# block 1

**Block 1: layout detail**

Window x 66 to 86, y 66 to 86 um. Cells in grey, sequential cells in the stronger grey; small squares are vias.
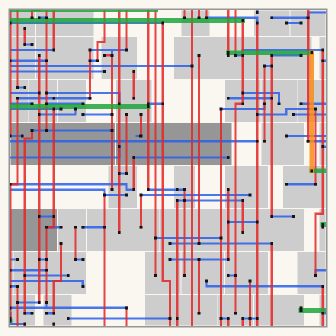
**Block 1: local utilization**

10 x 10 tiles, from white (low) to dark blue (high), 0 to 100% covered.
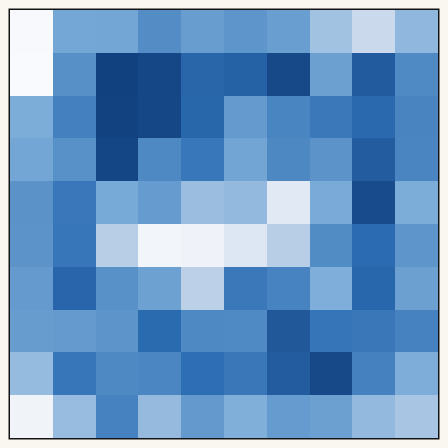
**Block 1: pin placement**

Scale bar: 20 um. Pins as bars across the die edge, other pins in grey.
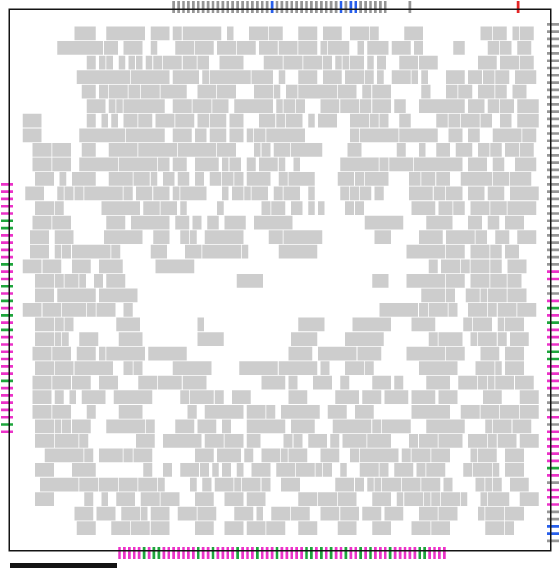
<file path="src/rtl/compute_engine_sequencer_if.sv">
// Bus bundle between the run sequencer and its surroundings: run control,
// per-engine enable/status/memory lanes and the single shared scratch memory port.
interface compute_engine_sequencer_if #(
  parameter int N_ENG  = 3,
  parameter int ADDR_W = 6,
  parameter int DATA_W = 8,
  parameter int N_RES  = 4,
  parameter int CNT_W  = 16
);
  localparam int SEL_W = (N_ENG > 1) ? $clog2(N_ENG) : 1;

  logic                          start;
  logic [SEL_W-1:0]              mode_sel;
  logic                          busy;
  logic                          done;
  logic                          sel_err;
  logic [N_ENG-1:0]              eng_en;
  logic [N_ENG-1:0]              eng_done;
  logic [N_ENG*ADDR_W-1:0]       eng_addr;
  logic [N_ENG-1:0]              eng_we;
  logic [N_ENG*N_RES*DATA_W-1:0] eng_res;
  logic [N_ENG*DATA_W-1:0]       eng_q;
  logic [ADDR_W-1:0]             mem_addr;
  logic                          mem_we;
  logic [DATA_W-1:0]             mem_q;
  logic [N_RES*DATA_W-1:0]       res_o;
  logic                          res_valid;
  logic [CNT_W-1:0]              cycles_o;
  logic                          tmo_err;

  // Environment side: top-level FSM, engines and the memory.
  modport master (
    output start, mode_sel, eng_done, eng_addr, eng_we, eng_res, mem_q,
    input  busy, done, sel_err, eng_en, eng_q, mem_addr, mem_we,
           res_o, res_valid, cycles_o, tmo_err
  );

  // Sequencer side.
  modport slave (
    input  start, mode_sel, eng_done, eng_addr, eng_we, eng_res, mem_q,
    output busy, done, sel_err, eng_en, eng_q, mem_addr, mem_we,
           res_o, res_valid, cycles_o, tmo_err
  );
endinterface

</file>
<file path="src/rtl/compute_engine_sequencer.sv">
// Single-run sequencer owning the shared scratch memory port for N_ENG engines.
// Optional watchdog on the RUN phase is enabled by defining CES_TIMEOUT_EN.
module compute_engine_sequencer #(
  parameter int N_ENG   = 3,
  parameter int ADDR_W  = 6,
  parameter int DATA_W  = 8,
  parameter int N_RES   = 4,
  parameter int CNT_W   = 16,
  parameter int TMO_CYC = 1024
) (
  input logic                        clk,
  input logic                        rst,
  compute_engine_sequencer_if.slave  bus
);
  localparam int SEL_W = (N_ENG > 1) ? $clog2(N_ENG) : 1;
  localparam int RES_W = N_RES * DATA_W;

  if (N_ENG < 2 || N_ENG > 8 || TMO_CYC < 2) begin : g_param_check
    $error("compute_engine_sequencer: N_ENG must be 2..8 and TMO_CYC at least 2");
  end

  typedef enum logic [1:0] {
    S_IDLE = 2'd0,
    S_RUN  = 2'd1,
    S_DONE = 2'd2
  } state_e;

  state_e             state_q, state_d;
  logic [SEL_W-1:0]   sel_q, sel_d;
  logic [CNT_W-1:0]   cycles_q, cycles_d;
  logic [RES_W-1:0]   res_q, res_d;
  logic               res_valid_q, res_valid_d;
  logic               sel_err_q, sel_err_d;
`ifdef CES_TIMEOUT_EN
  localparam logic [CNT_W-1:0] TMO_LIM = CNT_W'(TMO_CYC - 1);
  logic               tmo_err_q, tmo_err_d;
`endif

  logic [N_ENG-1:0]        eng_en_c;
  logic [N_ENG*DATA_W-1:0] eng_q_c;
  logic [ADDR_W-1:0]       mem_addr_c;
  logic                    mem_we_c;

  // Run-cycle counter sticks at all-ones instead of wrapping.
  function automatic logic [CNT_W-1:0] sat_inc(input logic [CNT_W-1:0] v);
    return (&v) ? v : v + CNT_W'(1);
  endfunction

  always_ff @(posedge clk) begin
    if (rst) begin
      state_q     <= S_IDLE;
      sel_q       <= '0;
      cycles_q    <= '0;
      res_q       <= '0;
      res_valid_q <= 1'b0;
      sel_err_q   <= 1'b0;
`ifdef CES_TIMEOUT_EN
      tmo_err_q   <= 1'b0;
`endif
    end else begin
      state_q     <= state_d;
      sel_q       <= sel_d;
      cycles_q    <= cycles_d;
      res_q       <= res_d;
      res_valid_q <= res_valid_d;
      sel_err_q   <= sel_err_d;
`ifdef CES_TIMEOUT_EN
      tmo_err_q   <= tmo_err_d;
`endif
    end
  end

  always_comb begin
    state_d     = state_q;
    sel_d       = sel_q;
    cycles_d    = cycles_q;
    res_d       = res_q;
    res_valid_d = res_valid_q;
    sel_err_d   = sel_err_q;
`ifdef CES_TIMEOUT_EN
    tmo_err_d   = tmo_err_q;
`endif
    case (state_q)
      S_IDLE: begin
        if (bus.start) begin
          if (int'(bus.mode_sel) < N_ENG) begin
            sel_d       = bus.mode_sel;
            cycles_d    = '0;
            res_valid_d = 1'b0;
            sel_err_d   = 1'b0;
`ifdef CES_TIMEOUT_EN
            tmo_err_d   = 1'b0;
`endif
            state_d     = S_RUN;
          end else begin
            sel_err_d = 1'b1;
          end
        end
      end
      S_RUN: begin
        // The completing cycle is itself counted; a completion on the limit cycle beats the watchdog.
        cycles_d = sat_inc(cycles_q);
        if (bus.eng_done[sel_q]) begin
          res_d       = bus.eng_res[int'(sel_q)*RES_W +: RES_W];
          res_valid_d = 1'b1;
          state_d     = S_DONE;
        end
`ifdef CES_TIMEOUT_EN
        else if (cycles_q == TMO_LIM) begin
          tmo_err_d = 1'b1;
          state_d   = S_DONE;
        end
`endif
      end
      S_DONE:  state_d = S_IDLE;
      default: state_d = S_IDLE;
    endcase
  end

  // Only the latched engine sees memory data or reaches the write-enable, and only in RUN.
  always_comb begin
    eng_en_c   = '0;
    eng_q_c    = '0;
    mem_addr_c = '0;
    mem_we_c   = 1'b0;
    if (state_q == S_RUN) begin
      eng_en_c[sel_q]                       = 1'b1;
      eng_q_c[int'(sel_q)*DATA_W +: DATA_W] = bus.mem_q;
      mem_addr_c = bus.eng_addr[int'(sel_q)*ADDR_W +: ADDR_W];
      mem_we_c   = bus.eng_we[sel_q];
    end
  end

  assign bus.busy      = (state_q != S_IDLE);
  assign bus.done      = (state_q == S_DONE);
  assign bus.sel_err   = sel_err_q;
  assign bus.eng_en    = eng_en_c;
  assign bus.eng_q     = eng_q_c;
  assign bus.mem_addr  = mem_addr_c;
  assign bus.mem_we    = mem_we_c;
  assign bus.res_o     = res_q;
  assign bus.res_valid = res_valid_q;
  assign bus.cycles_o  = cycles_q;
`ifdef CES_TIMEOUT_EN
  assign bus.tmo_err   = tmo_err_q;
`else
  assign bus.tmo_err   = 1'b0;
`endif
endmodule

</file>
<file path="src/flat_wrapper.sv">
// flat-port wrapper written by rule: the top's interface ports become plain ports
module compute_engine_sequencer_flat 
#(
  parameter int N_ENG   = 3,
  parameter int ADDR_W  = 6,
  parameter int DATA_W  = 8,
  parameter int N_RES   = 4,
  parameter int CNT_W   = 16,
  parameter int TMO_CYC = 1024
)
  (clk, rst, bus_start, bus_mode_sel, bus_eng_done, bus_eng_addr, bus_eng_we, bus_eng_res, bus_mem_q, bus_busy, bus_done, bus_sel_err, bus_eng_en, bus_eng_q, bus_mem_addr, bus_mem_we, bus_res_o, bus_res_valid, bus_cycles_o, bus_tmo_err);
  compute_engine_sequencer_if #(.N_ENG(N_ENG), .ADDR_W(ADDR_W), .DATA_W(DATA_W), .N_RES(N_RES), .CNT_W(CNT_W)) bus_i ();
  input logic clk;
  input logic rst;
  input wire logic [$bits(bus_i.start)-1:0] bus_start;
  input wire logic [$bits(bus_i.mode_sel)-1:0] bus_mode_sel;
  input wire logic [$bits(bus_i.eng_done)-1:0] bus_eng_done;
  input wire logic [$bits(bus_i.eng_addr)-1:0] bus_eng_addr;
  input wire logic [$bits(bus_i.eng_we)-1:0] bus_eng_we;
  input wire logic [$bits(bus_i.eng_res)-1:0] bus_eng_res;
  input wire logic [$bits(bus_i.mem_q)-1:0] bus_mem_q;
  output wire logic [$bits(bus_i.busy)-1:0] bus_busy;
  output wire logic [$bits(bus_i.done)-1:0] bus_done;
  output wire logic [$bits(bus_i.sel_err)-1:0] bus_sel_err;
  output wire logic [$bits(bus_i.eng_en)-1:0] bus_eng_en;
  output wire logic [$bits(bus_i.eng_q)-1:0] bus_eng_q;
  output wire logic [$bits(bus_i.mem_addr)-1:0] bus_mem_addr;
  output wire logic [$bits(bus_i.mem_we)-1:0] bus_mem_we;
  output wire logic [$bits(bus_i.res_o)-1:0] bus_res_o;
  output wire logic [$bits(bus_i.res_valid)-1:0] bus_res_valid;
  output wire logic [$bits(bus_i.cycles_o)-1:0] bus_cycles_o;
  output wire logic [$bits(bus_i.tmo_err)-1:0] bus_tmo_err;
  assign bus_i.start = bus_start;
  assign bus_i.mode_sel = bus_mode_sel;
  assign bus_i.eng_done = bus_eng_done;
  assign bus_i.eng_addr = bus_eng_addr;
  assign bus_i.eng_we = bus_eng_we;
  assign bus_i.eng_res = bus_eng_res;
  assign bus_i.mem_q = bus_mem_q;
  assign bus_busy = bus_i.busy;
  assign bus_done = bus_i.done;
  assign bus_sel_err = bus_i.sel_err;
  assign bus_eng_en = bus_i.eng_en;
  assign bus_eng_q = bus_i.eng_q;
  assign bus_mem_addr = bus_i.mem_addr;
  assign bus_mem_we = bus_i.mem_we;
  assign bus_res_o = bus_i.res_o;
  assign bus_res_valid = bus_i.res_valid;
  assign bus_cycles_o = bus_i.cycles_o;
  assign bus_tmo_err = bus_i.tmo_err;
  compute_engine_sequencer #(.N_ENG(N_ENG), .ADDR_W(ADDR_W), .DATA_W(DATA_W), .N_RES(N_RES), .CNT_W(CNT_W), .TMO_CYC(TMO_CYC)) u_core (.clk(clk), .rst(rst), .bus(bus_i));
endmodule
</file>
<file path="config.mk">
export PLATFORM = sky130hd
export DESIGN_NAME = compute_engine_sequencer_flat
export DESIGN_NICKNAME = d
export VERILOG_FILES = /design/src/rtl/compute_engine_sequencer_if.sv /design/src/rtl/compute_engine_sequencer.sv /design/src/flat_wrapper.sv
export SDC_FILE = /design/constraint.sdc
export NUM_CORES = 1
export LEC_CHECK = 0
export CAP_MARGIN = 10
export CORE_MARGIN = 2
export CORE_UTILIZATION = 38
export DETAILED_ROUTE_END_ITERATION = 6
export GPL_TIMING_DRIVEN = 0
export PLACE_DENSITY = 0.82
export REMOVE_ABC_BUFFERS = 1
export SETUP_SLACK_MARGIN = 0.15
export SYNTH_ARGS = -nofsm -noshare
export SYNTH_HDL_FRONTEND = slang
export SYNTH_SLANG_ARGS = --single-unit
</file>
<file path="constraint.sdc">
create_clock -name clk -period 2.85 [get_ports clk]
set_clock_uncertainty 0.05 [all_clocks]
set_input_delay 0.7125 -clock clk [delete_from_list [all_inputs] [get_ports clk]]
set_output_delay 0.7125 -clock clk [all_outputs]
set_load 0.05 [all_outputs]
</file>
==> run summary <==
Summary of the current implementation state.

- The power report puts the net switching power at 0.772 mW.
- The initial DRC count is 251, for reference.
- The worst hold path depth is 2, for reference.
- In this run, synthesis produced a sequential element count of 54.
- The total buffers and inverters traversed by the critical path is 2, for reference.
- The proportion of total power due to net switching is 35.6%, for reference.
- The worst setup timing slack at the placement stage is -1200 ps, for reference.
- For this run, the number of Yosys warnings is 0.
- The power of the combinational group is 0.906 mW, for reference.
- The startpoint identified for the worst hold timing path is u_core.bus.res_valid.
- The design received a total of 111 well taps at floorplan.
- The share of total power in combinational logic is 41.8%, for reference.
- The total power is 2.17 mW, for reference.
- The multi-input combinational cells in the finished layout cover a total of 2370 um^2.
- The instance tally after logic synthesis is 435, for reference.
- The number of antenna violations at the first check in global routing is 0.
- The final design utilization is 66.2%, for reference.
- According to the timing report, the data required time at the worst endpoint equals 2090 ps.
- The average size of a mapped cell is 8.21 um^2, for reference.
- The data arrival time reported for the critical path is 1900 ps.
- Counting stages on the worst path, the most repeated cell is and2_1.
- Setup repair after global routing could not meet its margin everywhere.
- The via count of the first global-routing pass came to 4,041.
- Nets still carrying antenna violations after routing amount to 0.
- The flow ran to the end, and the final reports show no timing, DRC or antenna violations.
- The startpoint-to-endpoint class of the critical path is flip-flop to output pin, for reference.
- The clock slew at the register clock pins of the worst setup and hold paths is 100 ps, for reference.
- The buffer levels on the longest clock path is 2, for reference.
- In the final layout, excluding clock buffers the buffer count is 237.
- The clock sink count is 54, for reference.
- The clock share of power is 20.4%, for reference.
- The post-layout instance count excluding filler cells is 753, for reference.
- The clock H-tree reported by CTS has 2 levels.
- Wire segments on met2 add up to 6800 um in the final route.
- STA classifies the critical path endpoint as an output pin.
- The group drawing the most power is combinational cells, for reference.
- Among all stages on the critical path, the largest delay is contributed by dfxtp_4.
- By instance count after routing, the leading logic cell type is clkdlybuf4s50_1.
- The number of setup buffers added after CTS is 12.
- According to the timing report, the critical path is captured at bus_eng_q[9].
- The analysis reports a worst IR drop on VDD of 0.000197 V.
- The stage-log warning count is 30, for reference.
- Pin placement for this block handled 220 I/O pins.
- The largest non-sequential cell family by area is AND-OR/OR-AND gates, for reference.
- The pin slew with the least headroom to its limit is 643 ps, for reference.
- Buffers outside the clock tree occupy 38.9% of the routed design's cell area.
- Looking at the gate-level netlist, the highest instance count belongs to a21oi_1.
- The share of the core area taken by cells at floorplan is 38.8%.
- The wire length on met1 is 4930 um, for reference.
- The signal on the critical path passes through buf_4 > ha_1 > and2_1 > and3_2 > and2_1 > clkbuf_4.
- The leakage dissipation is 2.20 nW, for reference.
- The main area contributors are dfxtp_1 30%, mux2i_1 11%, a21oi_1 11%.
- The register fraction of the total cell area is 17.9%, for reference.
- The per-cell via count in the routed design is 5.48, for reference.
- TritonRoute reported its final design rule violation total as 0.
- The count of cells resized by post-cts repair is 190, for reference.
- Of all the cell area in the finished design, the clock network holds 1.50%.
- The hold violation total from the final report is 0, for reference.
- The met2 usage is 45.9%, for reference.
- The power report lists the sequential group at 0.821 mW.
- The report counts max-capacitance violations totalling 0.
- The sequential cells in the finished layout cover a total of 1090 um^2.
- The number of placed instances, taps included, is 729.
- In the global route stage, overall resource usage came out at 24.4%.
Notes on 'layout detail' of block 1 above:
layer	colour
M1	blue
M3	green
M2	red
M4	orange
sequential cells in the window	2
netlist names of flops here include	u_core.bus.cycles_o (2)
cells with their middle in the window	33
most frequent	and2_1 (4), buf_4 (4)

Notes on 'local utilization' of block 1 above:
tiles over 75% full	21%
mean over tiles	58%
densest ninth of the die	top centre

Notes on 'pin placement' of block 1 above:
port	colour	pins	direction	edge
bus_eng_res	magenta	96	input	49 bottom, 26 left, 21 right
bus_mem_addr	blue	6	output	4 top, 2 right
bus_tmo_err	red	1	output	top
bus_res_o	green	32	output	18 bottom, 9 left, 5 right


# block 2

===== config.mk =====
export PLATFORM = sky130hd
export DESIGN_NAME = tlc_ped_scheduler_flat
export DESIGN_NICKNAME = d
export VERILOG_FILES = /design/src/rtl/tlc_ped_scheduler_if.sv /design/src/rtl/tlc_ped_scheduler.sv /design/src/flat_wrapper.sv
export SDC_FILE = /design/constraint.sdc
export NUM_CORES = 1
export LEC_CHECK = 0
export ABC_CLOCK_PERIOD_IN_PS = 1660
export CAP_MARGIN = 20
export CELL_PAD_IN_SITES_DETAIL_PLACEMENT = 0
export CELL_PAD_IN_SITES_GLOBAL_PLACEMENT = 2
export CORE_MARGIN = 5
export CORE_UTILIZATION = 28
export DETAILED_ROUTE_END_ITERATION = 8
export PLACE_DENSITY = 0.8
export SLEW_MARGIN = 30
export SYNTH_ARGS = -nofsm -noshare
export SYNTH_HDL_FRONTEND = slang
export SYNTH_SLANG_ARGS = --single-unit

===== constraint.sdc =====
create_clock -name clk -period 1.66 [get_ports clk]
set_clock_uncertainty 0.1 [all_clocks]
set_input_delay 0.415 -clock clk [delete_from_list [all_inputs] [get_ports clk]]
set_output_delay 0.415 -clock clk [all_outputs]
set_load 0.02 [all_outputs]

===== src/rtl/tlc_ped_scheduler_if.sv =====
// rtl/tlc_ped_scheduler_if.sv - button/walk/request signal bundle between crosswalk logic, scheduler and tlc
interface tlc_ped_scheduler_if #(
    parameter int N_REQ = 4
);
    logic [N_REQ-1:0] btn;
    logic             ped_walk;
    logic             ped_req;
    logic [N_REQ-1:0] pending;
    logic [N_REQ-1:0] served;
    logic             timeout;
    logic             busy;
    logic [15:0]      serve_count;

    // Environment side: drives buttons and the walk indication, observes the scheduler.
    modport master (
        output btn, ped_walk,
        input  ped_req, pending, served, timeout, busy, serve_count
    );

    // Scheduler side.
    modport slave (
        input  btn, ped_walk,
        output ped_req, pending, served, timeout, busy, serve_count
    );
endinterface


===== src/rtl/tlc_ped_scheduler.sv =====
// rtl/tlc_ped_scheduler.sv - pedestrian request scheduler for tlc; optional walk statistics via TLC_PED_STATS_EN
module tlc_ped_scheduler #(
    parameter int N_REQ    = 4,
    parameter int MIN_GAP  = 16,
    parameter int MAX_WAIT = 64
) (
    input  logic                 clk,
    input  logic                 rst_n,
    tlc_ped_scheduler_if.slave   bus
);
    localparam logic [2:0] IDLE      = 3'd0;
    localparam logic [2:0] ISSUE     = 3'd1;
    localparam logic [2:0] WAIT_WALK = 3'd2;
    localparam logic [2:0] WALK      = 3'd3;
    localparam logic [2:0] GAP       = 3'd4;

    localparam int WAIT_W = $clog2(MAX_WAIT + 1);
    localparam int GAP_W  = $clog2(MIN_GAP + 1);
    localparam logic [WAIT_W-1:0] WAIT_LAST = WAIT_W'(MAX_WAIT - 1);
    localparam logic [GAP_W-1:0]  GAP_LOAD  = GAP_W'(MIN_GAP - 1);

    logic [N_REQ-1:0]  btn_q;
    logic              walk_q;
    logic [N_REQ-1:0]  press;
    logic              walk_rise;

    logic [2:0]        state;
    logic [2:0]        state_next;
    logic              timeout_next;
    logic [WAIT_W-1:0] wait_cnt;
    logic [GAP_W-1:0]  gap_cnt;

    logic [N_REQ-1:0]  pending_q;
    logic [N_REQ-1:0]  served_q;
    logic              ped_req_q;
    logic              timeout_q;
    logic              busy_q;

    assign press     = bus.btn & ~btn_q;
    assign walk_rise = bus.ped_walk & ~walk_q;

    // Edge detectors: previous-cycle copies of the button and walk levels.
    always_ff @(posedge clk or negedge rst_n) begin
        if (!rst_n) begin
            btn_q  <= '0;
            walk_q <= 1'b0;
        end else begin
            btn_q  <= bus.btn;
            walk_q <= bus.ped_walk;
        end
    end

    // Request latch: a walk rise retires everything pending except bits pressed in that same cycle.
    always_ff @(posedge clk or negedge rst_n) begin
        if (!rst_n) begin
            pending_q <= '0;
            served_q  <= '0;
        end else if (walk_rise) begin
            pending_q <= press;
            served_q  <= pending_q & ~press;
        end else begin
            pending_q <= pending_q | press;
            served_q  <= '0;
        end
    end

    // Next-state decode; a walk rise preempts whatever the scheduler was doing, including a timeout.
    always_comb begin
        state_next   = state;
        timeout_next = 1'b0;
        case (state)
            IDLE: begin
                if (walk_rise)
                    state_next = WALK;
                else if (pending_q != '0)
                    state_next = ISSUE;
            end
            ISSUE: begin
                state_next = walk_rise ? WALK : WAIT_WALK;
            end
            WAIT_WALK: begin
                if (walk_rise) begin
                    state_next = WALK;
                end else if (wait_cnt == WAIT_LAST) begin
                    state_next   = ISSUE;
                    timeout_next = 1'b1;
                end
            end
            WALK: begin
                if (!bus.ped_walk)
                    state_next = GAP;
            end
            GAP: begin
                if (walk_rise)
                    state_next = WALK;
                else if (gap_cnt == '0)
                    state_next = IDLE;
            end
            default: state_next = IDLE;
        endcase
    end

    // State register and registered outputs derived from the upcoming state.
    always_ff @(posedge clk or negedge rst_n) begin
        if (!rst_n) begin
            state     <= IDLE;
            ped_req_q <= 1'b0;
            timeout_q <= 1'b0;
            busy_q    <= 1'b0;
        end else begin
            state     <= state_next;
            ped_req_q <= (state_next == ISSUE);
            timeout_q <= timeout_next;
            busy_q    <= (state_next != IDLE);
        end
    end

    // Wait counter: cleared while the request is issued, counts cycles spent waiting for a walk.
    always_ff @(posedge clk or negedge rst_n) begin
        if (!rst_n)
            wait_cnt <= '0;
        else if (state == ISSUE)
            wait_cnt <= '0;
        else if (state == WAIT_WALK && !walk_rise && wait_cnt != WAIT_LAST)
            wait_cnt <= wait_cnt + 1'b1;
    end

    // Gap counter: loaded when the walk ends, counts down to release the scheduler back to IDLE.
    always_ff @(posedge clk or negedge rst_n) begin
        if (!rst_n)
            gap_cnt <= '0;
        else if (state == WALK && !bus.ped_walk)
            gap_cnt <= GAP_LOAD;
        else if (state == GAP && gap_cnt != '0)
            gap_cnt <= gap_cnt - 1'b1;
    end

`ifdef TLC_PED_STATS_EN
    logic [15:0] serve_cnt_q;

    // Saturating count of walk phases that found at least one pending request.
    always_ff @(posedge clk or negedge rst_n) begin
        if (!rst_n)
            serve_cnt_q <= 16'd0;
        else if (walk_rise && pending_q != '0 && serve_cnt_q != 16'hFFFF)
            serve_cnt_q <= serve_cnt_q + 16'd1;
    end

    assign bus.serve_count = serve_cnt_q;
`else
    assign bus.serve_count = 16'd0;
`endif

    assign bus.ped_req = ped_req_q;
    assign bus.pending = pending_q;
    assign bus.served  = served_q;
    assign bus.timeout = timeout_q;
    assign bus.busy    = busy_q;
endmodule


===== src/flat_wrapper.sv =====
// flat-port wrapper written by rule: the top's interface ports become plain ports
module tlc_ped_scheduler_flat 
#(
    parameter int N_REQ    = 4,
    parameter int MIN_GAP  = 16,
    parameter int MAX_WAIT = 64
)
  (clk, rst_n, bus_btn, bus_ped_walk, bus_ped_req, bus_pending, bus_served, bus_timeout, bus_busy, bus_serve_count);
  tlc_ped_scheduler_if #(.N_REQ(N_REQ)) bus_i ();
  input  logic clk;
  input  logic rst_n;
  input wire logic [$bits(bus_i.btn)-1:0] bus_btn;
  input wire logic [$bits(bus_i.ped_walk)-1:0] bus_ped_walk;
  output wire logic [$bits(bus_i.ped_req)-1:0] bus_ped_req;
  output wire logic [$bits(bus_i.pending)-1:0] bus_pending;
  output wire logic [$bits(bus_i.served)-1:0] bus_served;
  output wire logic [$bits(bus_i.timeout)-1:0] bus_timeout;
  output wire logic [$bits(bus_i.busy)-1:0] bus_busy;
  output wire logic [$bits(bus_i.serve_count)-1:0] bus_serve_count;
  assign bus_i.btn = bus_btn;
  assign bus_i.ped_walk = bus_ped_walk;
  assign bus_ped_req = bus_i.ped_req;
  assign bus_pending = bus_i.pending;
  assign bus_served = bus_i.served;
  assign bus_timeout = bus_i.timeout;
  assign bus_busy = bus_i.busy;
  assign bus_serve_count = bus_i.serve_count;
  tlc_ped_scheduler #(.N_REQ(N_REQ), .MIN_GAP(MIN_GAP), .MAX_WAIT(MAX_WAIT)) u_core (.clk(clk), .rst_n(rst_n), .bus(bus_i));
endmodule

**Block 2: cell sizes after repair**

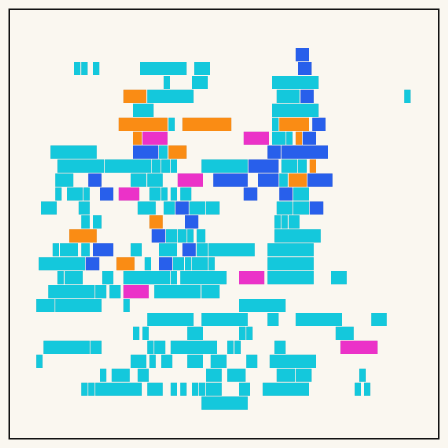
size	colour	cells	share
x6 and larger	magenta	7	3.9%
x3 and x4	blue	24	13%
x1 and smaller	cyan	138	76%
x2	orange	12	6.6%

**Block 2: layout detail**

Window x 53 to 73, y 53 to 73 um. Cells in grey, sequential cells in the stronger grey; small squares are vias.
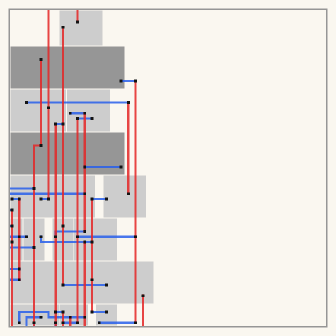
layer	colour
M1	blue
M2	red
netlist names of flops here include	u_core.gap_cnt (2)
cells with their middle in the window	14
most frequent	buf_4 (4), inv_2 (2), dfrtp_1 (2)
sequential cells in the window	2

==> run summary <==
Summary of the current implementation state.

- The run finished, with violations left.
- The checks that failed: setup timing.
- The count of nets left with antenna violations after detail routing is 0, for reference.
- Among the non-sequential cells, simple AND/OR/NAND/NOR gates take the most area.
- The final wirelength is 3230 um, for reference.
- Detailed routing placed a total of 1720 um of wire on met2.
- The average size of a mapped cell is 10.7 um^2, for reference.
- The post-route netlist has 23.8% of its cells at a drive strength greater than 1.
- For this design, the slowest cell found on the critical path is or4b_4.
- The combinational share of cell area is 35.1%, for reference.
- The power report puts the leakage power at 0.944 nW.
- Relative to the synthesized area, the layout overhead comes to 30.4%.
- Once the floorplan was initialized, standard cells occupied 29.2% of the core.
- The die area is 6970 um^2, for reference.
- The number of placed I/O pins is 34, for reference.
- After clock tree synthesis, the flow added hold-fix buffers numbering 0.
- The number of cells on the worst reg-to-reg path is 6, for reference.
- The total power is 2.52 mW, for reference.
- The first-pass GRT wire length is 5460 um, for reference.
- Per the finish-stage timing summary, setup violations number 2.
- Of the total power, registers draw 42.0%.
- The well tap count is 70, for reference.
- The final layout reports a setup TNS of -44.2 ps.
- Looking at the reg2reg group, the worst path ends at u_core.bus.busy.
- The tally of unique sky130hd cells used after synthesis is 36, for reference.
- The synthesized design spends more area on one cell type than any other, namely dfrtp_1.
- The endpoint type of the worst setup path is a flip-flop, for reference.
- By instance count after routing, the leading logic cell types are 29 x dfrtp_1, 20 x nand2_1, 16 x conb_1, 16 x buf_4, 12 x dlygate4sd2_1.
- The clock-cell share of area is 4.31%, for reference.
- The register with the most flip-flops in the layout has 7 of them.
- The non-clock buffer contribution to total cell area is 15.5%, for reference.
- The share of total power dissipated in the clock network is 22.6%.
- Counting the clock-network buffers in the layout gives 6.
- Fill cells in the final layout number 517.
- The number of detailed-routing iterations run before antenna repair is 4, for reference.
- For the worst setup path, the data arrival time is 1720 ps.
- The final route contains 1,100 vias.
- The critical path is of the flip-flop to flip-flop type.
- The post-synthesis async set-or-reset flop share is 100%, for reference.
- The least setup slack across all paths after layout is -22.5 ps, for reference.
- Prior to clock tree synthesis, the placed netlist has a worst setup slack of -351 ps.
- According to the finish report, the design has a final net count of 190.
- TritonRoute reported its final design rule violation total as 0.
- The H-tree depth is 2, for reference.
- The non-clock buffer instance count of the final layout is 35, for reference.
- The detailed-route wire length per cell is 12.9 um, for reference.
- For reference, the critical path is launched at u_core.gap_cnt[1].
- Total global-route track usage over all layers is 9.60%.
- Per STA, the highest per-stage delay on the worst path measures 490 ps.
- Traced cell by cell, the critical path runs through inv_2 > ha_4 > or4b_4 > nand2_4 > a21oi_4 > nand4bb_1.
- The post-route report lists met1 wire length as 1340 um.
- The power per standard cell area is 1280 nW/um^2, for reference.
- The chip height is 83.5 um, for reference.
- OpenROAD reports that the post-layout worst path occupies 101% of the period.
- Per the post-CTS timing run, clock transition at the registers of the reported paths is 70 ps.
- The power attributed to sequential cells is 1.06 mW, for reference.
- Setup repair after global routing could not meet its margin everywhere.
- Buffers placed on the I/O ports in this run total 17.
- The number of placed instances, taps included, is 239.
- The pin count of the biggest net entering global routing is 32, for reference.
- The group drawing the most power is registers, for reference.
- The power of the combinational group is 0.892 mW, for reference.
- The placeable core region is 5170 um^2, for reference.
- The clock insertion delay at the later pin of the skew report is 280 ps, for reference.
- In this run the clock root is driven by a clkbuf_8.
- The met3 global-route usage is 3.26%, for reference.

# block 3

`config.mk`:
```
export PLATFORM = sky130hd
export DESIGN_NAME = altmemddr_ex_lfsr_seq
export DESIGN_NICKNAME = d
export VERILOG_FILES = /design/src/rtl/altmemddr_ex_pkg.sv /design/src/rtl/altmemddr_ex_lane_cmp.sv /design/src/rtl/altmemddr_ex_lfsr_seq.sv
export SDC_FILE = /design/constraint.sdc
export NUM_CORES = 1
export LEC_CHECK = 0
export ABC_AREA = 1
export CELL_PAD_IN_SITES_DETAIL_PLACEMENT = 0
export CELL_PAD_IN_SITES_GLOBAL_PLACEMENT = 2
export CORE_MARGIN = 4
export CORE_UTILIZATION = 19
export DETAILED_ROUTE_END_ITERATION = 12
export GPL_TIMING_DRIVEN = 1
export PLACE_DENSITY_LB_ADDON = 0.25
export SETUP_SLACK_MARGIN = 0.2
export SLEW_MARGIN = 25
export SYNTH_ARGS = -nofsm -noshare
export SYNTH_HDL_FRONTEND = slang
export SYNTH_HIERARCHICAL = 1
export SYNTH_SLANG_ARGS = --single-unit
```
`constraint.sdc`:
```
create_clock -name clk -period 1.7 [get_ports clk]
set_clock_uncertainty 0.05 [all_clocks]
set_input_delay 0.51 -clock clk [delete_from_list [all_inputs] [get_ports clk]]
set_output_delay 0.51 -clock clk [all_outputs]
set_load 0.005 [all_outputs]
```
`src/rtl/altmemddr_ex_pkg.sv`:
```
// Shared constants and state type for the example-driver LFSR pattern sequencer.
package altmemddr_ex_pkg;

    localparam int LANE_W = 8;
    localparam logic [LANE_W-1:0] DEFAULT_SEED = 8'd32;

    typedef enum logic [1:0] {
        ST_IDLE = 2'd0,
        ST_LOAD = 2'd1,
        ST_RUN  = 2'd2,
        ST_DONE = 2'd3
    } seq_state_t;

endpackage

```
`src/rtl/altmemddr_ex_lane_cmp.sv`:
```
// Single byte-lane comparator: flags a read byte that differs from the lane's pattern byte.
module altmemddr_ex_lane_cmp
    import altmemddr_ex_pkg::*;
(
    input  logic [LANE_W-1:0] expected,
    input  logic [LANE_W-1:0] actual,
    output logic              mismatch
);

    assign mismatch = (expected != actual);

endmodule

```
`src/rtl/altmemddr_ex_lfsr_seq.sv`:
```
// Drives the LFSR lane bank through write and read/compare passes and keeps
// per-pass error statistics for the example driver.
module altmemddr_ex_lfsr_seq
    import altmemddr_ex_pkg::*;
#(
    parameter int DATA_LANES = 4,
    parameter int BURST_W    = 8,
    parameter int ERR_W      = 16
)(
    input  logic                         clk,
    input  logic                         reset_n,
    input  logic                         start,
    input  logic                         is_read,
    input  logic                         use_seed,
    input  logic [LANE_W*DATA_LANES-1:0] seed_in,
    input  logic [BURST_W-1:0]           burst_len,
    input  logic                         abort,
    output logic                         busy,
    output logic                         done,
    output logic                         wr_valid,
    input  logic                         wr_ready,
    input  logic                         rd_valid,
    input  logic [LANE_W*DATA_LANES-1:0] rd_data,
    output logic                         lfsr_enable,
    output logic                         lfsr_pause,
    output logic                         lfsr_load,
    output logic [LANE_W*DATA_LANES-1:0] lfsr_ldata,
    input  logic [LANE_W*DATA_LANES-1:0] lfsr_data,
    output logic [DATA_LANES-1:0]        err_lanes,
    output logic [ERR_W-1:0]             err_count,
    output logic [BURST_W-1:0]           first_err_beat
);

    seq_state_t           state;
    seq_state_t           next_state;
    logic                 is_read_q;
    logic [BURST_W-1:0]   burst_len_q;
    logic [BURST_W-1:0]   beat_cnt;
    logic                 beat;
    logic                 last_beat;
    logic [DATA_LANES-1:0] mismatch;

    for (genvar i = 0; i < DATA_LANES; i++) begin : g_lane
        altmemddr_ex_lane_cmp u_cmp (
            .expected (lfsr_data[i*LANE_W +: LANE_W]),
            .actual   (rd_data[i*LANE_W +: LANE_W]),
            .mismatch (mismatch[i])
        );
    end

    assign last_beat = (beat_cnt == burst_len_q - BURST_W'(1));

    // Pause follows the beat combinationally so a lane advances on the same edge its beat is taken.
    always_comb begin
        next_state  = state;
        busy        = 1'b1;
        done        = 1'b0;
        wr_valid    = 1'b0;
        lfsr_enable = 1'b1;
        lfsr_pause  = 1'b1;
        lfsr_load   = 1'b0;
        beat        = 1'b0;
        case (state)
            ST_IDLE: begin
                busy        = 1'b0;
                lfsr_enable = 1'b0;
                if (start) begin
                    if (burst_len == '0)
                        next_state = ST_DONE;
                    else if (use_seed)
                        next_state = ST_LOAD;
                    else
                        next_state = ST_RUN;
                end
            end
            ST_LOAD: begin
                lfsr_load  = 1'b1;
                next_state = abort ? ST_IDLE : ST_RUN;
            end
            ST_RUN: begin
                wr_valid   = !is_read_q;
                beat       = is_read_q ? rd_valid : wr_ready;
                lfsr_pause = !beat;
                if (abort)
                    next_state = ST_IDLE;
                else if (beat && last_beat)
                    next_state = ST_DONE;
            end
            ST_DONE: begin
                done        = 1'b1;
                lfsr_enable = 1'b0;
                next_state  = ST_IDLE;
            end
            default: next_state = ST_IDLE;
        endcase
    end

    always_ff @(posedge clk) begin
        if (!reset_n) begin
            state          <= ST_IDLE;
            is_read_q      <= 1'b0;
            burst_len_q    <= '0;
            beat_cnt       <= '0;
            lfsr_ldata     <= '0;
            err_lanes      <= '0;
            err_count      <= '0;
            first_err_beat <= '0;
        end else begin
            state <= next_state;
            if (state == ST_IDLE && start) begin
                is_read_q      <= is_read;
                burst_len_q    <= burst_len;
                lfsr_ldata     <= seed_in;
                beat_cnt       <= '0;
                err_lanes      <= '0;
                err_count      <= '0;
                first_err_beat <= '0;
            end else if (beat) begin
                beat_cnt <= beat_cnt + BURST_W'(1);
                // First-failure index is latched only while no lane has failed yet.
                if (is_read_q && |mismatch) begin
                    err_lanes <= err_lanes | mismatch;
                    if (err_count != {ERR_W{1'b1}})
                        err_count <= err_count + ERR_W'(1);
                    if (err_lanes == '0)
                        first_err_beat <= beat_cnt;
                end
            end
        end
    end

endmodule

```
**Block 3: cell sizes after repair**

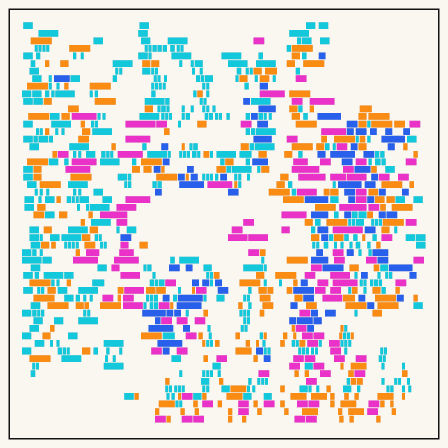
size	colour	cells	share
x6 and larger	magenta	114	13%
x1 and smaller	cyan	457	52%
x2	orange	223	25%
x3 and x4	blue	92	10%

**Block 3: pin placement**

Scale bar: 50 um. Pins as bars across the die edge, other pins in grey.
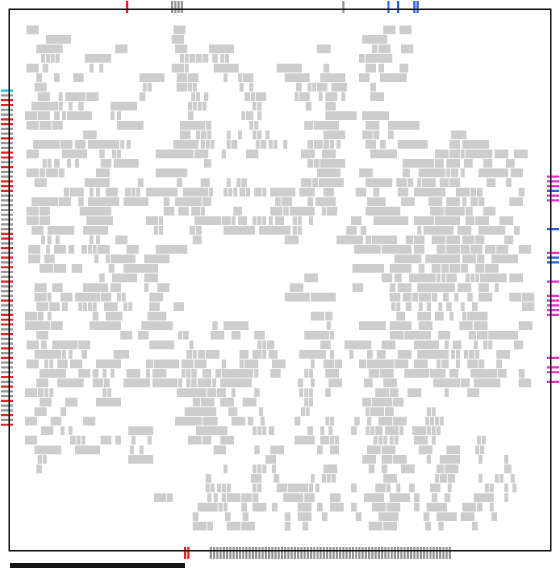
port	colour	pins	direction	edge
clk	cyan	1	input	left
first_err_beat	blue	8	output	4 right, 4 top
lfsr_ldata	red	32	output	29 left, 2 bottom, 1 top
err_count	magenta	16	output	right

==> run summary <==
Summary of the current implementation state.

- Summing the areas of all and, or, nand and nor instances in the mapped netlist gives 29.8% of the synthesized area.
- STA shows the worst reg2reg path with a cell count of 12.
- The worst hold path depth is 2, for reference.
- The critical path is of the flip-flop to flip-flop type.
- Per the final report, the share of cell area in clock cells is 4.03%.
- The synthesized netlist net count is 720, for reference.
- Along the worst path, the maximum fanout reaches 5.
- The wire length on met1 is 6260 um, for reference.
- The power report lists cell-internal power as 5.58 mW.
- The detailed-routed wire length on met3 is 1170 um, for reference.
- The placeable core region is 21,000 um^2, for reference.
- In this run, CTS created clock tree buffers numbering 9.
- Of the total standard cell area in the layout, the sequential portion is 20.2%.
- The checks that failed: setup timing.
- The critical path startpoint is state[0], for reference.
- The endpoint type of the worst setup path is a flip-flop, for reference.
- The kind of launch point of the worst setup path is a flip-flop, for reference.
- The chip width is 154 um, for reference.
- Routability-driven placement finished with a final weighted congestion of 0.809.
- Clock latency on the worst-skew pair, taken at its later pin, is 350 ps.
- The stage-log warning count is 33, for reference.
- The transition time recorded at the tightest slew-check pin is 410 ps.
- Detailed placement finished with a half-perimeter wire length of 11,200 um.
- The reg-to-reg critical path endpoint is err_count[0], for reference.
- The number of sequential storage elements is 79, for reference.
- Counting flops with an async set or reset pin after synthesis yields a share of 0%.
- The total of fill cells in the finished design is 2,205, for reference.
- The die area is 23,700 um^2, for reference.
- The fraction of power consumed by sequential logic is 28.3%, for reference.
- From the final report, the count of setup violators was given as 18.
- Of the synthesized area, sequential elements account for 39.1%.
- The TritonCTS clock tree is built, for reference.
- The instance tally after logic synthesis is 600, for reference.
- Synthesis instantiated 37 different standard cells from the library.
- The worst-path cell with the longest stage delay is dfxtp_2, for reference.
- Leaving out fill and tap cells, the most frequent cell in the layout is nor2_1.
- Counting flops per register, the top entry is lfsr_ldata.
- Of the total synthesized cell area, the portion taken by AND-OR and OR-AND cells is 13.8%.
- The portion of the clock cycle consumed by the worst path in the final layout is 104%, for reference.
- The number of synthesized flops with an enable pin is 0, for reference.
- The number of antenna violations at the first check in global routing came to 2.
- Summing all multiplexer cells gives an area fraction of 0%.
- The detailed-route wire length per cell is 14.1 um, for reference.
- The tally of yosys warning messages is 6, for reference.
- The final report gives the standard cell area, fillers excluded, as 8190 um^2.
- Setup repair after global routing could not meet its margin everywhere.
- The most frequent cell after synthesis is nor2_1, for reference.
- The critical path in the final layout is reported with a setup slack of -69.3 ps.
- The non-clock buffer instance count of the final layout is 285, for reference.
- The placed cell area is 6530 um^2, for reference.
- The detailed route wirelength on metal2 is 8700 um, for reference.
- The global routing report lists met3 layer usage as 5.46%.
- The flow ran to the end, but the final reports show violations.
- Once layout is complete, the cells apart from fillers number 1,163.
- The total power is 8.43 mW, for reference.
- The worst setup timing slack at the placement stage is -790 ps, for reference.
- Looking at the group totals, the largest power group turns out to be combinational cells.
- The layout overhead on the synthesized area is 103%, for reference.
- The synthesized netlist devotes 2.48% of its cell area to adder and majority cells.
- The cell at the root of the clock tree is clkbuf_16, for reference.
- The area share of the largest cell type after synthesis is 39.1%, for reference.
- STA lists the startpoint of the worst hold path as lfsr_ldata[1].
- The net switching power is 2.85 mW, for reference.
- Looking at the reg2reg group, the worst path starts from state[0].
- The post-CTS setup buffer count is 40, for reference.
- The count of final max-slew check failures is 0, for reference.
- The H-tree depth is 3, for reference.

# block 4

**Block 4: pin placement**

Scale bar: 20 um. Pins as bars across the die edge, other pins in grey.
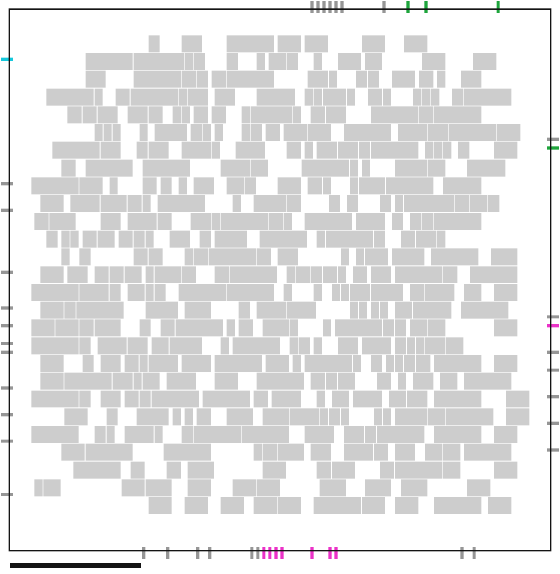
**config.mk**
```make
export PLATFORM = sky130hd
export DESIGN_NAME = window_coord_gen
export DESIGN_NICKNAME = d
export VERILOG_FILES = /design/src/rtl/window_coord_gen.sv
export SDC_FILE = /design/constraint.sdc
export NUM_CORES = 1
export LEC_CHECK = 0
export ABC_CLOCK_PERIOD_IN_PS = 8400
export CAP_MARGIN = 20
export CORE_MARGIN = 3
export CORE_UTILIZATION = 55
export CTS_CLUSTER_SIZE = 8
export DETAILED_ROUTE_END_ITERATION = 12
export GPL_TIMING_DRIVEN = 0
export PLACE_DENSITY_LB_ADDON = 0.12
export SYNTH_ARGS = -nofsm -noshare
export SYNTH_HDL_FRONTEND = slang
export SYNTH_SLANG_ARGS = --single-unit
export TNS_END_PERCENT = 1
```
**constraint.sdc**
```tcl
create_clock -name clk -period 8.4 [get_ports clk]
set_clock_uncertainty 0.1 [all_clocks]
set_input_delay 1.68 -clock clk [delete_from_list [all_inputs] [get_ports clk]]
set_output_delay 1.68 -clock clk [all_outputs]
set_load 0.01 [all_outputs]
```
**src/rtl/window_coord_gen.sv**
```systemverilog
// Window coordinate generator: walks a (2*RADIUS+1)^2 neighbourhood around a latched
// centre in row-major order, with edge clamp/flag, valid/ready flow control and chaining.
module window_coord_gen #(
   parameter int COORD_W   = 8,
   parameter int RADIUS    = 1,
   parameter int IMG_W     = 256,
   parameter int IMG_H     = 256,
   parameter int EDGE_MODE = 0,
   parameter int IDX_W     = $clog2((2*RADIUS+1)*(2*RADIUS+1))
) (
   input  logic               clk,
   input  logic               reset,
   input  logic [COORD_W-1:0] xCenter,
   input  logic [COORD_W-1:0] yCenter,
   input  logic               startGet,
   output logic               startReady,
   output logic               busy,
   output logic [COORD_W-1:0] xWindow,
   output logic [COORD_W-1:0] yWindow,
   output logic               windowOut,
   input  logic               windowReady,
   output logic               oob,
   output logic               first,
   output logic               last,
   output logic [IDX_W-1:0]   sampleIdx
);

   localparam int SW = COORD_W + 2;
   localparam int NS = (2*RADIUS+1) * (2*RADIUS+1);
   localparam logic signed [SW-1:0]  R_POS    = SW'(RADIUS);
   localparam logic signed [SW-1:0]  R_NEG    = SW'(-RADIUS);
   localparam logic signed [SW-1:0]  X_MAX    = SW'(IMG_W - 1);
   localparam logic signed [SW-1:0]  Y_MAX    = SW'(IMG_H - 1);
   localparam logic [COORD_W-1:0]    X_LAST   = COORD_W'(IMG_W - 1);
   localparam logic [COORD_W-1:0]    Y_LAST   = COORD_W'(IMG_H - 1);
   localparam logic [IDX_W-1:0]      IDX_LAST = IDX_W'(NS - 1);

   typedef enum logic {S_IDLE, S_RUN} state_t;

   state_t                state_q, state_d;
   logic [COORD_W-1:0]    xc_q, xc_d, yc_q, yc_d;
   logic signed [SW-1:0]  xoff_q, xoff_d, yoff_q, yoff_d;
   logic [IDX_W-1:0]      idx_q, idx_d;
   logic [COORD_W-1:0]    xw_q, xw_d, yw_q, yw_d;
   logic                  oob_q, oob_d, first_q, first_d, last_q, last_d;
   logic                  hs, start_ok;
   logic signed [SW-1:0]  xraw, yraw;
   logic                  x_lo, x_hi, y_lo, y_hi;

   always_comb begin
      hs         = (state_q == S_RUN) && windowReady;
      startReady = (state_q == S_IDLE) || (hs && last_q);
      start_ok   = startGet && startReady;

      state_d = state_q;
      xc_d    = xc_q;
      yc_d    = yc_q;
      xoff_d  = xoff_q;
      yoff_d  = yoff_q;
      idx_d   = idx_q;

      if (start_ok) begin
         state_d = S_RUN;
         xc_d    = (xCenter > X_LAST) ? X_LAST : xCenter;
         yc_d    = (yCenter > Y_LAST) ? Y_LAST : yCenter;
         xoff_d  = R_NEG;
         yoff_d  = R_NEG;
         idx_d   = '0;
      end else if (hs) begin
         if (last_q) begin
            state_d = S_IDLE;
            xoff_d  = R_NEG;
            yoff_d  = R_NEG;
            idx_d   = '0;
         end else begin
            idx_d = idx_q + IDX_W'(1);
            if (xoff_q == R_POS) begin
               xoff_d = R_NEG;
               yoff_d = yoff_q + SW'(1);
            end else begin
               xoff_d = xoff_q + SW'(1);
            end
         end
      end

      // Outputs are computed from the next position so they appear one edge after it is chosen.
      xraw = $signed({2'b00, xc_d}) + xoff_d;
      yraw = $signed({2'b00, yc_d}) + yoff_d;
      x_lo = xraw < 0;
      x_hi = xraw > X_MAX;
      y_lo = yraw < 0;
      y_hi = yraw > Y_MAX;

      xw_d    = x_lo ? '0 : (x_hi ? X_LAST : xraw[COORD_W-1:0]);
      yw_d    = y_lo ? '0 : (y_hi ? Y_LAST : yraw[COORD_W-1:0]);
      oob_d   = (EDGE_MODE == 1) ? (x_lo || x_hi || y_lo || y_hi) : 1'b0;
      first_d = (idx_d == '0);
      last_d  = (idx_d == IDX_LAST);

      if (state_d == S_IDLE) begin
         xw_d    = '0;
         yw_d    = '0;
         oob_d   = 1'b0;
         first_d = 1'b0;
         last_d  = 1'b0;
      end
   end

   always_ff @(posedge clk) begin
      if (reset) begin
         state_q <= S_IDLE;
         xc_q    <= '0;
         yc_q    <= '0;
         xoff_q  <= R_NEG;
         yoff_q  <= R_NEG;
         idx_q   <= '0;
         xw_q    <= '0;
         yw_q    <= '0;
         oob_q   <= 1'b0;
         first_q <= 1'b0;
         last_q  <= 1'b0;
      end else begin
         state_q <= state_d;
         xc_q    <= xc_d;
         yc_q    <= yc_d;
         xoff_q  <= xoff_d;
         yoff_q  <= yoff_d;
         idx_q   <= idx_d;
         xw_q    <= xw_d;
         yw_q    <= yw_d;
         oob_q   <= oob_d;
         first_q <= first_d;
         last_q  <= last_d;
      end
   end

   assign windowOut = (state_q == S_RUN);
   assign busy      = (state_q == S_RUN);
   assign xWindow   = xw_q;
   assign yWindow   = yw_q;
   assign oob       = oob_q;
   assign first     = first_q;
   assign last      = last_q;
   assign sampleIdx = idx_q;

endmodule

```
==> run summary <==
Summary of the current implementation state.

- Per the CTS log, the root buffer master is clkbuf_8.
- The non-clock buffer contribution to total cell area is 12.5%, for reference.
- The worst-path cell with the longest stage delay is clkdlybuf4s50_1, for reference.
- The yosys stat cell total is 357, for reference.
- Looking at the area split, the leading class of cells is logic gates.
- The wire-length estimate of the detail-placed layout is 5420 um.
- The count of nets left with antenna violations after detail routing is 0, for reference.
- In the power breakdown, the biggest contributor is registers.
- The largest registers in the layout are xoff_q: 10 flops, yoff_q: 10 flops.
- The power attributed to sequential cells is 0.309 mW, for reference.
- Looking at hold timing, the worst path starts from yoff_q[6].
- Leaving out fill and tap cells, the most frequent cells in the layout are 59 x dfxtp_1, 44 x clkdlybuf4s50_1, 37 x nand2_1.
- Counting stages on the worst path, the most repeated cell is nand2_1.
- The synthesis run shows multiplexers occupying 6.15% of the cell area.
- The share of total power in combinational logic is 27.9%, for reference.
- The cell-mix breakdown from Yosys lists the adder-cell area share as 8.97%.
- STA classifies the critical path endpoint as a flip-flop.
- The run finished with clean final reports.
- The final tally of setup violations is 0, for reference.
- Sorting the synthesis cell report by count puts at the top dfxtp_1.
- On the final layout, the worst hold slack is 437 ps.
- The number of maximum-capacitance violations is 0, for reference.
- The initial DRC count is 100, for reference.
- The worst IR drop on VDD is 0.000121 V, for reference.
- The least setup slack across all paths after layout is 2830 ps, for reference.
- Clock cells make up 4.08% of the layout cell area.
- The non-clock buffer instance count of the final layout is 55, for reference.
- Synthesis produced a netlist whose cell count is 357.
- Pin placement for this block handled 46 I/O pins.
- The worst setup timing slack at the placement stage is 2510 ps, for reference.
- The total of fill cells in the finished design is 473, for reference.
- In this design, the largest share of critical-path delay is due to simple AND/OR/NAND/NOR gates.
- The internal portion of the total power is 0.512 mW.
- The leakage power in the latest report is 1.64 nW.
- The die area is 6840 um^2, for reference.
- The clock slew at the register clock pins of the worst setup and hold paths is 60 ps, for reference.
- The number of antenna violations at the first check in global routing came to 0.
- The number of antenna diodes is 0, for reference.
- The flow measured a signed area growth from synthesis to layout of 21.4%.
- The design area is 3930 um^2, for reference.
- OpenROAD emitted warnings numbering 27.
- In this run, flip-flops and latches consume 42.3% of the power.
- The fraction of the yosys area taken by sequential cells is 36.5%, for reference.
- The worst pin sits at a relative slew slack of 49.1%.
- The power of the combinational group is 0.204 mW, for reference.
- The number of buffers added by the clock tree synthesis step is 9, for reference.
- The signal on the critical path passes through clkdlybuf4s50_1 > nand2_1 > nand2_1 > nand2_1 > clkbuf_1 > mux2_2 > ha_1 > inv_1 > fa_1 > nor2b_1 > o21ai_0 > a211oi_1 > or3_2 > xnor2_2 > a211oi_1.
- The clock passes through at most 2 buffers.
- The number of standard-cell rows in the floorplan is 27, for reference.
- The via count of the first global-routing pass is 2,707, for reference.
- By area, the combinational part of the netlist is dominated by simple AND/OR/NAND/NOR gates.
- The worst hold path depth is 2, for reference.
About 'pin placement' of block 4:
port	colour	pins	direction	edge
yCenter	magenta	8	input	7 bottom, 1 right
clk	cyan	1	input	left
sampleIdx	green	4	output	3 top, 1 right
all pins by edge	15 bottom, 12 left, 10 top, 9 right


# block 5

==> src/rtl/cache_pkg.sv <==
// Shared cache-subsystem definitions: line geometry, burst length and the
// memory-port arbiter state encoding.
package cache_pkg;

  localparam int ICACHE_B  = 5;
  localparam int BURST_LEN = 2 ** (ICACHE_B - 2);

  typedef enum logic [1:0] {
    ARB_IDLE = 2'd0,
    ARB_ADDR = 2'd1,
    ARB_DATA = 2'd2
  } arb_state_e;

  // Round-robin pick between two requesters: on a conflict the side that
  // was not granted last wins. Returns 1 when dCache should be granted.
  function automatic logic pick_d(input logic i_req, input logic d_req,
                                  input logic last_d);
    return d_req && (!i_req || !last_d);
  endfunction

endpackage

==> src/rtl/cache_mem_arbiter_beat_counter.sv <==
// Burst beat counter: cleared at the start of a burst, advanced once per
// beat, with a last-beat flag found by comparison rather than by wrap-around.
module beat_counter #(
  parameter int BURST_LEN = 8,
  parameter int CNT_W     = $clog2(BURST_LEN)
) (
  input  logic             clk,
  input  logic             reset,
  input  logic             clear,
  input  logic             inc,
  output logic [CNT_W-1:0] cnt,
  output logic             last
);

  assign last = (cnt == CNT_W'(BURST_LEN - 1));

  // Returning to zero on the last beat keeps the counter idle-clean between bursts.
  always_ff @(posedge clk) begin
    if (reset || clear) begin
      cnt <= '0;
    end else if (inc) begin
      cnt <= last ? '0 : cnt + CNT_W'(1);
    end
  end

endmodule

==> src/rtl/cache_mem_arbiter.sv <==
// Shares the single burst memory port between iCache refills and dCache
// refill/writeback traffic, one full burst at a time, round-robin on conflict.
module cache_mem_arbiter
  import cache_pkg::*;
#(
  parameter int BURST_LEN = cache_pkg::BURST_LEN,
  parameter int CNT_W     = $clog2(BURST_LEN)
) (
  input  logic        clk,
  input  logic        reset,

  input  logic        i_req,
  input  logic [31:0] i_addr,
  output logic        i_addr_ok,
  output logic        i_data_ok,
  output logic [31:0] i_rdata,

  input  logic        d_req,
  input  logic        d_wr,
  input  logic [31:0] d_addr,
  input  logic [31:0] d_wdata,
  output logic        d_addr_ok,
  output logic        d_data_ok,
  output logic [31:0] d_rdata,

  output logic        mem_req,
  output logic        mem_wr,
  output logic [31:0] mem_addr,
  output logic [31:0] mem_wdata,
  input  logic        mem_addr_ok,
  input  logic        mem_data_ok,
  input  logic [31:0] mem_rdata,

  output logic        busy,
  output logic        owner_d
);

  arb_state_e       state_q, state_d;
  logic             last_d;
  logic [31:0]      own_addr;
  logic             own_wr;

  logic             grant_take;
  logic             grant_d;
  logic             addr_hs;
  logic             beat;
  logic             cnt_clear;
  logic             cnt_inc;
  logic             burst_done;
  logic [CNT_W-1:0] beat_cnt;
  logic             beat_last;

  beat_counter #(
    .BURST_LEN (BURST_LEN),
    .CNT_W     (CNT_W)
  ) u_beat_counter (
    .clk   (clk),
    .reset (reset),
    .clear (cnt_clear),
    .inc   (cnt_inc),
    .cnt   (beat_cnt),
    .last  (beat_last)
  );

  // Next-state and handshake decode; beats and address accepts outside
  // their own state fall through to the defaults and are dropped.
  always_comb begin
    state_d    = state_q;
    grant_take = 1'b0;
    grant_d    = 1'b0;
    addr_hs    = 1'b0;
    beat       = 1'b0;
    cnt_clear  = 1'b0;
    cnt_inc    = 1'b0;
    burst_done = 1'b0;
    unique case (state_q)
      ARB_IDLE: begin
        if (i_req || d_req) begin
          grant_take = 1'b1;
          grant_d    = pick_d(i_req, d_req, last_d);
          state_d    = ARB_ADDR;
        end
      end
      ARB_ADDR: begin
        if (mem_addr_ok) begin
          addr_hs   = 1'b1;
          cnt_clear = 1'b1;
          state_d   = ARB_DATA;
        end
      end
      ARB_DATA: begin
        if (mem_data_ok) begin
          beat    = 1'b1;
          cnt_inc = 1'b1;
          if (beat_last) begin
            burst_done = 1'b1;
            state_d    = ARB_IDLE;
          end
        end
      end
      default: state_d = ARB_IDLE;
    endcase
  end

  always_ff @(posedge clk) begin
    if (reset) begin
      state_q  <= ARB_IDLE;
      last_d   <= 1'b0;
      owner_d  <= 1'b0;
      own_addr <= '0;
      own_wr   <= 1'b0;
    end else begin
      state_q <= state_d;
      if (grant_take) begin
        owner_d  <= grant_d;
        own_addr <= grant_d ? d_addr : i_addr;
        own_wr   <= grant_d && d_wr;
      end
      if (burst_done) begin
        last_d <= owner_d;
      end
    end
  end

  assign mem_req   = (state_q == ARB_ADDR);
  assign mem_addr  = own_addr;
  assign mem_wr    = own_wr;
  assign mem_wdata = own_wr ? d_wdata : 32'd0;

  assign i_addr_ok = addr_hs && !owner_d;
  assign d_addr_ok = addr_hs &&  owner_d;
  assign i_data_ok = beat && !owner_d;
  assign d_data_ok = beat &&  owner_d;

  assign i_rdata = mem_rdata;
  assign d_rdata = mem_rdata;
  assign busy    = (state_q != ARB_IDLE);

  // Memory must not complete a beat in the same cycle it accepts the address.
  a_no_beat_with_addr_ok: assert property (@(posedge clk) disable iff (reset)
    !(state_q == ARB_ADDR && mem_addr_ok && mem_data_ok));

  a_cnt_zero_outside_data: assert property (@(posedge clk) disable iff (reset)
    (state_q != ARB_DATA) |-> (beat_cnt == '0));

endmodule

==> config.mk <==
export PLATFORM = sky130hd
export DESIGN_NAME = cache_mem_arbiter
export DESIGN_NICKNAME = d
export VERILOG_FILES = /design/src/rtl/cache_pkg.sv /design/src/rtl/cache_mem_arbiter_beat_counter.sv /design/src/rtl/cache_mem_arbiter.sv
export SDC_FILE = /design/constraint.sdc
export NUM_CORES = 1
export LEC_CHECK = 0
export CAP_MARGIN = 20
export CORE_ASPECT_RATIO = 2
export CORE_MARGIN = 8
export CORE_UTILIZATION = 31
export DETAILED_ROUTE_END_ITERATION = 16
export PLACE_DENSITY_LB_ADDON = 0.2
export SLEW_MARGIN = 20
export SYNTH_ARGS = -nofsm -noshare
export SYNTH_HDL_FRONTEND = slang
export SYNTH_HIERARCHICAL = 1
export SYNTH_SLANG_ARGS = --single-unit
==> constraint.sdc <==
create_clock -name clk -period 1.8 [get_ports clk]
set_input_delay 0.36 -clock clk [delete_from_list [all_inputs] [get_ports clk]]
set_output_delay 0.36 -clock clk [all_outputs]
set_load 0.05 [all_outputs]
**Block 5: layout detail**

Window x 53 to 73, y 103 to 123 um. Cells in grey, sequential cells in the stronger grey; small squares are vias.
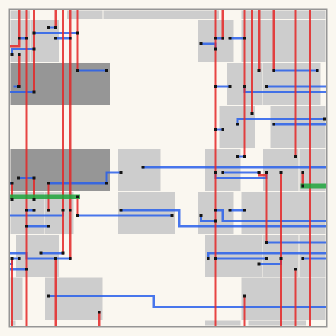
layer	colour
M3	green
M2	red
M1	blue
most frequent	and2_1 (7), clkdlybuf4s50_1 (5), buf_12 (3)
cells with their middle in the window	22
sequential cells in the window	2
netlist names of flops here include	mem_addr (2)

**Block 5: cell sizes after repair**

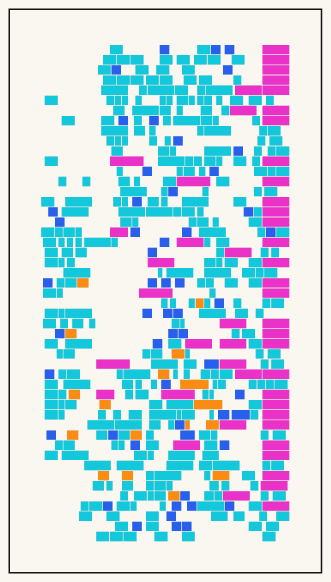
size	colour	cells	share
x6 and larger	magenta	49	11%
x3 and x4	blue	54	12%
x2	orange	17	3.8%
x1 and smaller	cyan	322	73%

==> run summary <==
Summary of the current implementation state.

- The buffer levels on the longest clock path is 2, for reference.
- Yosys attributes the largest share of cell area to dfxtp_1 28%, buf_4 19%, a311oi_1 10%.
- The non-clock buffer instance count of the final layout is 194, for reference.
- The final report lists a non-filler cell total of 544.
- The clock share of power is 26.0%, for reference.
- In the log, the iteration count for the first detailed-route pass is 4.
- The routing layer with the top usage in global route is met2, for reference.
- The number of standard-cell rows in the floorplan is 49, for reference.
- Compared with the post-synthesis result, the final layout area differs by 65.1%.
- Per the synthesis report, the dominant area consumer among library cells is dfxtp_1.
- Max-cap violations in this run came to 0.
- The number of synthesized flops with an enable pin is 0, for reference.
- The layout report lists the combined flip-flop and latch area as 803 um^2.
- The run finished with clean final reports.
- The capturing instance or port of the critical path is i_data_ok, for reference.
- In this run the clock root is driven by a clkbuf_16.
- The clock insertion delay at the later pin of the skew report is 280 ps, for reference.
- The cell class ranked first by area is buffers, for reference.
- The main flop type after synthesis is dfxtp_1, for reference.
- The number of different library cells used by synthesis comes to 37.
- The total buffers and inverters traversed by the critical path is 2, for reference.
- Derived from the worst setup path, the maximum achievable clock frequency is 578 MHz.
- The layout stage reports a final design area of 4640 um^2.
- The count of nets left with antenna violations after detail routing is 0, for reference.
- The launch point of the critical path was reported as mem_data_ok.
- The critical path depth is 4, for reference.
- On met2, the global router reports a usage of 32.1%.
- Endpoints failing hold in the final report were tallied at 0.
- The H-tree depth is 2, for reference.
- The portion of the clock cycle consumed by the worst path in the final layout is 96.1%, for reference.
- After synthesis, flip-flops and latches occupy 28.5% of the total area.
- The detailed-routed wire length on met3 is 917 um, for reference.
- The final design utilization is 52.2%, for reference.
- The worst setup timing slack at the placement stage is -24.6 ps, for reference.
- Warnings raised by the tools during the run amount to 27.
- The yosys stat cell total is 339, for reference.
- The core utilization at floorplan is 31.6%, for reference.
- The clock slew at the register clock pins of the worst setup and hold paths is 60 ps, for reference.
- In this design, the largest share of critical-path delay is due to buffers and inverters.
- The global routing met1 resource utilization is 17.4%, for reference.
**Block 5: pin placement**

Scale bar: 20 um. Pins as bars across the die edge, other pins in grey.
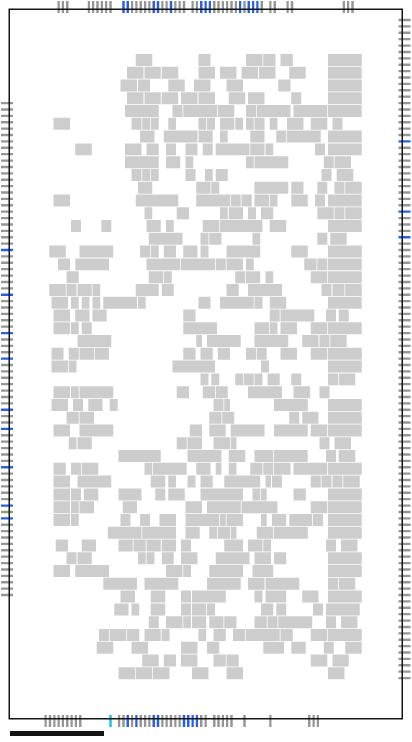
port	colour	pins	direction	edge
i_addr	blue	32	input	12 top, 9 left, 8 bottom, 3 right
clk	cyan	1	input	bottom
all pins by edge	104 right, 78 left, 48 top, 41 bottom


# block 6

$ cat config.mk
export PLATFORM = sky130hd
export DESIGN_NAME = cpu_ctrl_fsm
export DESIGN_NICKNAME = d
export VERILOG_FILES = /design/src/rtl/cpu_ctrl_fsm_pkg.sv /design/src/rtl/cpu_ctrl_fsm_branch_cond.sv /design/src/rtl/cpu_ctrl_fsm.sv
export SDC_FILE = /design/constraint.sdc
export NUM_CORES = 1
export LEC_CHECK = 0
export CAP_MARGIN = 20
export CORE_UTILIZATION = 28
export CTS_CLUSTER_DIAMETER = 120
export DETAILED_ROUTE_END_ITERATION = 8
export MAX_ROUTING_LAYER = met4
export PLACE_DENSITY = 0.61
export SETUP_SLACK_MARGIN = 0.3
export SLEW_MARGIN = 25
export SYNTH_ARGS = -nofsm -noshare
export SYNTH_HDL_FRONTEND = slang
export SYNTH_SLANG_ARGS = --single-unit
$ cat constraint.sdc
create_clock -name clk -period 3.1 [get_ports clk]
set_input_delay 0.62 -clock clk [delete_from_list [all_inputs] [get_ports clk]]
set_output_delay 0.62 -clock clk [all_outputs]
set_load 0.02 [all_outputs]
$ cat src/rtl/cpu_ctrl_fsm_pkg.sv
// Shared types for the cpu_ctrl_fsm control sequencer:
// opcodes, FSM states, instruction fields and opcode class helpers.
package cpu_ctrl_fsm_pkg;

    typedef enum logic [3:0] {
        OP_ADD  = 4'h0,
        OP_SUB  = 4'h1,
        OP_AND  = 4'h2,
        OP_OR   = 4'h3,
        OP_ADDI = 4'h4,
        OP_SUBI = 4'h5,
        OP_SHL  = 4'h6,
        OP_SHR  = 4'h7,
        OP_MOVI = 4'h8,
        OP_BEQ  = 4'h9,
        OP_BLT  = 4'hA,
        OP_BGT  = 4'hB,
        OP_LD   = 4'hC,
        OP_ST   = 4'hD,
        OP_NOP  = 4'hE,
        OP_HALT = 4'hF
    } opcode_e;

    typedef enum logic [2:0] {
        ST_IDLE,
        ST_FETCH,
        ST_DECODE,
        ST_EXEC,
        ST_MEM,
        ST_WB,
        ST_HALTED
    } state_e;

    localparam int OP_HI = 15;
    localparam int OP_LO = 12;
    localparam int A_HI  = 11;
    localparam int A_LO  = 8;
    localparam int B_HI  = 7;
    localparam int B_LO  = 4;
    localparam int C_HI  = 3;
    localparam int C_LO  = 0;

    function automatic logic is_rtype(input logic [3:0] op);
        return op <= 4'h3;
    endfunction

    function automatic logic is_stype(input logic [3:0] op);
        return (op >= 4'h4) && (op <= 4'h8);
    endfunction

    function automatic logic is_btype(input logic [3:0] op);
        return (op >= 4'h9) && (op <= 4'hB);
    endfunction

    function automatic logic is_ltype(input logic [3:0] op);
        return (op == 4'hC) || (op == 4'hD);
    endfunction

endpackage

$ cat src/rtl/cpu_ctrl_fsm_branch_cond.sv
// Branch resolution: opcode plus ALU zero/neg flags to taken.
module cpu_ctrl_fsm_branch_cond
    import cpu_ctrl_fsm_pkg::*;
(
    input  opcode_e i_op,
    input  logic    i_zero,
    input  logic    i_neg,
    output logic    o_taken
);

    always_comb begin
        o_taken = 1'b0;
        case (i_op)
            OP_BEQ:  o_taken = i_zero;
            OP_BLT:  o_taken = i_neg & ~i_zero;
            OP_BGT:  o_taken = ~i_neg & ~i_zero;
            default: o_taken = 1'b0;
        endcase
    end

endmodule

$ cat src/rtl/cpu_ctrl_fsm.sv
// Multi-cycle control sequencer for the 16-bit RISC core.
// Owns PC, IR and the retire counter; drives fetch, decode, ALU and memory.
module cpu_ctrl_fsm
    import cpu_ctrl_fsm_pkg::*;
#(
    parameter logic [15:0] RESET_PC = 16'h0000,
    parameter int          CNT_W    = 16
) (
    input  logic             clk,
    input  logic             rst,
    input  logic             start,
    output logic             imem_req,
    output logic [15:0]      imem_addr,
    input  logic             imem_ack,
    input  logic [15:0]      imem_rdata,
    output logic             dmem_req,
    output logic             dmem_we,
    input  logic             dmem_ack,
    output logic [3:0]       alu_op,
    output logic [3:0]       imm4,
    input  logic             alu_zero,
    input  logic             alu_neg,
    input  logic             alu_ovf,
    output logic [3:0]       rf_raddr1,
    output logic [3:0]       rf_raddr2,
    output logic [3:0]       rf_waddr,
    output logic             rf_we,
    output logic             wb_sel,
    output logic [15:0]      pc,
    output logic             halted,
    output logic             ovf_sticky,
    output logic [CNT_W-1:0] retired
);

    state_e           r_state;
    state_e           w_state_nxt;
    logic [15:0]      r_pc;
    logic [15:0]      r_ir;
    logic [CNT_W-1:0] r_retired;
    logic             r_ovf;
    opcode_e          w_op;
    logic [3:0]       w_a;
    logic [3:0]       w_b;
    logic [3:0]       w_c;
    logic             w_taken;
    logic             w_retire;

    assign w_op = opcode_e'(r_ir[OP_HI:OP_LO]);
    assign w_a  = r_ir[A_HI:A_LO];
    assign w_b  = r_ir[B_HI:B_LO];
    assign w_c  = r_ir[C_HI:C_LO];

    cpu_ctrl_fsm_branch_cond u_branch_cond (
        .i_op    (w_op),
        .i_zero  (alu_zero),
        .i_neg   (alu_neg),
        .o_taken (w_taken)
    );

    always_ff @(posedge clk) begin
        if (rst) r_state <= ST_IDLE;
        else     r_state <= w_state_nxt;
    end

    always_comb begin
        w_state_nxt = r_state;
        w_retire    = 1'b0;
        imem_req    = 1'b0;
        dmem_req    = 1'b0;
        dmem_we     = 1'b0;
        alu_op      = 4'h0;
        rf_raddr1   = 4'h0;
        rf_raddr2   = 4'h0;
        rf_we       = 1'b0;
        wb_sel      = 1'b0;
        // Read ports stay on the instruction's operands from decode to mem.
        if (r_state == ST_DECODE || r_state == ST_EXEC || r_state == ST_MEM) begin
            if (is_rtype(w_op)) begin
                rf_raddr1 = w_b;
                rf_raddr2 = w_c;
            end else if (is_stype(w_op)) begin
                rf_raddr1 = w_b;
            end else if (is_btype(w_op)) begin
                rf_raddr1 = w_a;
                rf_raddr2 = w_b;
            end else if (is_ltype(w_op)) begin
                rf_raddr1 = w_b;
                if (w_op == OP_ST) rf_raddr2 = w_a;
            end
        end
        case (r_state)
            ST_IDLE: begin
                if (start) w_state_nxt = ST_FETCH;
            end
            ST_FETCH: begin
                imem_req = 1'b1;
                if (imem_ack) w_state_nxt = ST_DECODE;
            end
            ST_DECODE: begin
                if (w_op == OP_HALT) begin
                    w_state_nxt = ST_HALTED;
                end else if (w_op == OP_NOP) begin
                    w_retire    = 1'b1;
                    w_state_nxt = ST_FETCH;
                end else begin
                    w_state_nxt = ST_EXEC;
                end
            end
            ST_EXEC: begin
                alu_op = w_op;
                if (is_ltype(w_op)) begin
                    w_state_nxt = ST_MEM;
                end else begin
                    rf_we       = is_rtype(w_op) || is_stype(w_op);
                    w_retire    = 1'b1;
                    w_state_nxt = ST_FETCH;
                end
            end
            ST_MEM: begin
                alu_op   = w_op;
                dmem_req = 1'b1;
                dmem_we  = (w_op == OP_ST);
                if (dmem_ack) begin
                    w_retire    = (w_op == OP_ST);
                    w_state_nxt = (w_op == OP_ST) ? ST_FETCH : ST_WB;
                end
            end
            ST_WB: begin
                rf_we       = 1'b1;
                wb_sel      = 1'b1;
                w_retire    = 1'b1;
                w_state_nxt = ST_FETCH;
            end
            ST_HALTED: begin
                w_state_nxt = ST_HALTED;
            end
            default: begin
                w_state_nxt = ST_IDLE;
            end
        endcase
    end

    always_ff @(posedge clk) begin
        if (rst) begin
            r_pc      <= RESET_PC;
            r_ir      <= 16'h0000;
            r_retired <= '0;
            r_ovf     <= 1'b0;
        end else begin
            if (r_state == ST_FETCH && imem_ack) begin
                r_ir <= imem_rdata;
                r_pc <= r_pc + 16'd1;
            end
            // pc already points past the branch when the offset is applied.
            if (r_state == ST_EXEC) begin
                if (w_taken) r_pc <= r_pc + {{12{w_c[3]}}, w_c};
                if (alu_ovf && (w_op == OP_ADD || w_op == OP_SUB)) r_ovf <= 1'b1;
            end
            if (w_retire) r_retired <= r_retired + CNT_W'(1);
        end
    end

    assign imem_addr  = r_pc;
    assign pc         = r_pc;
    assign imm4       = w_c;
    assign rf_waddr   = w_a;
    assign halted     = (r_state == ST_HALTED);
    assign ovf_sticky = r_ovf;
    assign retired    = r_retired;

endmodule
**Block 6: layout detail**

Window x 78 to 98, y 78 to 98 um. Cells in grey, sequential cells in the stronger grey; small squares are vias.
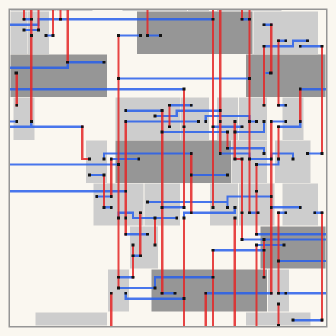
layer	colour
M2	red
M1	blue
sequential cells in the window	6
netlist names of flops here include	retired (6)
cells with their middle in the window	25
most frequent	nor2_1 (6), dfxtp_1 (6)

**Block 6: pin placement**

Scale bar: 20 um. Pins as bars across the die edge, other pins in grey.
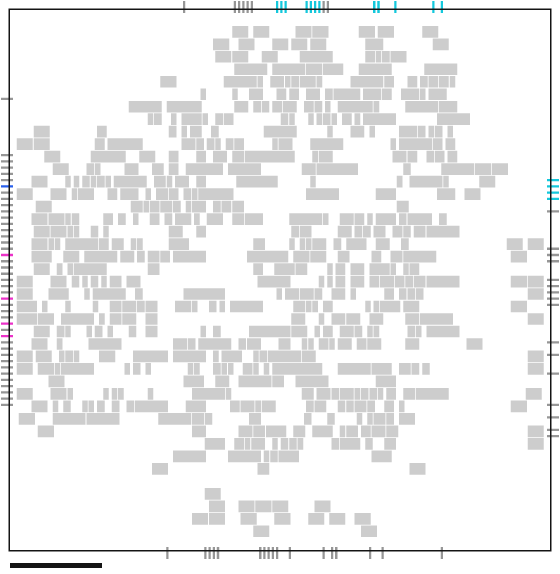
port	colour	pins	direction	edge
alu_zero	blue	1	input	left
retired	cyan	16	output	12 top, 4 right
rf_raddr2	magenta	4	output	left
all pins by edge	42 left, 20 top, 20 right, 17 bottom

==> run summary <==
Summary of the current implementation state.

- The flow ran to the end, and the final reports show no timing, DRC or antenna violations.
- The highest cell delay on the worst timing path is 630 ps, for reference.
- The kind of cell with the highest combined delay on the critical path is simple AND/OR/NAND/NOR gates, for reference.
- The worst-path cell with the longest stage delay is clkdlybuf4s50_1, for reference.
- In the Yosys stats the netlist draws on 62 distinct library cells.
- The horizontal die dimension reported for this design is 118 um.
- The number of placed I/O pins is 99, for reference.
- The first global-routing pass estimated 17,000 um of wire.
- The internal portion of the total power is 1.25 mW.
- The largest fanout of any net on the critical path is 11, for reference.
- The shortest period the worst path allows is 2640 ps, for reference.
- The reg-to-reg critical path endpoint is imem_addr[15], for reference.
- The leakage dissipation is 1.89 nW, for reference.
- The critical path startpoint is r_state[1], for reference.
- Synthesis produced a netlist whose cell count is 484.
- The clock network power reported by the tool is 0.702 mW.
- Based on the critical path, the design can be clocked at up to 378 MHz.
**Block 6: cell sizes after repair**

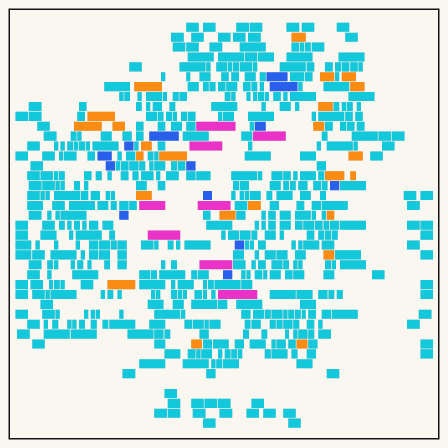
size	colour	cells	share
x6 and larger	magenta	8	1.4%
x3 and x4	blue	13	2.4%
x2	orange	24	4.3%
x1 and smaller	cyan	507	92%


# block 7

**Block 7: cell outlines without signal wires**

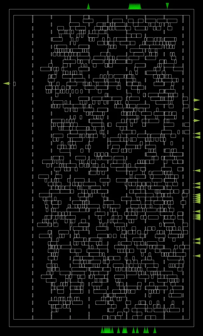
**Block 7: cell sizes after repair**

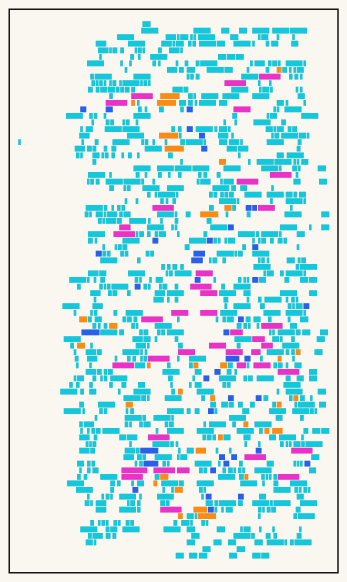
**Block 7: local utilization**

14 x 23 tiles, from white (low) to dark blue (high), 0 to 100% covered.
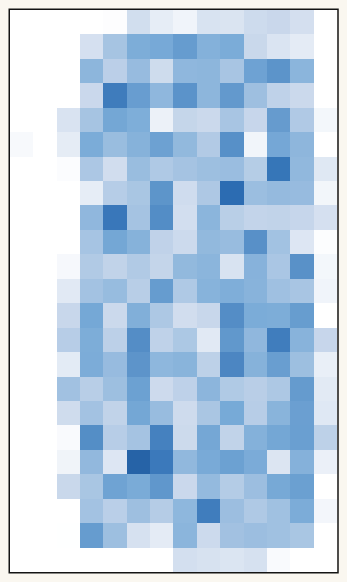
### src/rtl/blink_count_display_if.sv
// Display-side bundle of blink_count_display.
//   count_in  binary count to show (driven by the master / producer)
//   an        anode enables, active-low, an[0] = rightmost digit
//   seg       segments active-low, seg[0]=a .. seg[6]=g
//   dp        decimal point, active-low
//   busy      BCD conversion in progress
//   overflow  last converted value does not fit in DIGITS decimal digits
// master: producer of count_in, observer of the display pins.
// slave : the display controller itself.
interface blink_count_display_if #(
    parameter int DIGITS = 4
);
    logic [31:0]       count_in;
    logic [DIGITS-1:0] an;
    logic [6:0]        seg;
    logic              dp;
    logic              busy;
    logic              overflow;

    modport master (
        output count_in,
        input  an, seg, dp, busy, overflow
    );

    modport slave (
        input  count_in,
        output an, seg, dp, busy, overflow
    );
endinterface

### src/rtl/blink_count_display.sv
// blink_count_display
//   Converts a 32-bit binary count to BCD with a sequential double-dabble
//   engine (IDLE -> CONV x32 -> COMMIT) and scans the lowest DIGITS decimal
//   digits onto a multiplexed common-anode 7-segment display.
// Ports
//   clk   system clock, all logic on posedge
//   rst   synchronous, active-low reset
//   bus   slave side of blink_count_display_if:
//         count_in (in), an/seg/dp/busy/overflow (out, display pins active-low)
module blink_count_display #(
    parameter int DIGITS      = 4,
    parameter int REFRESH_DIV = 100000,
    parameter int LZ_BLANK    = 1
) (
    input  logic                  clk,
    input  logic                  rst,
    blink_count_display_if.slave  bus
);
    localparam int RW = $clog2(REFRESH_DIV);
    localparam int SW = (DIGITS > 1) ? $clog2(DIGITS) : 1;

    typedef enum logic [1:0] {IDLE, CONV, COMMIT} state_t;

    state_t              state_reg, state_next;
    logic                load, shift_en, commit;

    logic [31:0]         snapshot_reg;
    logic [31:0]         shift_reg;
    logic [39:0]         bcd_reg;
    logic [39:0]         bcd_adj;
    logic [4:0]          bit_cnt_reg;
    logic [4*DIGITS-1:0] disp_reg;
    logic                overflow_reg;

    logic [RW-1:0]       refresh_cnt_reg;
    logic [SW-1:0]       scan_idx_reg;
    logic [DIGITS-1:0]   an_reg;
    logic [6:0]          seg_reg;

    logic [3:0]          digit [DIGITS];
    logic                blank [DIGITS];
    logic [3:0]          cur_digit;
    logic                cur_blank;
    logic                changed;

    assign changed = (bus.count_in != snapshot_reg);

    // ---------------- FSM: state register ----------------
    always_ff @(posedge clk) begin
        if (!rst) begin
            state_reg <= IDLE;
        end else begin
            state_reg <= state_next;
        end
    end

    // ---------------- FSM: next state ----------------
    always_comb begin
        state_next = state_reg;
        case (state_reg)
            IDLE:    if (changed) state_next = CONV;
            CONV:    if (bit_cnt_reg == 5'd31) state_next = COMMIT;
            COMMIT:  state_next = IDLE;
            default: state_next = IDLE;
        endcase
    end

    // ---------------- FSM: outputs ----------------
    always_comb begin
        load     = 1'b0;
        shift_en = 1'b0;
        commit   = 1'b0;
        case (state_reg)
            IDLE:    load     = changed;
            CONV:    shift_en = 1'b1;
            COMMIT:  commit   = 1'b1;
            default: ;
        endcase
    end

    // Add-3 correction on every BCD nibble ahead of the shift.
    generate
        for (genvar gi = 0; gi < 10; gi++) begin : g_adj
            assign bcd_adj[4*gi +: 4] = (bcd_reg[4*gi +: 4] >= 4'd5)
                                      ? bcd_reg[4*gi +: 4] + 4'd3
                                      : bcd_reg[4*gi +: 4];
        end
    endgenerate

    // ---------------- conversion datapath ----------------
    always_ff @(posedge clk) begin
        if (!rst) begin
            snapshot_reg <= '0;
            shift_reg    <= '0;
            bcd_reg      <= '0;
            bit_cnt_reg  <= '0;
            disp_reg     <= '0;
            overflow_reg <= 1'b0;
        end else begin
            if (load) begin
                snapshot_reg <= bus.count_in;
                shift_reg    <= bus.count_in;
                bcd_reg      <= '0;
                bit_cnt_reg  <= '0;
            end
            if (shift_en) begin
                {bcd_reg, shift_reg} <= {bcd_adj[38:0], shift_reg, 1'b0};
                bit_cnt_reg          <= bit_cnt_reg + 5'd1;
            end
            if (commit) begin
                disp_reg     <= bcd_reg[4*DIGITS-1:0];
                overflow_reg <= |bcd_reg[39:4*DIGITS];
            end
        end
    end

    // Digit 0 is never blanked; higher digits blank when they and every digit
    // above are zero, unless the value overflowed (then all digits are shown).
    generate
        for (genvar gi = 0; gi < DIGITS; gi++) begin : g_digit
            assign digit[gi] = disp_reg[4*gi +: 4];
            if (gi == 0) begin : g_first
                assign blank[gi] = 1'b0;
            end else begin : g_upper
                assign blank[gi] = (LZ_BLANK != 0) && !overflow_reg &&
                                   (disp_reg[4*DIGITS-1:4*gi] == '0);
            end
        end
    endgenerate

    assign cur_digit = digit[scan_idx_reg];
    assign cur_blank = blank[scan_idx_reg];

    function automatic logic [6:0] decode(input logic [3:0] d);
        case (d)
            4'd0:    decode = 7'b1000000;
            4'd1:    decode = 7'b1111001;
            4'd2:    decode = 7'b0100100;
            4'd3:    decode = 7'b0110000;
            4'd4:    decode = 7'b0011001;
            4'd5:    decode = 7'b0010010;
            4'd6:    decode = 7'b0000010;
            4'd7:    decode = 7'b1111000;
            4'd8:    decode = 7'b0000000;
            4'd9:    decode = 7'b0010000;
            default: decode = 7'b1111111;
        endcase
    endfunction

    // ---------------- scan ----------------
    // Anode and segments are both registered from the same scan index, so
    // they always change together; a commit only alters the next seg load.
    always_ff @(posedge clk) begin
        if (!rst) begin
            refresh_cnt_reg <= '0;
            scan_idx_reg    <= '0;
            an_reg          <= '1;
            seg_reg         <= 7'h7F;
        end else begin
            if (refresh_cnt_reg == RW'(REFRESH_DIV - 1)) begin
                refresh_cnt_reg <= '0;
                scan_idx_reg    <= (scan_idx_reg == SW'(DIGITS - 1))
                                 ? '0 : scan_idx_reg + SW'(1);
            end else begin
                refresh_cnt_reg <= refresh_cnt_reg + RW'(1);
            end
            an_reg  <= ~(DIGITS'(1) << scan_idx_reg);
            seg_reg <= cur_blank ? 7'h7F : decode(cur_digit);
        end
    end

    assign bus.an       = an_reg;
    assign bus.seg      = seg_reg;
    assign bus.dp       = 1'b1;
    assign bus.busy     = (state_reg != IDLE);
    assign bus.overflow = overflow_reg;
endmodule

### src/flat_wrapper.sv
// flat-port wrapper written by rule: the top's interface ports become plain ports
module blink_count_display_flat 
#(
    parameter int DIGITS      = 4,
    parameter int REFRESH_DIV = 100000,
    parameter int LZ_BLANK    = 1
)
  (clk, rst, bus_count_in, bus_an, bus_seg, bus_dp, bus_busy, bus_overflow);
  blink_count_display_if #(.DIGITS(DIGITS)) bus_i ();
  input  logic clk;
  input  logic rst;
  input wire logic [$bits(bus_i.count_in)-1:0] bus_count_in;
  output wire logic [$bits(bus_i.an)-1:0] bus_an;
  output wire logic [$bits(bus_i.seg)-1:0] bus_seg;
  output wire logic [$bits(bus_i.dp)-1:0] bus_dp;
  output wire logic [$bits(bus_i.busy)-1:0] bus_busy;
  output wire logic [$bits(bus_i.overflow)-1:0] bus_overflow;
  assign bus_i.count_in = bus_count_in;
  assign bus_an = bus_i.an;
  assign bus_seg = bus_i.seg;
  assign bus_dp = bus_i.dp;
  assign bus_busy = bus_i.busy;
  assign bus_overflow = bus_i.overflow;
  blink_count_display #(.DIGITS(DIGITS), .REFRESH_DIV(REFRESH_DIV), .LZ_BLANK(LZ_BLANK)) u_core (.clk(clk), .rst(rst), .bus(bus_i));
endmodule
### config.mk
export PLATFORM = sky130hd
export DESIGN_NAME = blink_count_display_flat
export DESIGN_NICKNAME = d
export VERILOG_FILES = /design/src/rtl/blink_count_display_if.sv /design/src/rtl/blink_count_display.sv /design/src/flat_wrapper.sv
export SDC_FILE = /design/constraint.sdc
export NUM_CORES = 1
export LEC_CHECK = 0
export CORE_ASPECT_RATIO = 1.75
export CORE_MARGIN = 3
export CORE_UTILIZATION = 25
export CTS_CLUSTER_DIAMETER = 150
export DETAILED_ROUTE_END_ITERATION = 8
export PLACE_DENSITY = 0.38
export SKIP_LAST_GASP = 1
export SLEW_MARGIN = 15
export SYNTH_ARGS = -nofsm -noshare
export SYNTH_HDL_FRONTEND = slang
export SYNTH_SLANG_ARGS = --single-unit
### constraint.sdc
create_clock -name clk -period 2.04 [get_ports clk]
set_input_delay 0.204 -clock clk [delete_from_list [all_inputs] [get_ports clk]]
set_output_delay 0.204 -clock clk [all_outputs]
set_load 0.005 [all_outputs]
==> run summary <==
Summary of the current implementation state.

- The run finished, with violations left.
- The timing report shows that the slowest cell on the worst path is dfxtp_2.
- The final tally of setup violations is 2, for reference.
- Once routing completed, OpenROAD measured the worst setup slack at -25.3 ps.
- The proportion of total power due to net switching is 25.0%, for reference.
- The count of placed standard cells including taps is 1,326, for reference.
- The chip area estimate from yosys synthesis is 7360 um^2, for reference.
- Summing the areas of all fa, ha and maj instances in the mapped netlist gives 6.46% of the synthesized area.
- The worst register-to-register path depth is 9.
- In the layout the commonest cells are 166 x nand2_1, 156 x dfxtp_1, 87 x a21oi_1, 87 x nand3_1, 51 x nor2_1.
- Non-clock inverters in the final layout number 30.
- The well tap count is 378, for reference.
- The highest-count logic cell in the final layout is nand2_1, for reference.
- The kind of launch point of the worst setup path is a flip-flop, for reference.
- The fraction of cell area in multi-input combinational cells is reported as 42.6%.
- After detailed routing, the number of remaining DRC violations is 0.
- The final reports fail on setup timing.
- The last weighted congestion value of the routability-driven placer is 0.717, for reference.
- The wire length on met1 is 8500 um, for reference.
About 'cell outlines without signal wires' of block 7:
utilization after layout: 32.4%
non-filler cells in the finished layout: 1,364

About 'cell sizes after repair' of block 7:
size	colour	cells	share
x2	orange	34	3.4%
x6 and larger	magenta	39	4.0%
x1 and smaller	cyan	872	88%
x3 and x4	blue	41	4.2%

About 'local utilization' of block 7:
nearly empty tiles	23%
tiles over 75% full	0.60%
mean over tiles	28%
emptiest ninth of the die	upper left


# block 8

`src/rtl/bus_master_port.sv`:
```
// Master-side adapter: serializes one single-beat read/write request onto the bit-serial
// bus slave and deserializes the read data, returning a completion or timeout response.
module bus_master_port #(
    parameter int N       = 8,
    parameter int ADN     = 12,
    parameter int TIMEOUT = 64
) (
    input  logic           clk,
    input  logic           reset,
    input  logic           req,
    input  logic           req_wr,
    input  logic [ADN-1:0] req_addr,
    input  logic [N-1:0]   req_wdata,
    output logic           req_ready,
    output logic           resp_valid,
    output logic [N-1:0]   resp_rdata,
    output logic           resp_err,
    output logic           bus_valid,
    output logic           bus_wren,
    output logic           bus_addr,
    output logic           bus_wdata,
    output logic           bus_burst,
    input  logic           bus_ready,
    input  logic           bus_rvalid,
    input  logic           bus_rdata
);

    localparam int CW = $clog2(ADN + 1);
    localparam int TW = $clog2(TIMEOUT + 1);
    localparam logic [CW-1:0] ADDR_LAST = CW'(ADN - 1);
    localparam logic [CW-1:0] WSTART    = CW'(ADN - N);
    localparam logic [CW-1:0] BIT_LAST  = CW'(N - 1);
    localparam logic [TW-1:0] TMO_LAST  = TW'(TIMEOUT - 1);

    typedef enum logic [2:0] {
        IDLE    = 3'd0,
        REQ     = 3'd1,
        ADDR    = 3'd2,
        WCOMMIT = 3'd3,
        WAIT_RD = 3'd4,
        RDATA   = 3'd5
    } state_t;

    state_t         state_r;
    logic [ADN-1:0] addr_sh_r;
    logic [N-1:0]   wdata_sh_r;
    logic [N-2:0]   rdata_sh_r;
    logic           wr_r;
    logic [CW-1:0]  cnt_r;
    logic [TW-1:0]  tmo_r;

    logic [CW-1:0]  next_idx_s;
    logic           wdata_slot_s;
    logic [N-1:0]   rdata_next_s;

    // Index of the ADDR cycle presented after the coming edge, and the read-data shift result.
    always_comb begin
        next_idx_s = {CW{1'b0}};
        if (state_r == ADDR) begin
            next_idx_s = cnt_r + CW'(1'b1);
        end else begin
            next_idx_s = {CW{1'b0}};
        end
        wdata_slot_s = wr_r && (next_idx_s >= WSTART);
        rdata_next_s = {rdata_sh_r, bus_rdata};
    end

    // Control FSM; every bus and response output is registered here alongside the state.
    always_ff @(posedge clk) begin
        if (reset) begin
            state_r    <= IDLE;
            addr_sh_r  <= {ADN{1'b0}};
            wdata_sh_r <= {N{1'b0}};
            rdata_sh_r <= {(N-1){1'b0}};
            wr_r       <= 1'b0;
            cnt_r      <= {CW{1'b0}};
            tmo_r      <= {TW{1'b0}};
            req_ready  <= 1'b0;
            resp_valid <= 1'b0;
            resp_rdata <= {N{1'b0}};
            resp_err   <= 1'b0;
            bus_valid  <= 1'b0;
            bus_wren   <= 1'b0;
            bus_addr   <= 1'b0;
            bus_wdata  <= 1'b0;
            bus_burst  <= 1'b0;
        end else begin
            resp_valid <= 1'b0;
            resp_err   <= 1'b0;
            resp_rdata <= {N{1'b0}};
            bus_burst  <= 1'b0;
            case (state_r)
                IDLE: begin
                    if (req && req_ready) begin
                        addr_sh_r  <= req_addr;
                        wdata_sh_r <= req_wdata;
                        wr_r       <= req_wr;
                        req_ready  <= 1'b0;
                        bus_valid  <= 1'b1;
                        bus_wren   <= req_wr;
                        bus_addr   <= 1'b0;
                        bus_wdata  <= 1'b0;
                        state_r    <= REQ;
                    end else begin
                        req_ready <= bus_ready;
                    end
                end
                REQ, ADDR: begin
                    if (state_r == ADDR && cnt_r == ADDR_LAST) begin
                        bus_valid  <= 1'b0;
                        bus_wren   <= 1'b0;
                        bus_addr   <= 1'b0;
                        bus_wdata  <= 1'b0;
                        cnt_r      <= {CW{1'b0}};
                        tmo_r      <= {TW{1'b0}};
                        rdata_sh_r <= {(N-1){1'b0}};
                        state_r    <= wr_r ? WCOMMIT : WAIT_RD;
                    end else begin
                        cnt_r     <= next_idx_s;
                        bus_addr  <= addr_sh_r[ADN-1];
                        addr_sh_r <= addr_sh_r << 1;
                        if (wdata_slot_s) begin
                            bus_wdata  <= wdata_sh_r[N-1];
                            wdata_sh_r <= wdata_sh_r << 1;
                        end else begin
                            bus_wdata <= 1'b0;
                        end
                        state_r <= ADDR;
                    end
                end
                WCOMMIT: begin
                    if (cnt_r == CW'(1'b1)) begin
                        resp_valid <= 1'b1;
                        cnt_r      <= {CW{1'b0}};
                        state_r    <= IDLE;
                    end else begin
                        cnt_r <= cnt_r + CW'(1'b1);
                    end
                end
                WAIT_RD, RDATA: begin
                    // A final data bit landing on the timeout edge still counts as a completion.
                    if (state_r == RDATA && bus_rvalid && cnt_r == BIT_LAST) begin
                        resp_valid <= 1'b1;
                        resp_rdata <= rdata_next_s;
                        rdata_sh_r <= {(N-1){1'b0}};
                        cnt_r      <= {CW{1'b0}};
                        tmo_r      <= {TW{1'b0}};
                        state_r    <= IDLE;
                    end else if (tmo_r == TMO_LAST) begin
                        resp_valid <= 1'b1;
                        resp_err   <= 1'b1;
                        rdata_sh_r <= {(N-1){1'b0}};
                        cnt_r      <= {CW{1'b0}};
                        tmo_r      <= {TW{1'b0}};
                        state_r    <= IDLE;
                    end else begin
                        tmo_r <= tmo_r + TW'(1'b1);
                        if (bus_rvalid && state_r == WAIT_RD) begin
                            state_r <= RDATA;
                        end else if (bus_rvalid) begin
                            rdata_sh_r <= rdata_next_s[N-2:0];
                            cnt_r      <= cnt_r + CW'(1'b1);
                        end
                    end
                end
                default: begin
                    state_r   <= IDLE;
                    req_ready <= 1'b0;
                    bus_valid <= 1'b0;
                    bus_wren  <= 1'b0;
                    bus_addr  <= 1'b0;
                    bus_wdata <= 1'b0;
                end
            endcase
        end
    end

endmodule

```
`config.mk`:
```
export PLATFORM = sky130hd
export DESIGN_NAME = bus_master_port
export DESIGN_NICKNAME = d
export VERILOG_FILES = /design/src/rtl/bus_master_port.sv
export SDC_FILE = /design/constraint.sdc
export NUM_CORES = 1
export LEC_CHECK = 0
export CAP_MARGIN = 20
export CORE_MARGIN = 8
export CORE_UTILIZATION = 55
export DETAILED_ROUTE_END_ITERATION = 8
export HOLD_SLACK_MARGIN = 0.02
export PLACE_DENSITY = 0.87
export SYNTH_ARGS = -nofsm -noshare
export SYNTH_HDL_FRONTEND = slang
export SYNTH_SLANG_ARGS = --single-unit
```
`constraint.sdc`:
```
create_clock -name clk -period 3.8 [get_ports clk]
set_clock_uncertainty 0.1 [all_clocks]
set_input_delay 1.14 -clock clk [delete_from_list [all_inputs] [get_ports clk]]
set_output_delay 1.14 -clock clk [all_outputs]
set_load 0.05 [all_outputs]
```
**Block 8: local utilization**

8 x 8 tiles, from white (low) to dark blue (high), 0 to 100% covered.
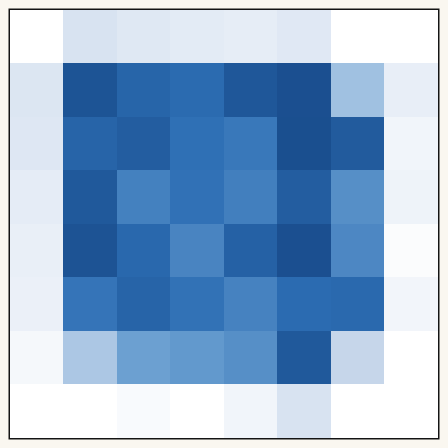
mean over tiles	43%
nearly empty tiles	16%
tiles over 75% full	30%
densest ninth of the die	centre
fullest tile	88%

**Block 8: pin placement**

Scale bar: 20 um. Pins as bars across the die edge, other pins in grey.
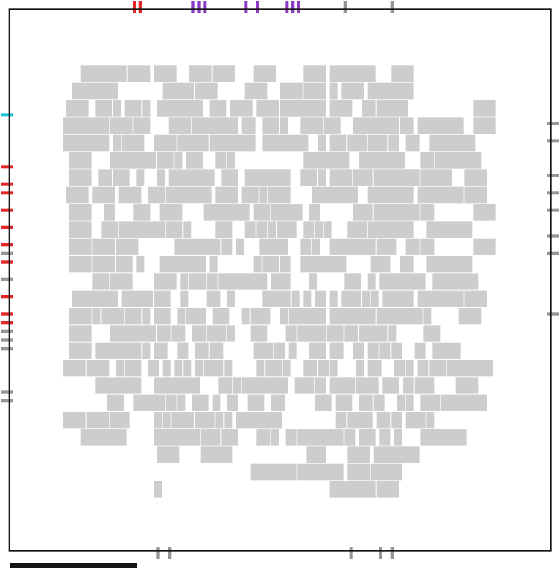
port	colour	pins	direction	edge
req_wdata	purple	8	input	top
clk	cyan	1	input	left
req_addr	red	12	input	10 left, 2 top
all pins by edge	18 left, 12 top, 8 right, 5 bottom

**Block 8: layout detail**

Window x 54 to 74, y 54 to 74 um. Cells in grey, sequential cells in the stronger grey; small squares are vias.
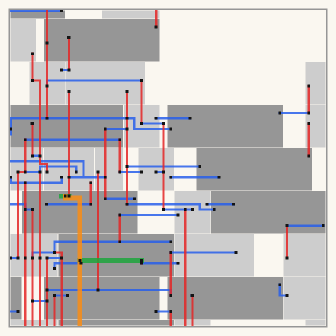
layer	colour
M1	blue
M2	red
M4	orange
M3	green
sequential cells in the window	9
most frequent	dfxtp_1 (9), and2_1 (4), a22o_1 (3)
netlist names of flops here include	resp_rdata (5), rdata_sh_r (4)
cells with their middle in the window	21

==> run summary <==
Summary of the current implementation state.

- More flip-flops sit in one register than any other, and that register is addr_sh_r.
- The worst-case IR drop observed on VDD is 0.000529 V.
- The critical path depth is 1, for reference.
- The number of buffers added by the clock tree synthesis step is 9, for reference.
- The first global-routing pass estimated 9280 um of wire.
- The kind of launch point of the worst setup path is a flip-flop, for reference.
- Looking at the area split, the leading class of cells is logic gates.
- TritonCTS built the clock tree.
- Yosys stat counts 286 cells in the synthesized netlist.
- The chip area estimate from yosys synthesis is 2600 um^2, for reference.
- The internal power consumption is 1.25 mW, for reference.
- The clock share of power is 25.7%, for reference.
- The clock-cell share of area is 5.69%, for reference.
- The final timing report lists a max-slew violation count of 0.
- The net switching power is 0.720 mW, for reference.
- The tally of buffers added on design ports is 41, for reference.
- Combinational cells account for 34.1% of the total power.
- The initial DRC count is 159, for reference.
- The register fraction of the total cell area is 35.8%, for reference.
- The synthesized design spends more area on one cell type than any other, namely dfxtp_1.
- Looking at the worst setup and hold paths, the clock pins of their registers show a slew of 60 ps.
- The core utilization at floorplan is 56.2%, for reference.
- The area fraction in compound gates after synthesis is 22.9%, for reference.
- Max-cap violations in this run came to 0.
- The global routing met1 resource utilization is 18.8%, for reference.
- The chip width is 84.8 um, for reference.
- The via count of the first global-routing pass is 2,081, for reference.
- According to the CTS report, the clock sink count is 57.
- The total overflow reported by the global router is 0, for reference.
- At the end of the flow, the number of nets in the layout was 354.
- The final timing report gives a worst setup slack of 940 ps.
- The design area is 3190 um^2, for reference.
- The flow ran to the end, and the final reports show no timing, DRC or antenna violations.
- Of the total standard cell area in the layout, the multi-input combinational portion is 42.3%.
- The register with the most flip-flops in the layout has 12 of them.
- The OpenROAD report gives the critical path a required time of 2560 ps.
- After synthesis, the cell types taking the most area are dfxtp_1 44%, mux2i_1 7.3%, a211oi_1 6.1%.
- The type of the most critical hold path is flip-flop to flip-flop, for reference.
- The number of synthesized flops with an enable pin is 0, for reference.
- In the synthesized netlist, mux cells make up 7.30% of the area.
- The clock buffer count in the final layout is 10, for reference.
- The reg-to-reg critical path endpoint is wdata_sh_r[6], for reference.
- The global routing stage identified its most utilized layer as met2.
- The pre-CTS setup check shows a worst slack of 838 ps.
- The DRC violation count after routing is 0, for reference.
- The hold violation total from the final report is 0, for reference.

# block 9

**Block 9: local utilization**

9 x 9 tiles, from white (low) to dark blue (high), 0 to 100% covered.
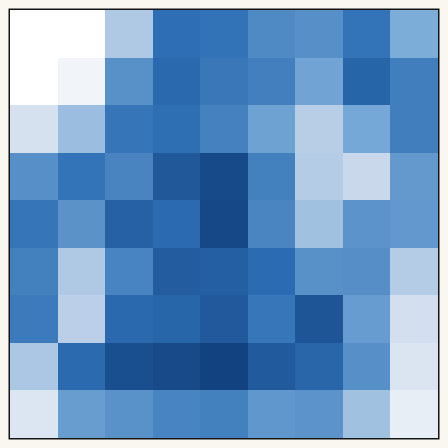
**Block 9: pin placement**

Scale bar: 20 um. Pins as bars across the die edge, other pins in grey.
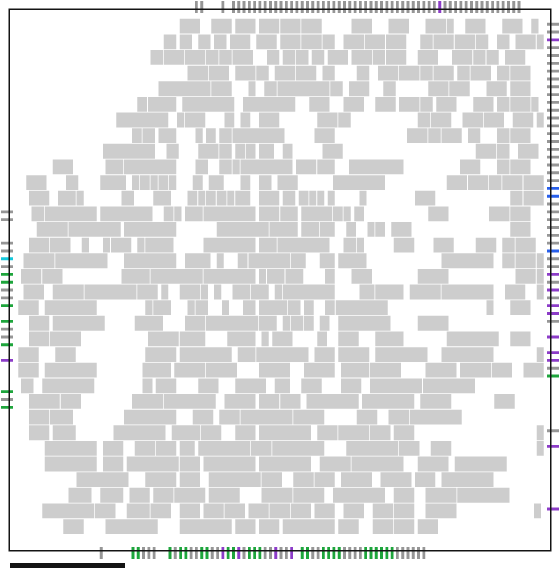
## config.mk

```make
export PLATFORM = sky130hd
export DESIGN_NAME = acc_host_streamer
export DESIGN_NICKNAME = d
export VERILOG_FILES = /design/src/rtl/acc_stream_pkg.sv /design/src/rtl/acc_result_writer.sv /design/src/rtl/acc_host_streamer.sv
export SDC_FILE = /design/constraint.sdc
export NUM_CORES = 1
export LEC_CHECK = 0
export CAP_MARGIN = 20
export CORE_UTILIZATION = 40
export CTS_BUF_LIST = sky130_fd_sc_hd__clkbuf_4 sky130_fd_sc_hd__clkbuf_8 sky130_fd_sc_hd__clkbuf_16
export DETAILED_ROUTE_END_ITERATION = 12
export PLACE_DENSITY = 0.85
export SKIP_CTS_REPAIR_TIMING = 1
export SLEW_MARGIN = 20
export SYNTH_ARGS = -nofsm -noshare
export SYNTH_HDL_FRONTEND = slang
export SYNTH_SLANG_ARGS = --single-unit
```

## constraint.sdc

```tcl
create_clock -name clk -period 2.96 [get_ports clk]
set_input_delay 0.592 -clock clk [delete_from_list [all_inputs] [get_ports clk]]
set_output_delay 0.592 -clock clk [all_outputs]
set_load 0.01 [all_outputs]
```

## src/rtl/acc_stream_pkg.sv

```systemverilog
// Shared sizes and FSM state constants for the accelerator host streamer.
package acc_stream_pkg;

  localparam int DATA_W       = 32;
  localparam int ADDR_W       = 16;
  localparam int IFMAP_WORDS  = 32;
  localparam int WEIGHT_WORDS = 1024;
  localparam int BIAS_WORDS   = 128;
  localparam int OUT_WORDS    = 128;
  localparam int TOTAL_WORDS  = IFMAP_WORDS + WEIGHT_WORDS + BIAS_WORDS;

  typedef logic [2:0] state_t;

  localparam state_t ST_IDLE    = 3'd0;
  localparam state_t ST_LOAD    = 3'd1;
  localparam state_t ST_DRAIN   = 3'd2;
  localparam state_t ST_COLLECT = 3'd3;
  localparam state_t ST_FIN     = 3'd4;

endpackage

```

## src/rtl/acc_result_writer.sv

```systemverilog
// Captures accelerator result words into memory at OUT_BASE upward, flags overflow.
// Optional STREAM_CHECKSUM_EN adds rx_sum_o, the sum of all captured words.
module acc_result_writer #(
  parameter int DATA_W    = acc_stream_pkg::DATA_W,
  parameter int ADDR_W    = acc_stream_pkg::ADDR_W,
  parameter int OUT_WORDS = acc_stream_pkg::OUT_WORDS,
  parameter logic [ADDR_W-1:0] OUT_BASE = 16'h4000
) (
  input  logic              clk,
  input  logic              rst,
  input  logic              clear_i,
  input  logic              active_i,
  input  logic              valid_i,
  input  logic [DATA_W-1:0] data_i,
  output logic              wr_en_o,
  output logic [ADDR_W-1:0] wr_addr_o,
  output logic [DATA_W-1:0] wr_data_o,
  output logic              err_ovf_o
`ifdef STREAM_CHECKSUM_EN
  , output logic [DATA_W-1:0] rx_sum_o
`endif
);

  localparam int WCW = $clog2(OUT_WORDS + 1);
  localparam logic [WCW-1:0] WR_MAX = WCW'(OUT_WORDS);

  logic [WCW-1:0]    cnt_q;
  logic              wr_en_q;
  logic [ADDR_W-1:0] addr_q;
  logic [DATA_W-1:0] data_q;
  logic              ovf_q;
  logic              take;
  logic              drop;

  // Count saturates at OUT_WORDS; anything beyond is dropped and flagged.
  assign take = active_i & valid_i & (cnt_q != WR_MAX);
  assign drop = active_i & valid_i & (cnt_q == WR_MAX);

  always_ff @(posedge clk or posedge rst) begin
    if (rst) begin
      cnt_q   <= '0;
      wr_en_q <= 1'b0;
      addr_q  <= '0;
      data_q  <= '0;
      ovf_q   <= 1'b0;
    end else begin
      wr_en_q <= take;
      if (clear_i) begin
        cnt_q <= '0;
        ovf_q <= 1'b0;
      end else begin
        if (take) begin
          cnt_q  <= cnt_q + 1'b1;
          addr_q <= OUT_BASE + ADDR_W'(cnt_q);
          data_q <= data_i;
        end
        if (drop) ovf_q <= 1'b1;
      end
    end
  end

`ifdef STREAM_CHECKSUM_EN
  logic [DATA_W-1:0] rx_sum_q;

  always_ff @(posedge clk or posedge rst) begin
    if (rst) rx_sum_q <= '0;
    else if (clear_i) rx_sum_q <= '0;
    else if (take) rx_sum_q <= rx_sum_q + data_i;
  end

  assign rx_sum_o = rx_sum_q;
`endif

  assign wr_en_o   = wr_en_q;
  assign wr_addr_o = addr_q;
  assign wr_data_o = data_q;
  assign err_ovf_o = ovf_q;

endmodule

```

## src/rtl/acc_host_streamer.sv

```systemverilog
// Host-side streamer: reads the input image from memory, streams it gap-free to the
// accelerator, writes results back. Optional STREAM_CHECKSUM_EN adds tx_sum / rx_sum.
module acc_host_streamer #(
  parameter int DATA_W       = acc_stream_pkg::DATA_W,
  parameter int ADDR_W       = acc_stream_pkg::ADDR_W,
  parameter int IFMAP_WORDS  = acc_stream_pkg::IFMAP_WORDS,
  parameter int WEIGHT_WORDS = acc_stream_pkg::WEIGHT_WORDS,
  parameter int BIAS_WORDS   = acc_stream_pkg::BIAS_WORDS,
  parameter int OUT_WORDS    = acc_stream_pkg::OUT_WORDS,
  parameter logic [ADDR_W-1:0] IN_BASE  = 16'h0000,
  parameter logic [ADDR_W-1:0] OUT_BASE = 16'h4000
) (
  input  logic              clk,
  input  logic              rst,
  input  logic              start,
  input  logic              mode_in,
  output logic              busy,
  output logic              done,
  output logic              err_ovf,
  output logic              err_early,
  output logic              mem_rd_en,
  output logic [ADDR_W-1:0] mem_rd_addr,
  input  logic [DATA_W-1:0] mem_rd_data,
  output logic              mem_wr_en,
  output logic [ADDR_W-1:0] mem_wr_addr,
  output logic [DATA_W-1:0] mem_wr_data,
  output logic              acc_mode,
  output logic              acc_ready,
  output logic              acc_i_en,
  output logic [DATA_W-1:0] acc_data_in,
  input  logic              acc_valid,
  input  logic [DATA_W-1:0] acc_ofmap,
  input  logic              acc_done,
  output logic [2:0]        dbg_state
`ifdef STREAM_CHECKSUM_EN
  , output logic [DATA_W-1:0] tx_sum
  , output logic [DATA_W-1:0] rx_sum
`endif
);

  import acc_stream_pkg::*;

  localparam int TOTAL = IFMAP_WORDS + WEIGHT_WORDS + BIAS_WORDS;
  localparam int RCW   = $clog2(TOTAL + 1);
  localparam logic [RCW-1:0] RD_LAST = RCW'(TOTAL - 1);

  state_t         state_q, state_d;
  logic [RCW-1:0] rd_cnt_q, rd_cnt_d;
  logic           mode_q, mode_d;
  logic           err_early_q, err_early_d;
  logic           ready_q;
  logic           start_ok;

  always_comb begin
    state_d     = state_q;
    rd_cnt_d    = rd_cnt_q;
    mode_d      = mode_q;
    err_early_d = err_early_q;
    start_ok    = 1'b0;
    case (state_q)
      ST_IDLE: if (start) begin
        start_ok    = 1'b1;
        mode_d      = mode_in;
        rd_cnt_d    = '0;
        err_early_d = 1'b0;
        state_d     = ST_LOAD;
      end
      ST_LOAD: begin
        rd_cnt_d = rd_cnt_q + 1'b1;
        if (rd_cnt_q == RD_LAST) state_d = ST_DRAIN;
        if (acc_done) err_early_d = 1'b1;
      end
      // An early acc_done only flags; COLLECT still waits for a fresh one.
      ST_DRAIN: begin
        state_d = ST_COLLECT;
        if (acc_done) err_early_d = 1'b1;
      end
      ST_COLLECT: if (acc_done) state_d = ST_FIN;
      ST_FIN:     state_d = ST_IDLE;
      default:    state_d = ST_IDLE;
    endcase
  end

  always_ff @(posedge clk or posedge rst) begin
    if (rst) begin
      state_q     <= ST_IDLE;
      rd_cnt_q    <= '0;
      mode_q      <= 1'b0;
      err_early_q <= 1'b0;
      ready_q     <= 1'b0;
    end else begin
      state_q     <= state_d;
      rd_cnt_q    <= rd_cnt_d;
      mode_q      <= mode_d;
      err_early_q <= err_early_d;
      ready_q     <= mem_rd_en;
    end
  end

  // Memory returns data one cycle after the strobe, so the delayed strobe marks it valid.
  assign mem_rd_en   = (state_q == ST_LOAD);
  assign mem_rd_addr = mem_rd_en ? IN_BASE + ADDR_W'(rd_cnt_q) : '0;
  assign acc_ready   = ready_q;
  assign acc_data_in = ready_q ? mem_rd_data : '0;
  assign busy        = (state_q != ST_IDLE);
  assign acc_i_en    = busy;
  assign done        = (state_q == ST_FIN);
  assign acc_mode    = mode_q;
  assign err_early   = err_early_q;
  assign dbg_state   = state_q;

`ifdef STREAM_CHECKSUM_EN
  logic [DATA_W-1:0] tx_sum_q;

  always_ff @(posedge clk or posedge rst) begin
    if (rst) tx_sum_q <= '0;
    else if (start_ok) tx_sum_q <= '0;
    else if (ready_q) tx_sum_q <= tx_sum_q + acc_data_in;
  end

  assign tx_sum = tx_sum_q;
`endif

  acc_result_writer #(
    .DATA_W   (DATA_W),
    .ADDR_W   (ADDR_W),
    .OUT_WORDS(OUT_WORDS),
    .OUT_BASE (OUT_BASE)
  ) u_writer (
    .clk      (clk),
    .rst      (rst),
    .clear_i  (start_ok),
    .active_i (busy),
    .valid_i  (acc_valid),
    .data_i   (acc_ofmap),
    .wr_en_o  (mem_wr_en),
    .wr_addr_o(mem_wr_addr),
    .wr_data_o(mem_wr_data),
    .err_ovf_o(err_ovf)
`ifdef STREAM_CHECKSUM_EN
    , .rx_sum_o(rx_sum)
`endif
  );

endmodule
```

==> run summary <==
Summary of the current implementation state.

- Per report_power, the Sequential row totals 1.35 mW.
- The clock buffer count in the final layout is 13, for reference.
- The placed cell area is 5070 um^2, for reference.
- Setup repair after global routing left no endpoint under its margin.
- The chip height is 93.9 um, for reference.
- The design draws 3.21 mW.
- The critical path in this run is classified as flip-flop to output pin.
- The group drawing the most power is registers, for reference.
- Sorting the synthesized cells by how often they occur yields 68 x dfrtp_1, 46 x and2_1, 35 x mux2_4.
- The area used by sequential logic in the layout is 1700 um^2, for reference.
- Sorting the synthesis cell report by count puts at the top dfrtp_1.
- In this run the tightest slew margin relative to its limit is 53.9%.
- The power of the combinational group is 1.14 mW, for reference.
- The count of nets left with antenna violations after detail routing is 0, for reference.
- The hold violation total from the final report is 0, for reference.
- TritonCTS created 9 clock buffers.
- For this design the top-level I/O count stands at 178.
- Summing the areas of all xor and xnor instances in the mapped netlist gives 1.55% of the synthesized area.
- For the worst min-delay path, the startpoint reported by OpenROAD is u_writer.wr_addr_o[14].
- The detailed router reported a total wirelength of 8290 um.
- The global routing met1 resource utilization is 24.3%, for reference.
- The hold slack is 480 ps, for reference.
- The worst IR drop on VDD is 0.000353 V, for reference.
- The most common logic cell in the final layout is clkdlybuf4s50_1.
- The number of maximum-capacitance violations is 0, for reference.
- After routing the design area is 5270 um^2.
- The internal power consumption is 2.23 mW, for reference.
- The clock share of power is 22.4%, for reference.
- Per the OpenROAD power report, switching power amounts to 0.982 mW.
- The average size of a mapped cell is 11.9 um^2, for reference.
- The number of combinational gates with multiple inputs is 194, for reference.
- The flow measured a signed area growth from synthesis to layout of 55.8%.
- The wire length on met1 is 3570 um, for reference.
- The routing layer with the top usage in global route is met2, for reference.
- The cell sitting at the root of the clock tree is a clkbuf_8.
- Looking at the reg2reg group, the worst path ends at u_writer.wr_data_o[20].
- Fill cells in the final layout number 655.
- The pre-antenna-repair detailed-routing pass consisted of 4 iterations.
- The post-synthesis async set-or-reset flop share is 100%, for reference.
- The number of antenna violations at the first check in global routing is 0, for reference.
- The post-layout instance count excluding filler cells is 559, for reference.
- The instance tally after logic synthesis is 283, for reference.
- Setup slack on the worst reg-to-reg path comes out at 920 ps.
- The flow ran to the end, and the final reports show no timing, DRC or antenna violations.
- For this run, global-route usage on met3 was measured as 4.21%.
- The clock H-tree reported by CTS has 3 levels.
- The detailed-route wire length per cell is 14.8 um, for reference.
- The critical path contains buffers and inverters numbering 2 combined.
- The per-cell via count in the routed design is 4.67, for reference.
- Once layout is complete, the utilization of the core stands at 64.1%.
- The least setup slack across all paths after layout is 161 ps, for reference.
- The count of placed standard cells including taps is 543, for reference.
- After layout the signal buffers, clock cells excluded, come to 32.3% of cell area.
- After detailed routing, the met2 layer carries 4110 um of wire.
- The number of standard-cell rows in the floorplan is 33, for reference.
- The pin slew with the least headroom to its limit is 692 ps, for reference.
- The share of total power in combinational logic is 35.4%, for reference.
- The area fraction in compound gates after synthesis is 4.44%, for reference.
- Per the timing report, the most critical flop-to-flop path originates at u_writer.cnt_q[0].
About 'local utilization' of block 9:
emptiest ninth of the die	upper left
nearly empty tiles	3.7%
tiles over 75% full	26%

About 'pin placement' of block 9:
port	colour	pins	direction	edge
mode_in	cyan	1	input	left
mem_wr_addr	purple	16	output	10 right, 4 bottom, 1 top, 1 left
acc_ofmap	green	32	input	24 bottom, 7 left, 1 right
dbg_state	blue	3	output	right
all pins by edge	58 top, 54 bottom, 47 right, 19 left


# block 10

**Block 10: pin placement**

Scale bar: 20 um. Pins as bars across the die edge, other pins in grey.
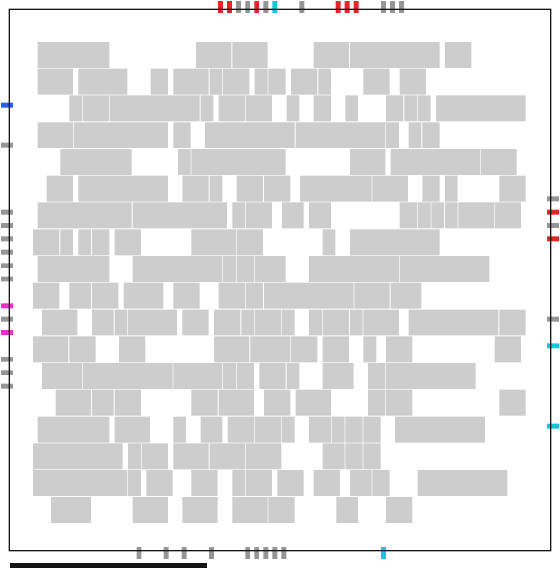
**Block 10: cell sizes after repair**

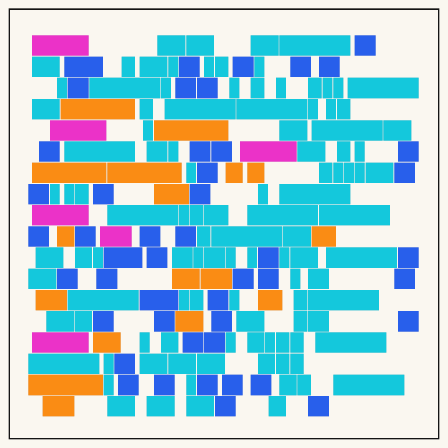
**config.mk**
```make
export PLATFORM = sky130hd
export DESIGN_NAME = ppi_group_ctrl
export DESIGN_NICKNAME = d
export VERILOG_FILES = /design/src/rtl/ppi_group_ctrl.sv
export SDC_FILE = /design/constraint.sdc
export NUM_CORES = 1
export LEC_CHECK = 0
export CAP_MARGIN = 20
export CORE_MARGIN = 2
export CORE_UTILIZATION = 42
export DETAILED_ROUTE_END_ITERATION = 7
export PLACE_DENSITY = 0.76
export SYNTH_ARGS = -nofsm -noshare
export SYNTH_HDL_FRONTEND = slang
export SYNTH_SLANG_ARGS = --single-unit
export TNS_END_PERCENT = 5
```
**constraint.sdc**
```tcl
create_clock -name clk -period 1.65 [get_ports clk]
set_input_delay 0.33 -clock clk [delete_from_list [all_inputs] [get_ports clk]]
set_output_delay 0.33 -clock clk [all_outputs]
set_load 0.05 [all_outputs]
```
**src/rtl/ppi_group_ctrl.sv**
```systemverilog
// Group A control of an 8255-style parallel peripheral interface.
// Decodes mode-set and bit-set/reset control words, drives port C upper
// direction and values, and runs the mode-1 strobed input handshake on port A
// (STB on PC4, IBF on PC5, INTE_A set through the PC4 bit-set command).
module ppi_group_ctrl #(
  parameter int PORT_W      = 8,
  parameter int SYNC_STAGES = 2
) (
  input  logic              clk,
  input  logic              rst,
  input  logic              wr_ctrl,
  input  logic [7:0]        ctrl_word,
  input  logic              stb_n,
  input  logic              rd_a,
  input  logic [PORT_W-1:0] port_a_in,
  output logic [1:0]        mode_a,
  output logic              a_dir,
  output logic              cu_dir,
  output logic [3:0]        pc_out,
  output logic [3:0]        pc_oe,
  output logic [PORT_W-1:0] a_latch,
  output logic              ibf,
  output logic              intr,
  output logic              inte,
  output logic              ctrl_err
);

  localparam logic [1:0] MODE0 = 2'b00;
  localparam logic [1:0] MODE1 = 2'b01;

  // Strobe synchroniser and edge detector state. Both reset high so that the
  // first cycles after reset never look like a strobe edge.
  logic [SYNC_STAGES-1:0] stb_meta;
  logic                   stb_dly;
  logic                   stb_s;
  logic                   stb_fall;
  logic                   stb_rise;

  // Architectural registers
  logic [1:0]        mode_r;
  logic              a_dir_r;
  logic              cu_dir_r;
  logic [3:0]        pc_r;
  logic [PORT_W-1:0] latch_r;
  logic              ibf_r;
  logic              intr_r;
  logic              inte_r;
  logic              err_r;

  // Next-state values
  logic [1:0]        mode_n;
  logic              a_dir_n;
  logic              cu_dir_n;
  logic [3:0]        pc_n;
  logic [PORT_W-1:0] latch_n;
  logic              ibf_n;
  logic              intr_n;
  logic              inte_n;
  logic              err_n;

  logic              is_mode1;
  logic              mode_ok;
  logic [2:0]        bsr_idx;

  // Shift the asynchronous strobe through the synchroniser, keep last sample
  always_ff @(posedge clk or posedge rst) begin
    if (rst) begin
      stb_meta <= '1;
      stb_dly  <= 1'b1;
    end else begin
      stb_meta <= {stb_meta[SYNC_STAGES-2:0], stb_n};
      stb_dly  <= stb_meta[SYNC_STAGES-1];
    end
  end

  assign stb_s    = stb_meta[SYNC_STAGES-1];
  assign stb_fall = stb_dly & ~stb_s;
  assign stb_rise = ~stb_dly & stb_s;

  assign is_mode1 = (mode_r == MODE1);
  // Only mode 0 (either direction) and mode 1 input are supported.
  assign mode_ok  = ~ctrl_word[6] & (~ctrl_word[5] | ctrl_word[4]);
  assign bsr_idx  = ctrl_word[3:1];

  // Next-state: handshake events first, then the control word on top of them
  always_comb begin
    mode_n   = mode_r;
    a_dir_n  = a_dir_r;
    cu_dir_n = cu_dir_r;
    pc_n     = pc_r;
    latch_n  = latch_r;
    ibf_n    = ibf_r;
    intr_n   = intr_r;
    inte_n   = inte_r;
    err_n    = 1'b0;

    if (is_mode1) begin
      if (rd_a) begin
        ibf_n  = 1'b0;
        intr_n = 1'b0;
      end
      // A capture beats a coincident read: data is new and still unread.
      if (stb_fall) begin
        latch_n = port_a_in;
        ibf_n   = 1'b1;
      end
      if (stb_rise && ibf_r && inte_r && !rd_a) begin
        intr_n = 1'b1;
      end
    end

    if (wr_ctrl) begin
      if (ctrl_word[7]) begin
        if (mode_ok) begin
          mode_n   = ctrl_word[6:5];
          a_dir_n  = ctrl_word[4];
          cu_dir_n = ctrl_word[3];
          pc_n     = 4'b0000;
          latch_n  = '0;
          ibf_n    = 1'b0;
          intr_n   = 1'b0;
          inte_n   = 1'b0;
        end else begin
          err_n = 1'b1;
        end
      end else if (bsr_idx[2]) begin
        // In mode 1 the PC4 bit-set command addresses INTE_A, not the pin.
        if (is_mode1 && (bsr_idx[1:0] == 2'd0)) begin
          inte_n = ctrl_word[0];
          if (!ctrl_word[0]) begin
            intr_n = 1'b0;
          end else if (ibf_n && stb_s) begin
            intr_n = 1'b1;
          end
        end else begin
          pc_n[bsr_idx[1:0]] = ctrl_word[0];
        end
      end
    end
  end

  // Register all control and handshake state
  always_ff @(posedge clk or posedge rst) begin
    if (rst) begin
      mode_r   <= MODE0;
      a_dir_r  <= 1'b1;
      cu_dir_r <= 1'b1;
      pc_r     <= 4'b0000;
      latch_r  <= '0;
      ibf_r    <= 1'b0;
      intr_r   <= 1'b0;
      inte_r   <= 1'b0;
      err_r    <= 1'b0;
    end else begin
      mode_r   <= mode_n;
      a_dir_r  <= a_dir_n;
      cu_dir_r <= cu_dir_n;
      pc_r     <= pc_n;
      latch_r  <= latch_n;
      ibf_r    <= ibf_n;
      intr_r   <= intr_n;
      inte_r   <= inte_n;
      err_r    <= err_n;
    end
  end

  assign mode_a   = mode_r;
  assign a_dir    = a_dir_r;
  assign cu_dir   = cu_dir_r;
  assign a_latch  = latch_r;
  assign ibf      = ibf_r;
  assign intr     = intr_r;
  assign inte     = inte_r;
  assign ctrl_err = err_r;

  // PC4 is the strobe input and PC5 carries IBF while in mode 1; the reset
  // state (mode 0, cu_dir=1) naturally yields all enables low.
  assign pc_out = is_mode1 ? {pc_r[3:2], ibf_r, pc_r[0]} : pc_r;
  assign pc_oe  = is_mode1 ? {{2{~cu_dir_r}}, 1'b1, 1'b0} : {4{~cu_dir_r}};

endmodule

```
==> run summary <==
Summary of the current implementation state.

- The synthesized netlist was found by Yosys to have 112 cells.
- The type of the most critical hold path is input port to asynchronous set/reset pin, for reference.
- The layout has 4 clock buffers.
- The clock-cell share of area is 1.50%, for reference.
- Wire segments on met2 add up to 1510 um in the final route.
- The HPWL after detailed placement is 2130 um, for reference.
- In the detailed route, the total length drawn on met3 is 126 um.
- The worst-path cell with the longest stage delay is dfrtp_1, for reference.
- Relative to the synthesized area, the layout overhead comes to 61.4%.
- In the layout the commonest cells are 41 x buf_4, 25 x nand2_1, 20 x clkdlybuf4s50_1.
- The number of maximum-capacitance violations is 0, for reference.
- The detailed-route wire length per cell is 13.5 um, for reference.
- Yosys shows that the main logic family after synthesis is simple AND/OR/NAND/NOR gates.
- The area fraction in compound gates after synthesis is 13.9%, for reference.
- There are 23 flip-flops and latches.
- The number of buffers added by the clock tree synthesis step is 3, for reference.
- The startpoint identified for the worst register-to-register timing path is mode_a[0].
- In this run the count of I/O pins placed on the die edge is 45.
- The cell-mix breakdown from Yosys lists the XOR/XNOR area share as 0%.
- The via count of the first global-routing pass came to 987.
- The floorplan has 18 rows.
- Ranked by instance count, the synthesized netlist is headed by 27 x nand2_1, 18 x dfrtp_1, 10 x o21ai_0.
- Per report_power, the sequential group accounts for 36.3% of the total.
- The sum of negative setup slack is 0 ps, for reference.
- The total power is 2.05 mW, for reference.
- Per the OpenROAD power report, switching power amounts to 0.881 mW.
- For the worst flop-to-flop path, the logic depth is 5.
- The cell class ranked first by area is buffers, for reference.
- The placeable core region is 2450 um^2, for reference.
- For met3 alone, demand over resource in global routing was 3.28%.
- The run finished with clean final reports.
- The fraction of final layout cells with drive strength greater than 1 is 39.3%, for reference.
- After detailed routing, the number of remaining DRC violations is 0.
- The shortest period the worst path allows is 1600 ps, for reference.
- The stage-log warning count is 28, for reference.
- Summed over all layers, the global routing overflow is 0.
- The register with the most flip-flops in the layout has 8 of them.
- The group drawing the most power is combinational cells, for reference.
- The chip width is 54.9 um, for reference.
- Buffers inserted to repair hold after CTS numbered 0.
- Grouping stages by cell kind, the critical path spends the most delay in flip-flops.
- The kind of launch point of the worst setup path is a flip-flop, for reference.
- The skew report gives the latency at the later pin of the worst-skew pair as 330 ps.
- The wire length on met1 is 1120 um, for reference.
- The most common cell in the synthesized netlist is nand2_1.
- The share of total power in combinational logic is 50.1%, for reference.
- The hold slack is 316 ps, for reference.
- The clock network burns 13.6% of the power.
- The final hold violation count recorded for this run is 0.
- The TritonCTS clock tree is built, for reference.
- The clock arrives with 9.64 ps of skew.
- The cell type with the largest total area is dfrtp_1, for reference.
- In the Yosys report, the sequential cells make up 53.5% of the chip area.
- The layout has 189 filler cells.
- By instance count after routing, the leading logic cell type is buf_4.
- Once detail routing completed, the nets flagged for antenna violations numbered 0.
- For this design the static power due to leakage is 0.819 nW.
- Once the clock tree was built, the resizer swapped 4 gates to a different size.
- Dividing the final minimum period by the clock period gives 96.8%.
- The instance tally after logic synthesis is 112, for reference.
- At the pin with the least slew margin, the transition time is 297 ps.
- The final tally of setup violations is 0, for reference.
- The count of placed standard cells including taps is 199, for reference.
- The chip height is 54.9 um, for reference.
- The number of vias in the routed layout is 1,038, for reference.
- For this run, the number of Yosys warnings is 0.
- In the global route stage, met1 resource usage came out at 25.2%.
- The area used by sequential logic in the layout is 582 um^2, for reference.
- In the routed layout, each cell is associated on average with a via count of 4.99.
About 'pin placement' of block 10:
port	colour	pins	direction	edge
mode_a	magenta	2	output	left
clk	blue	1	input	left
port_a_in	red	8	input	6 top, 2 right
pc_out	cyan	4	output	2 right, 1 top, 1 bottom

About 'cell sizes after repair' of block 10:
size	colour	cells	share
x1 and smaller	cyan	108	61%
x2	orange	17	9.6%
x3 and x4	blue	47	26%
x6 and larger	magenta	6	3.4%



## Gallery

Local utilization.
image #1
12 x 12 tiles, from white (low) to dark blue (high), 0 to 100% covered.
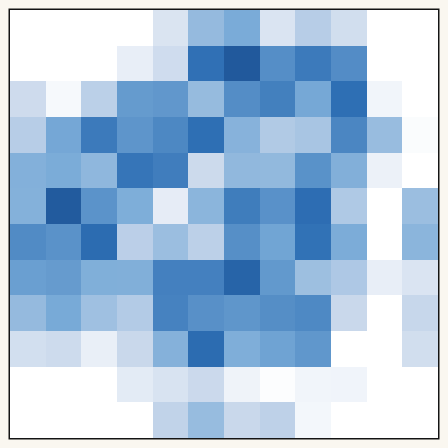
image #2
8 x 8 tiles, from white (low) to dark blue (high), 0 to 100% covered.
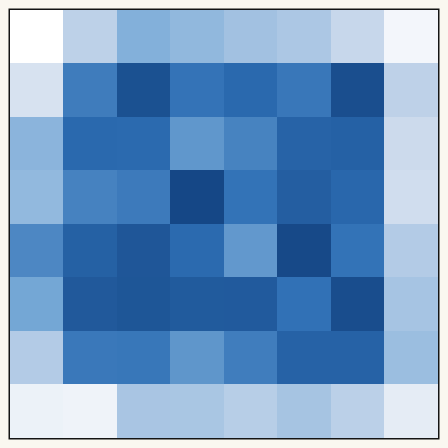
image #3
15 x 15 tiles, from white (low) to dark blue (high), 0 to 100% covered.
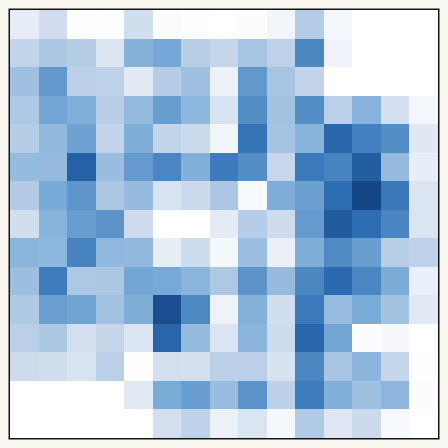
image #4
11 x 11 tiles, from white (low) to dark blue (high), 0 to 100% covered.
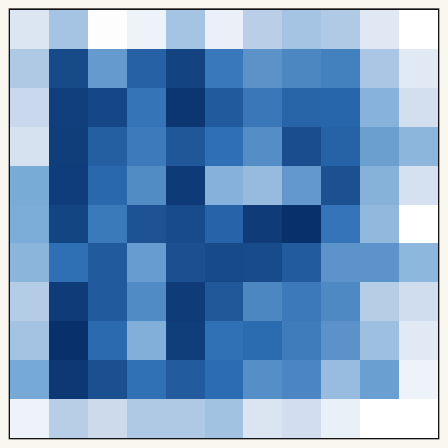
image #5
8 x 8 tiles, from white (low) to dark blue (high), 0 to 100% covered.
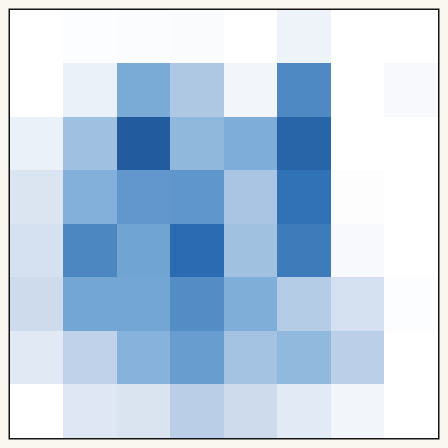
image #6
8 x 15 tiles, from white (low) to dark blue (high), 0 to 100% covered.
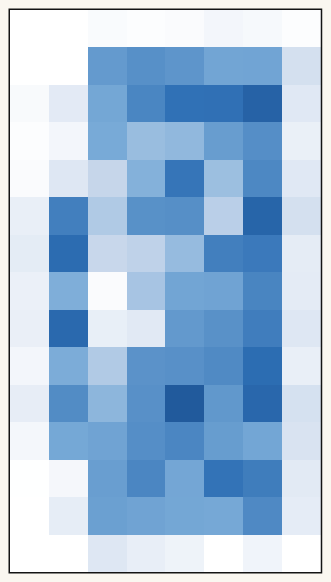
image #4 -> block 10
image #6 -> block 5
image #2 -> block 4
image #1 -> block 6
image #5 -> block 2
image #3 -> block 3

Key to image #2:
densest ninth of the die	centre
tiles over 75% full	33%
fullest tile	91%
mean over tiles	56%
nearly empty tiles	1.6%


## Gallery

Cell outlines without signal wires.
panel A
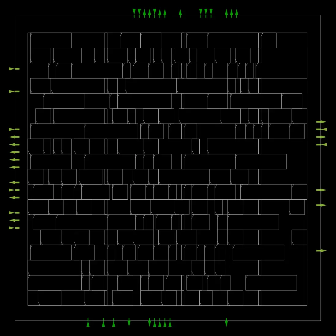
panel B
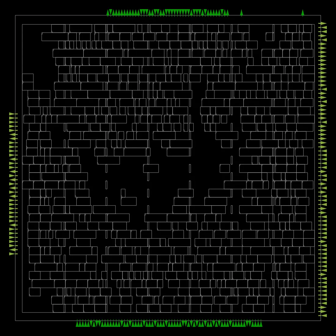
panel C
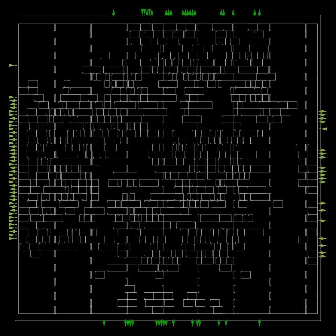
panel D
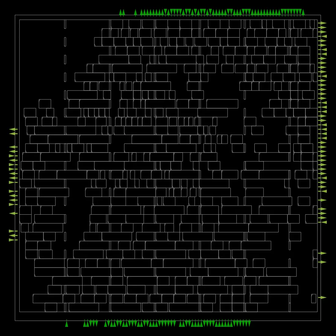
panel E
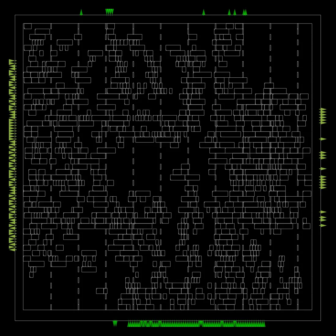
panel F
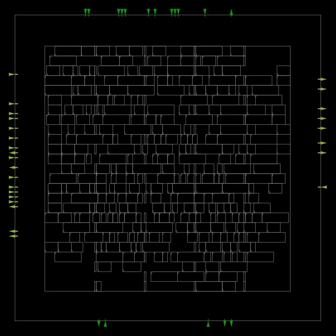
Of these, fewest cells: panel A
Of these, fewest sequential cells: panel A
| picture | from |
|---|---|
| panel A | block 10 |
| panel C | block 6 |
| panel B | block 1 |
| panel F | block 8 |
| panel E | block 3 |
| panel D | block 9 |

Power is estimated from default activity; no workload was simulated.
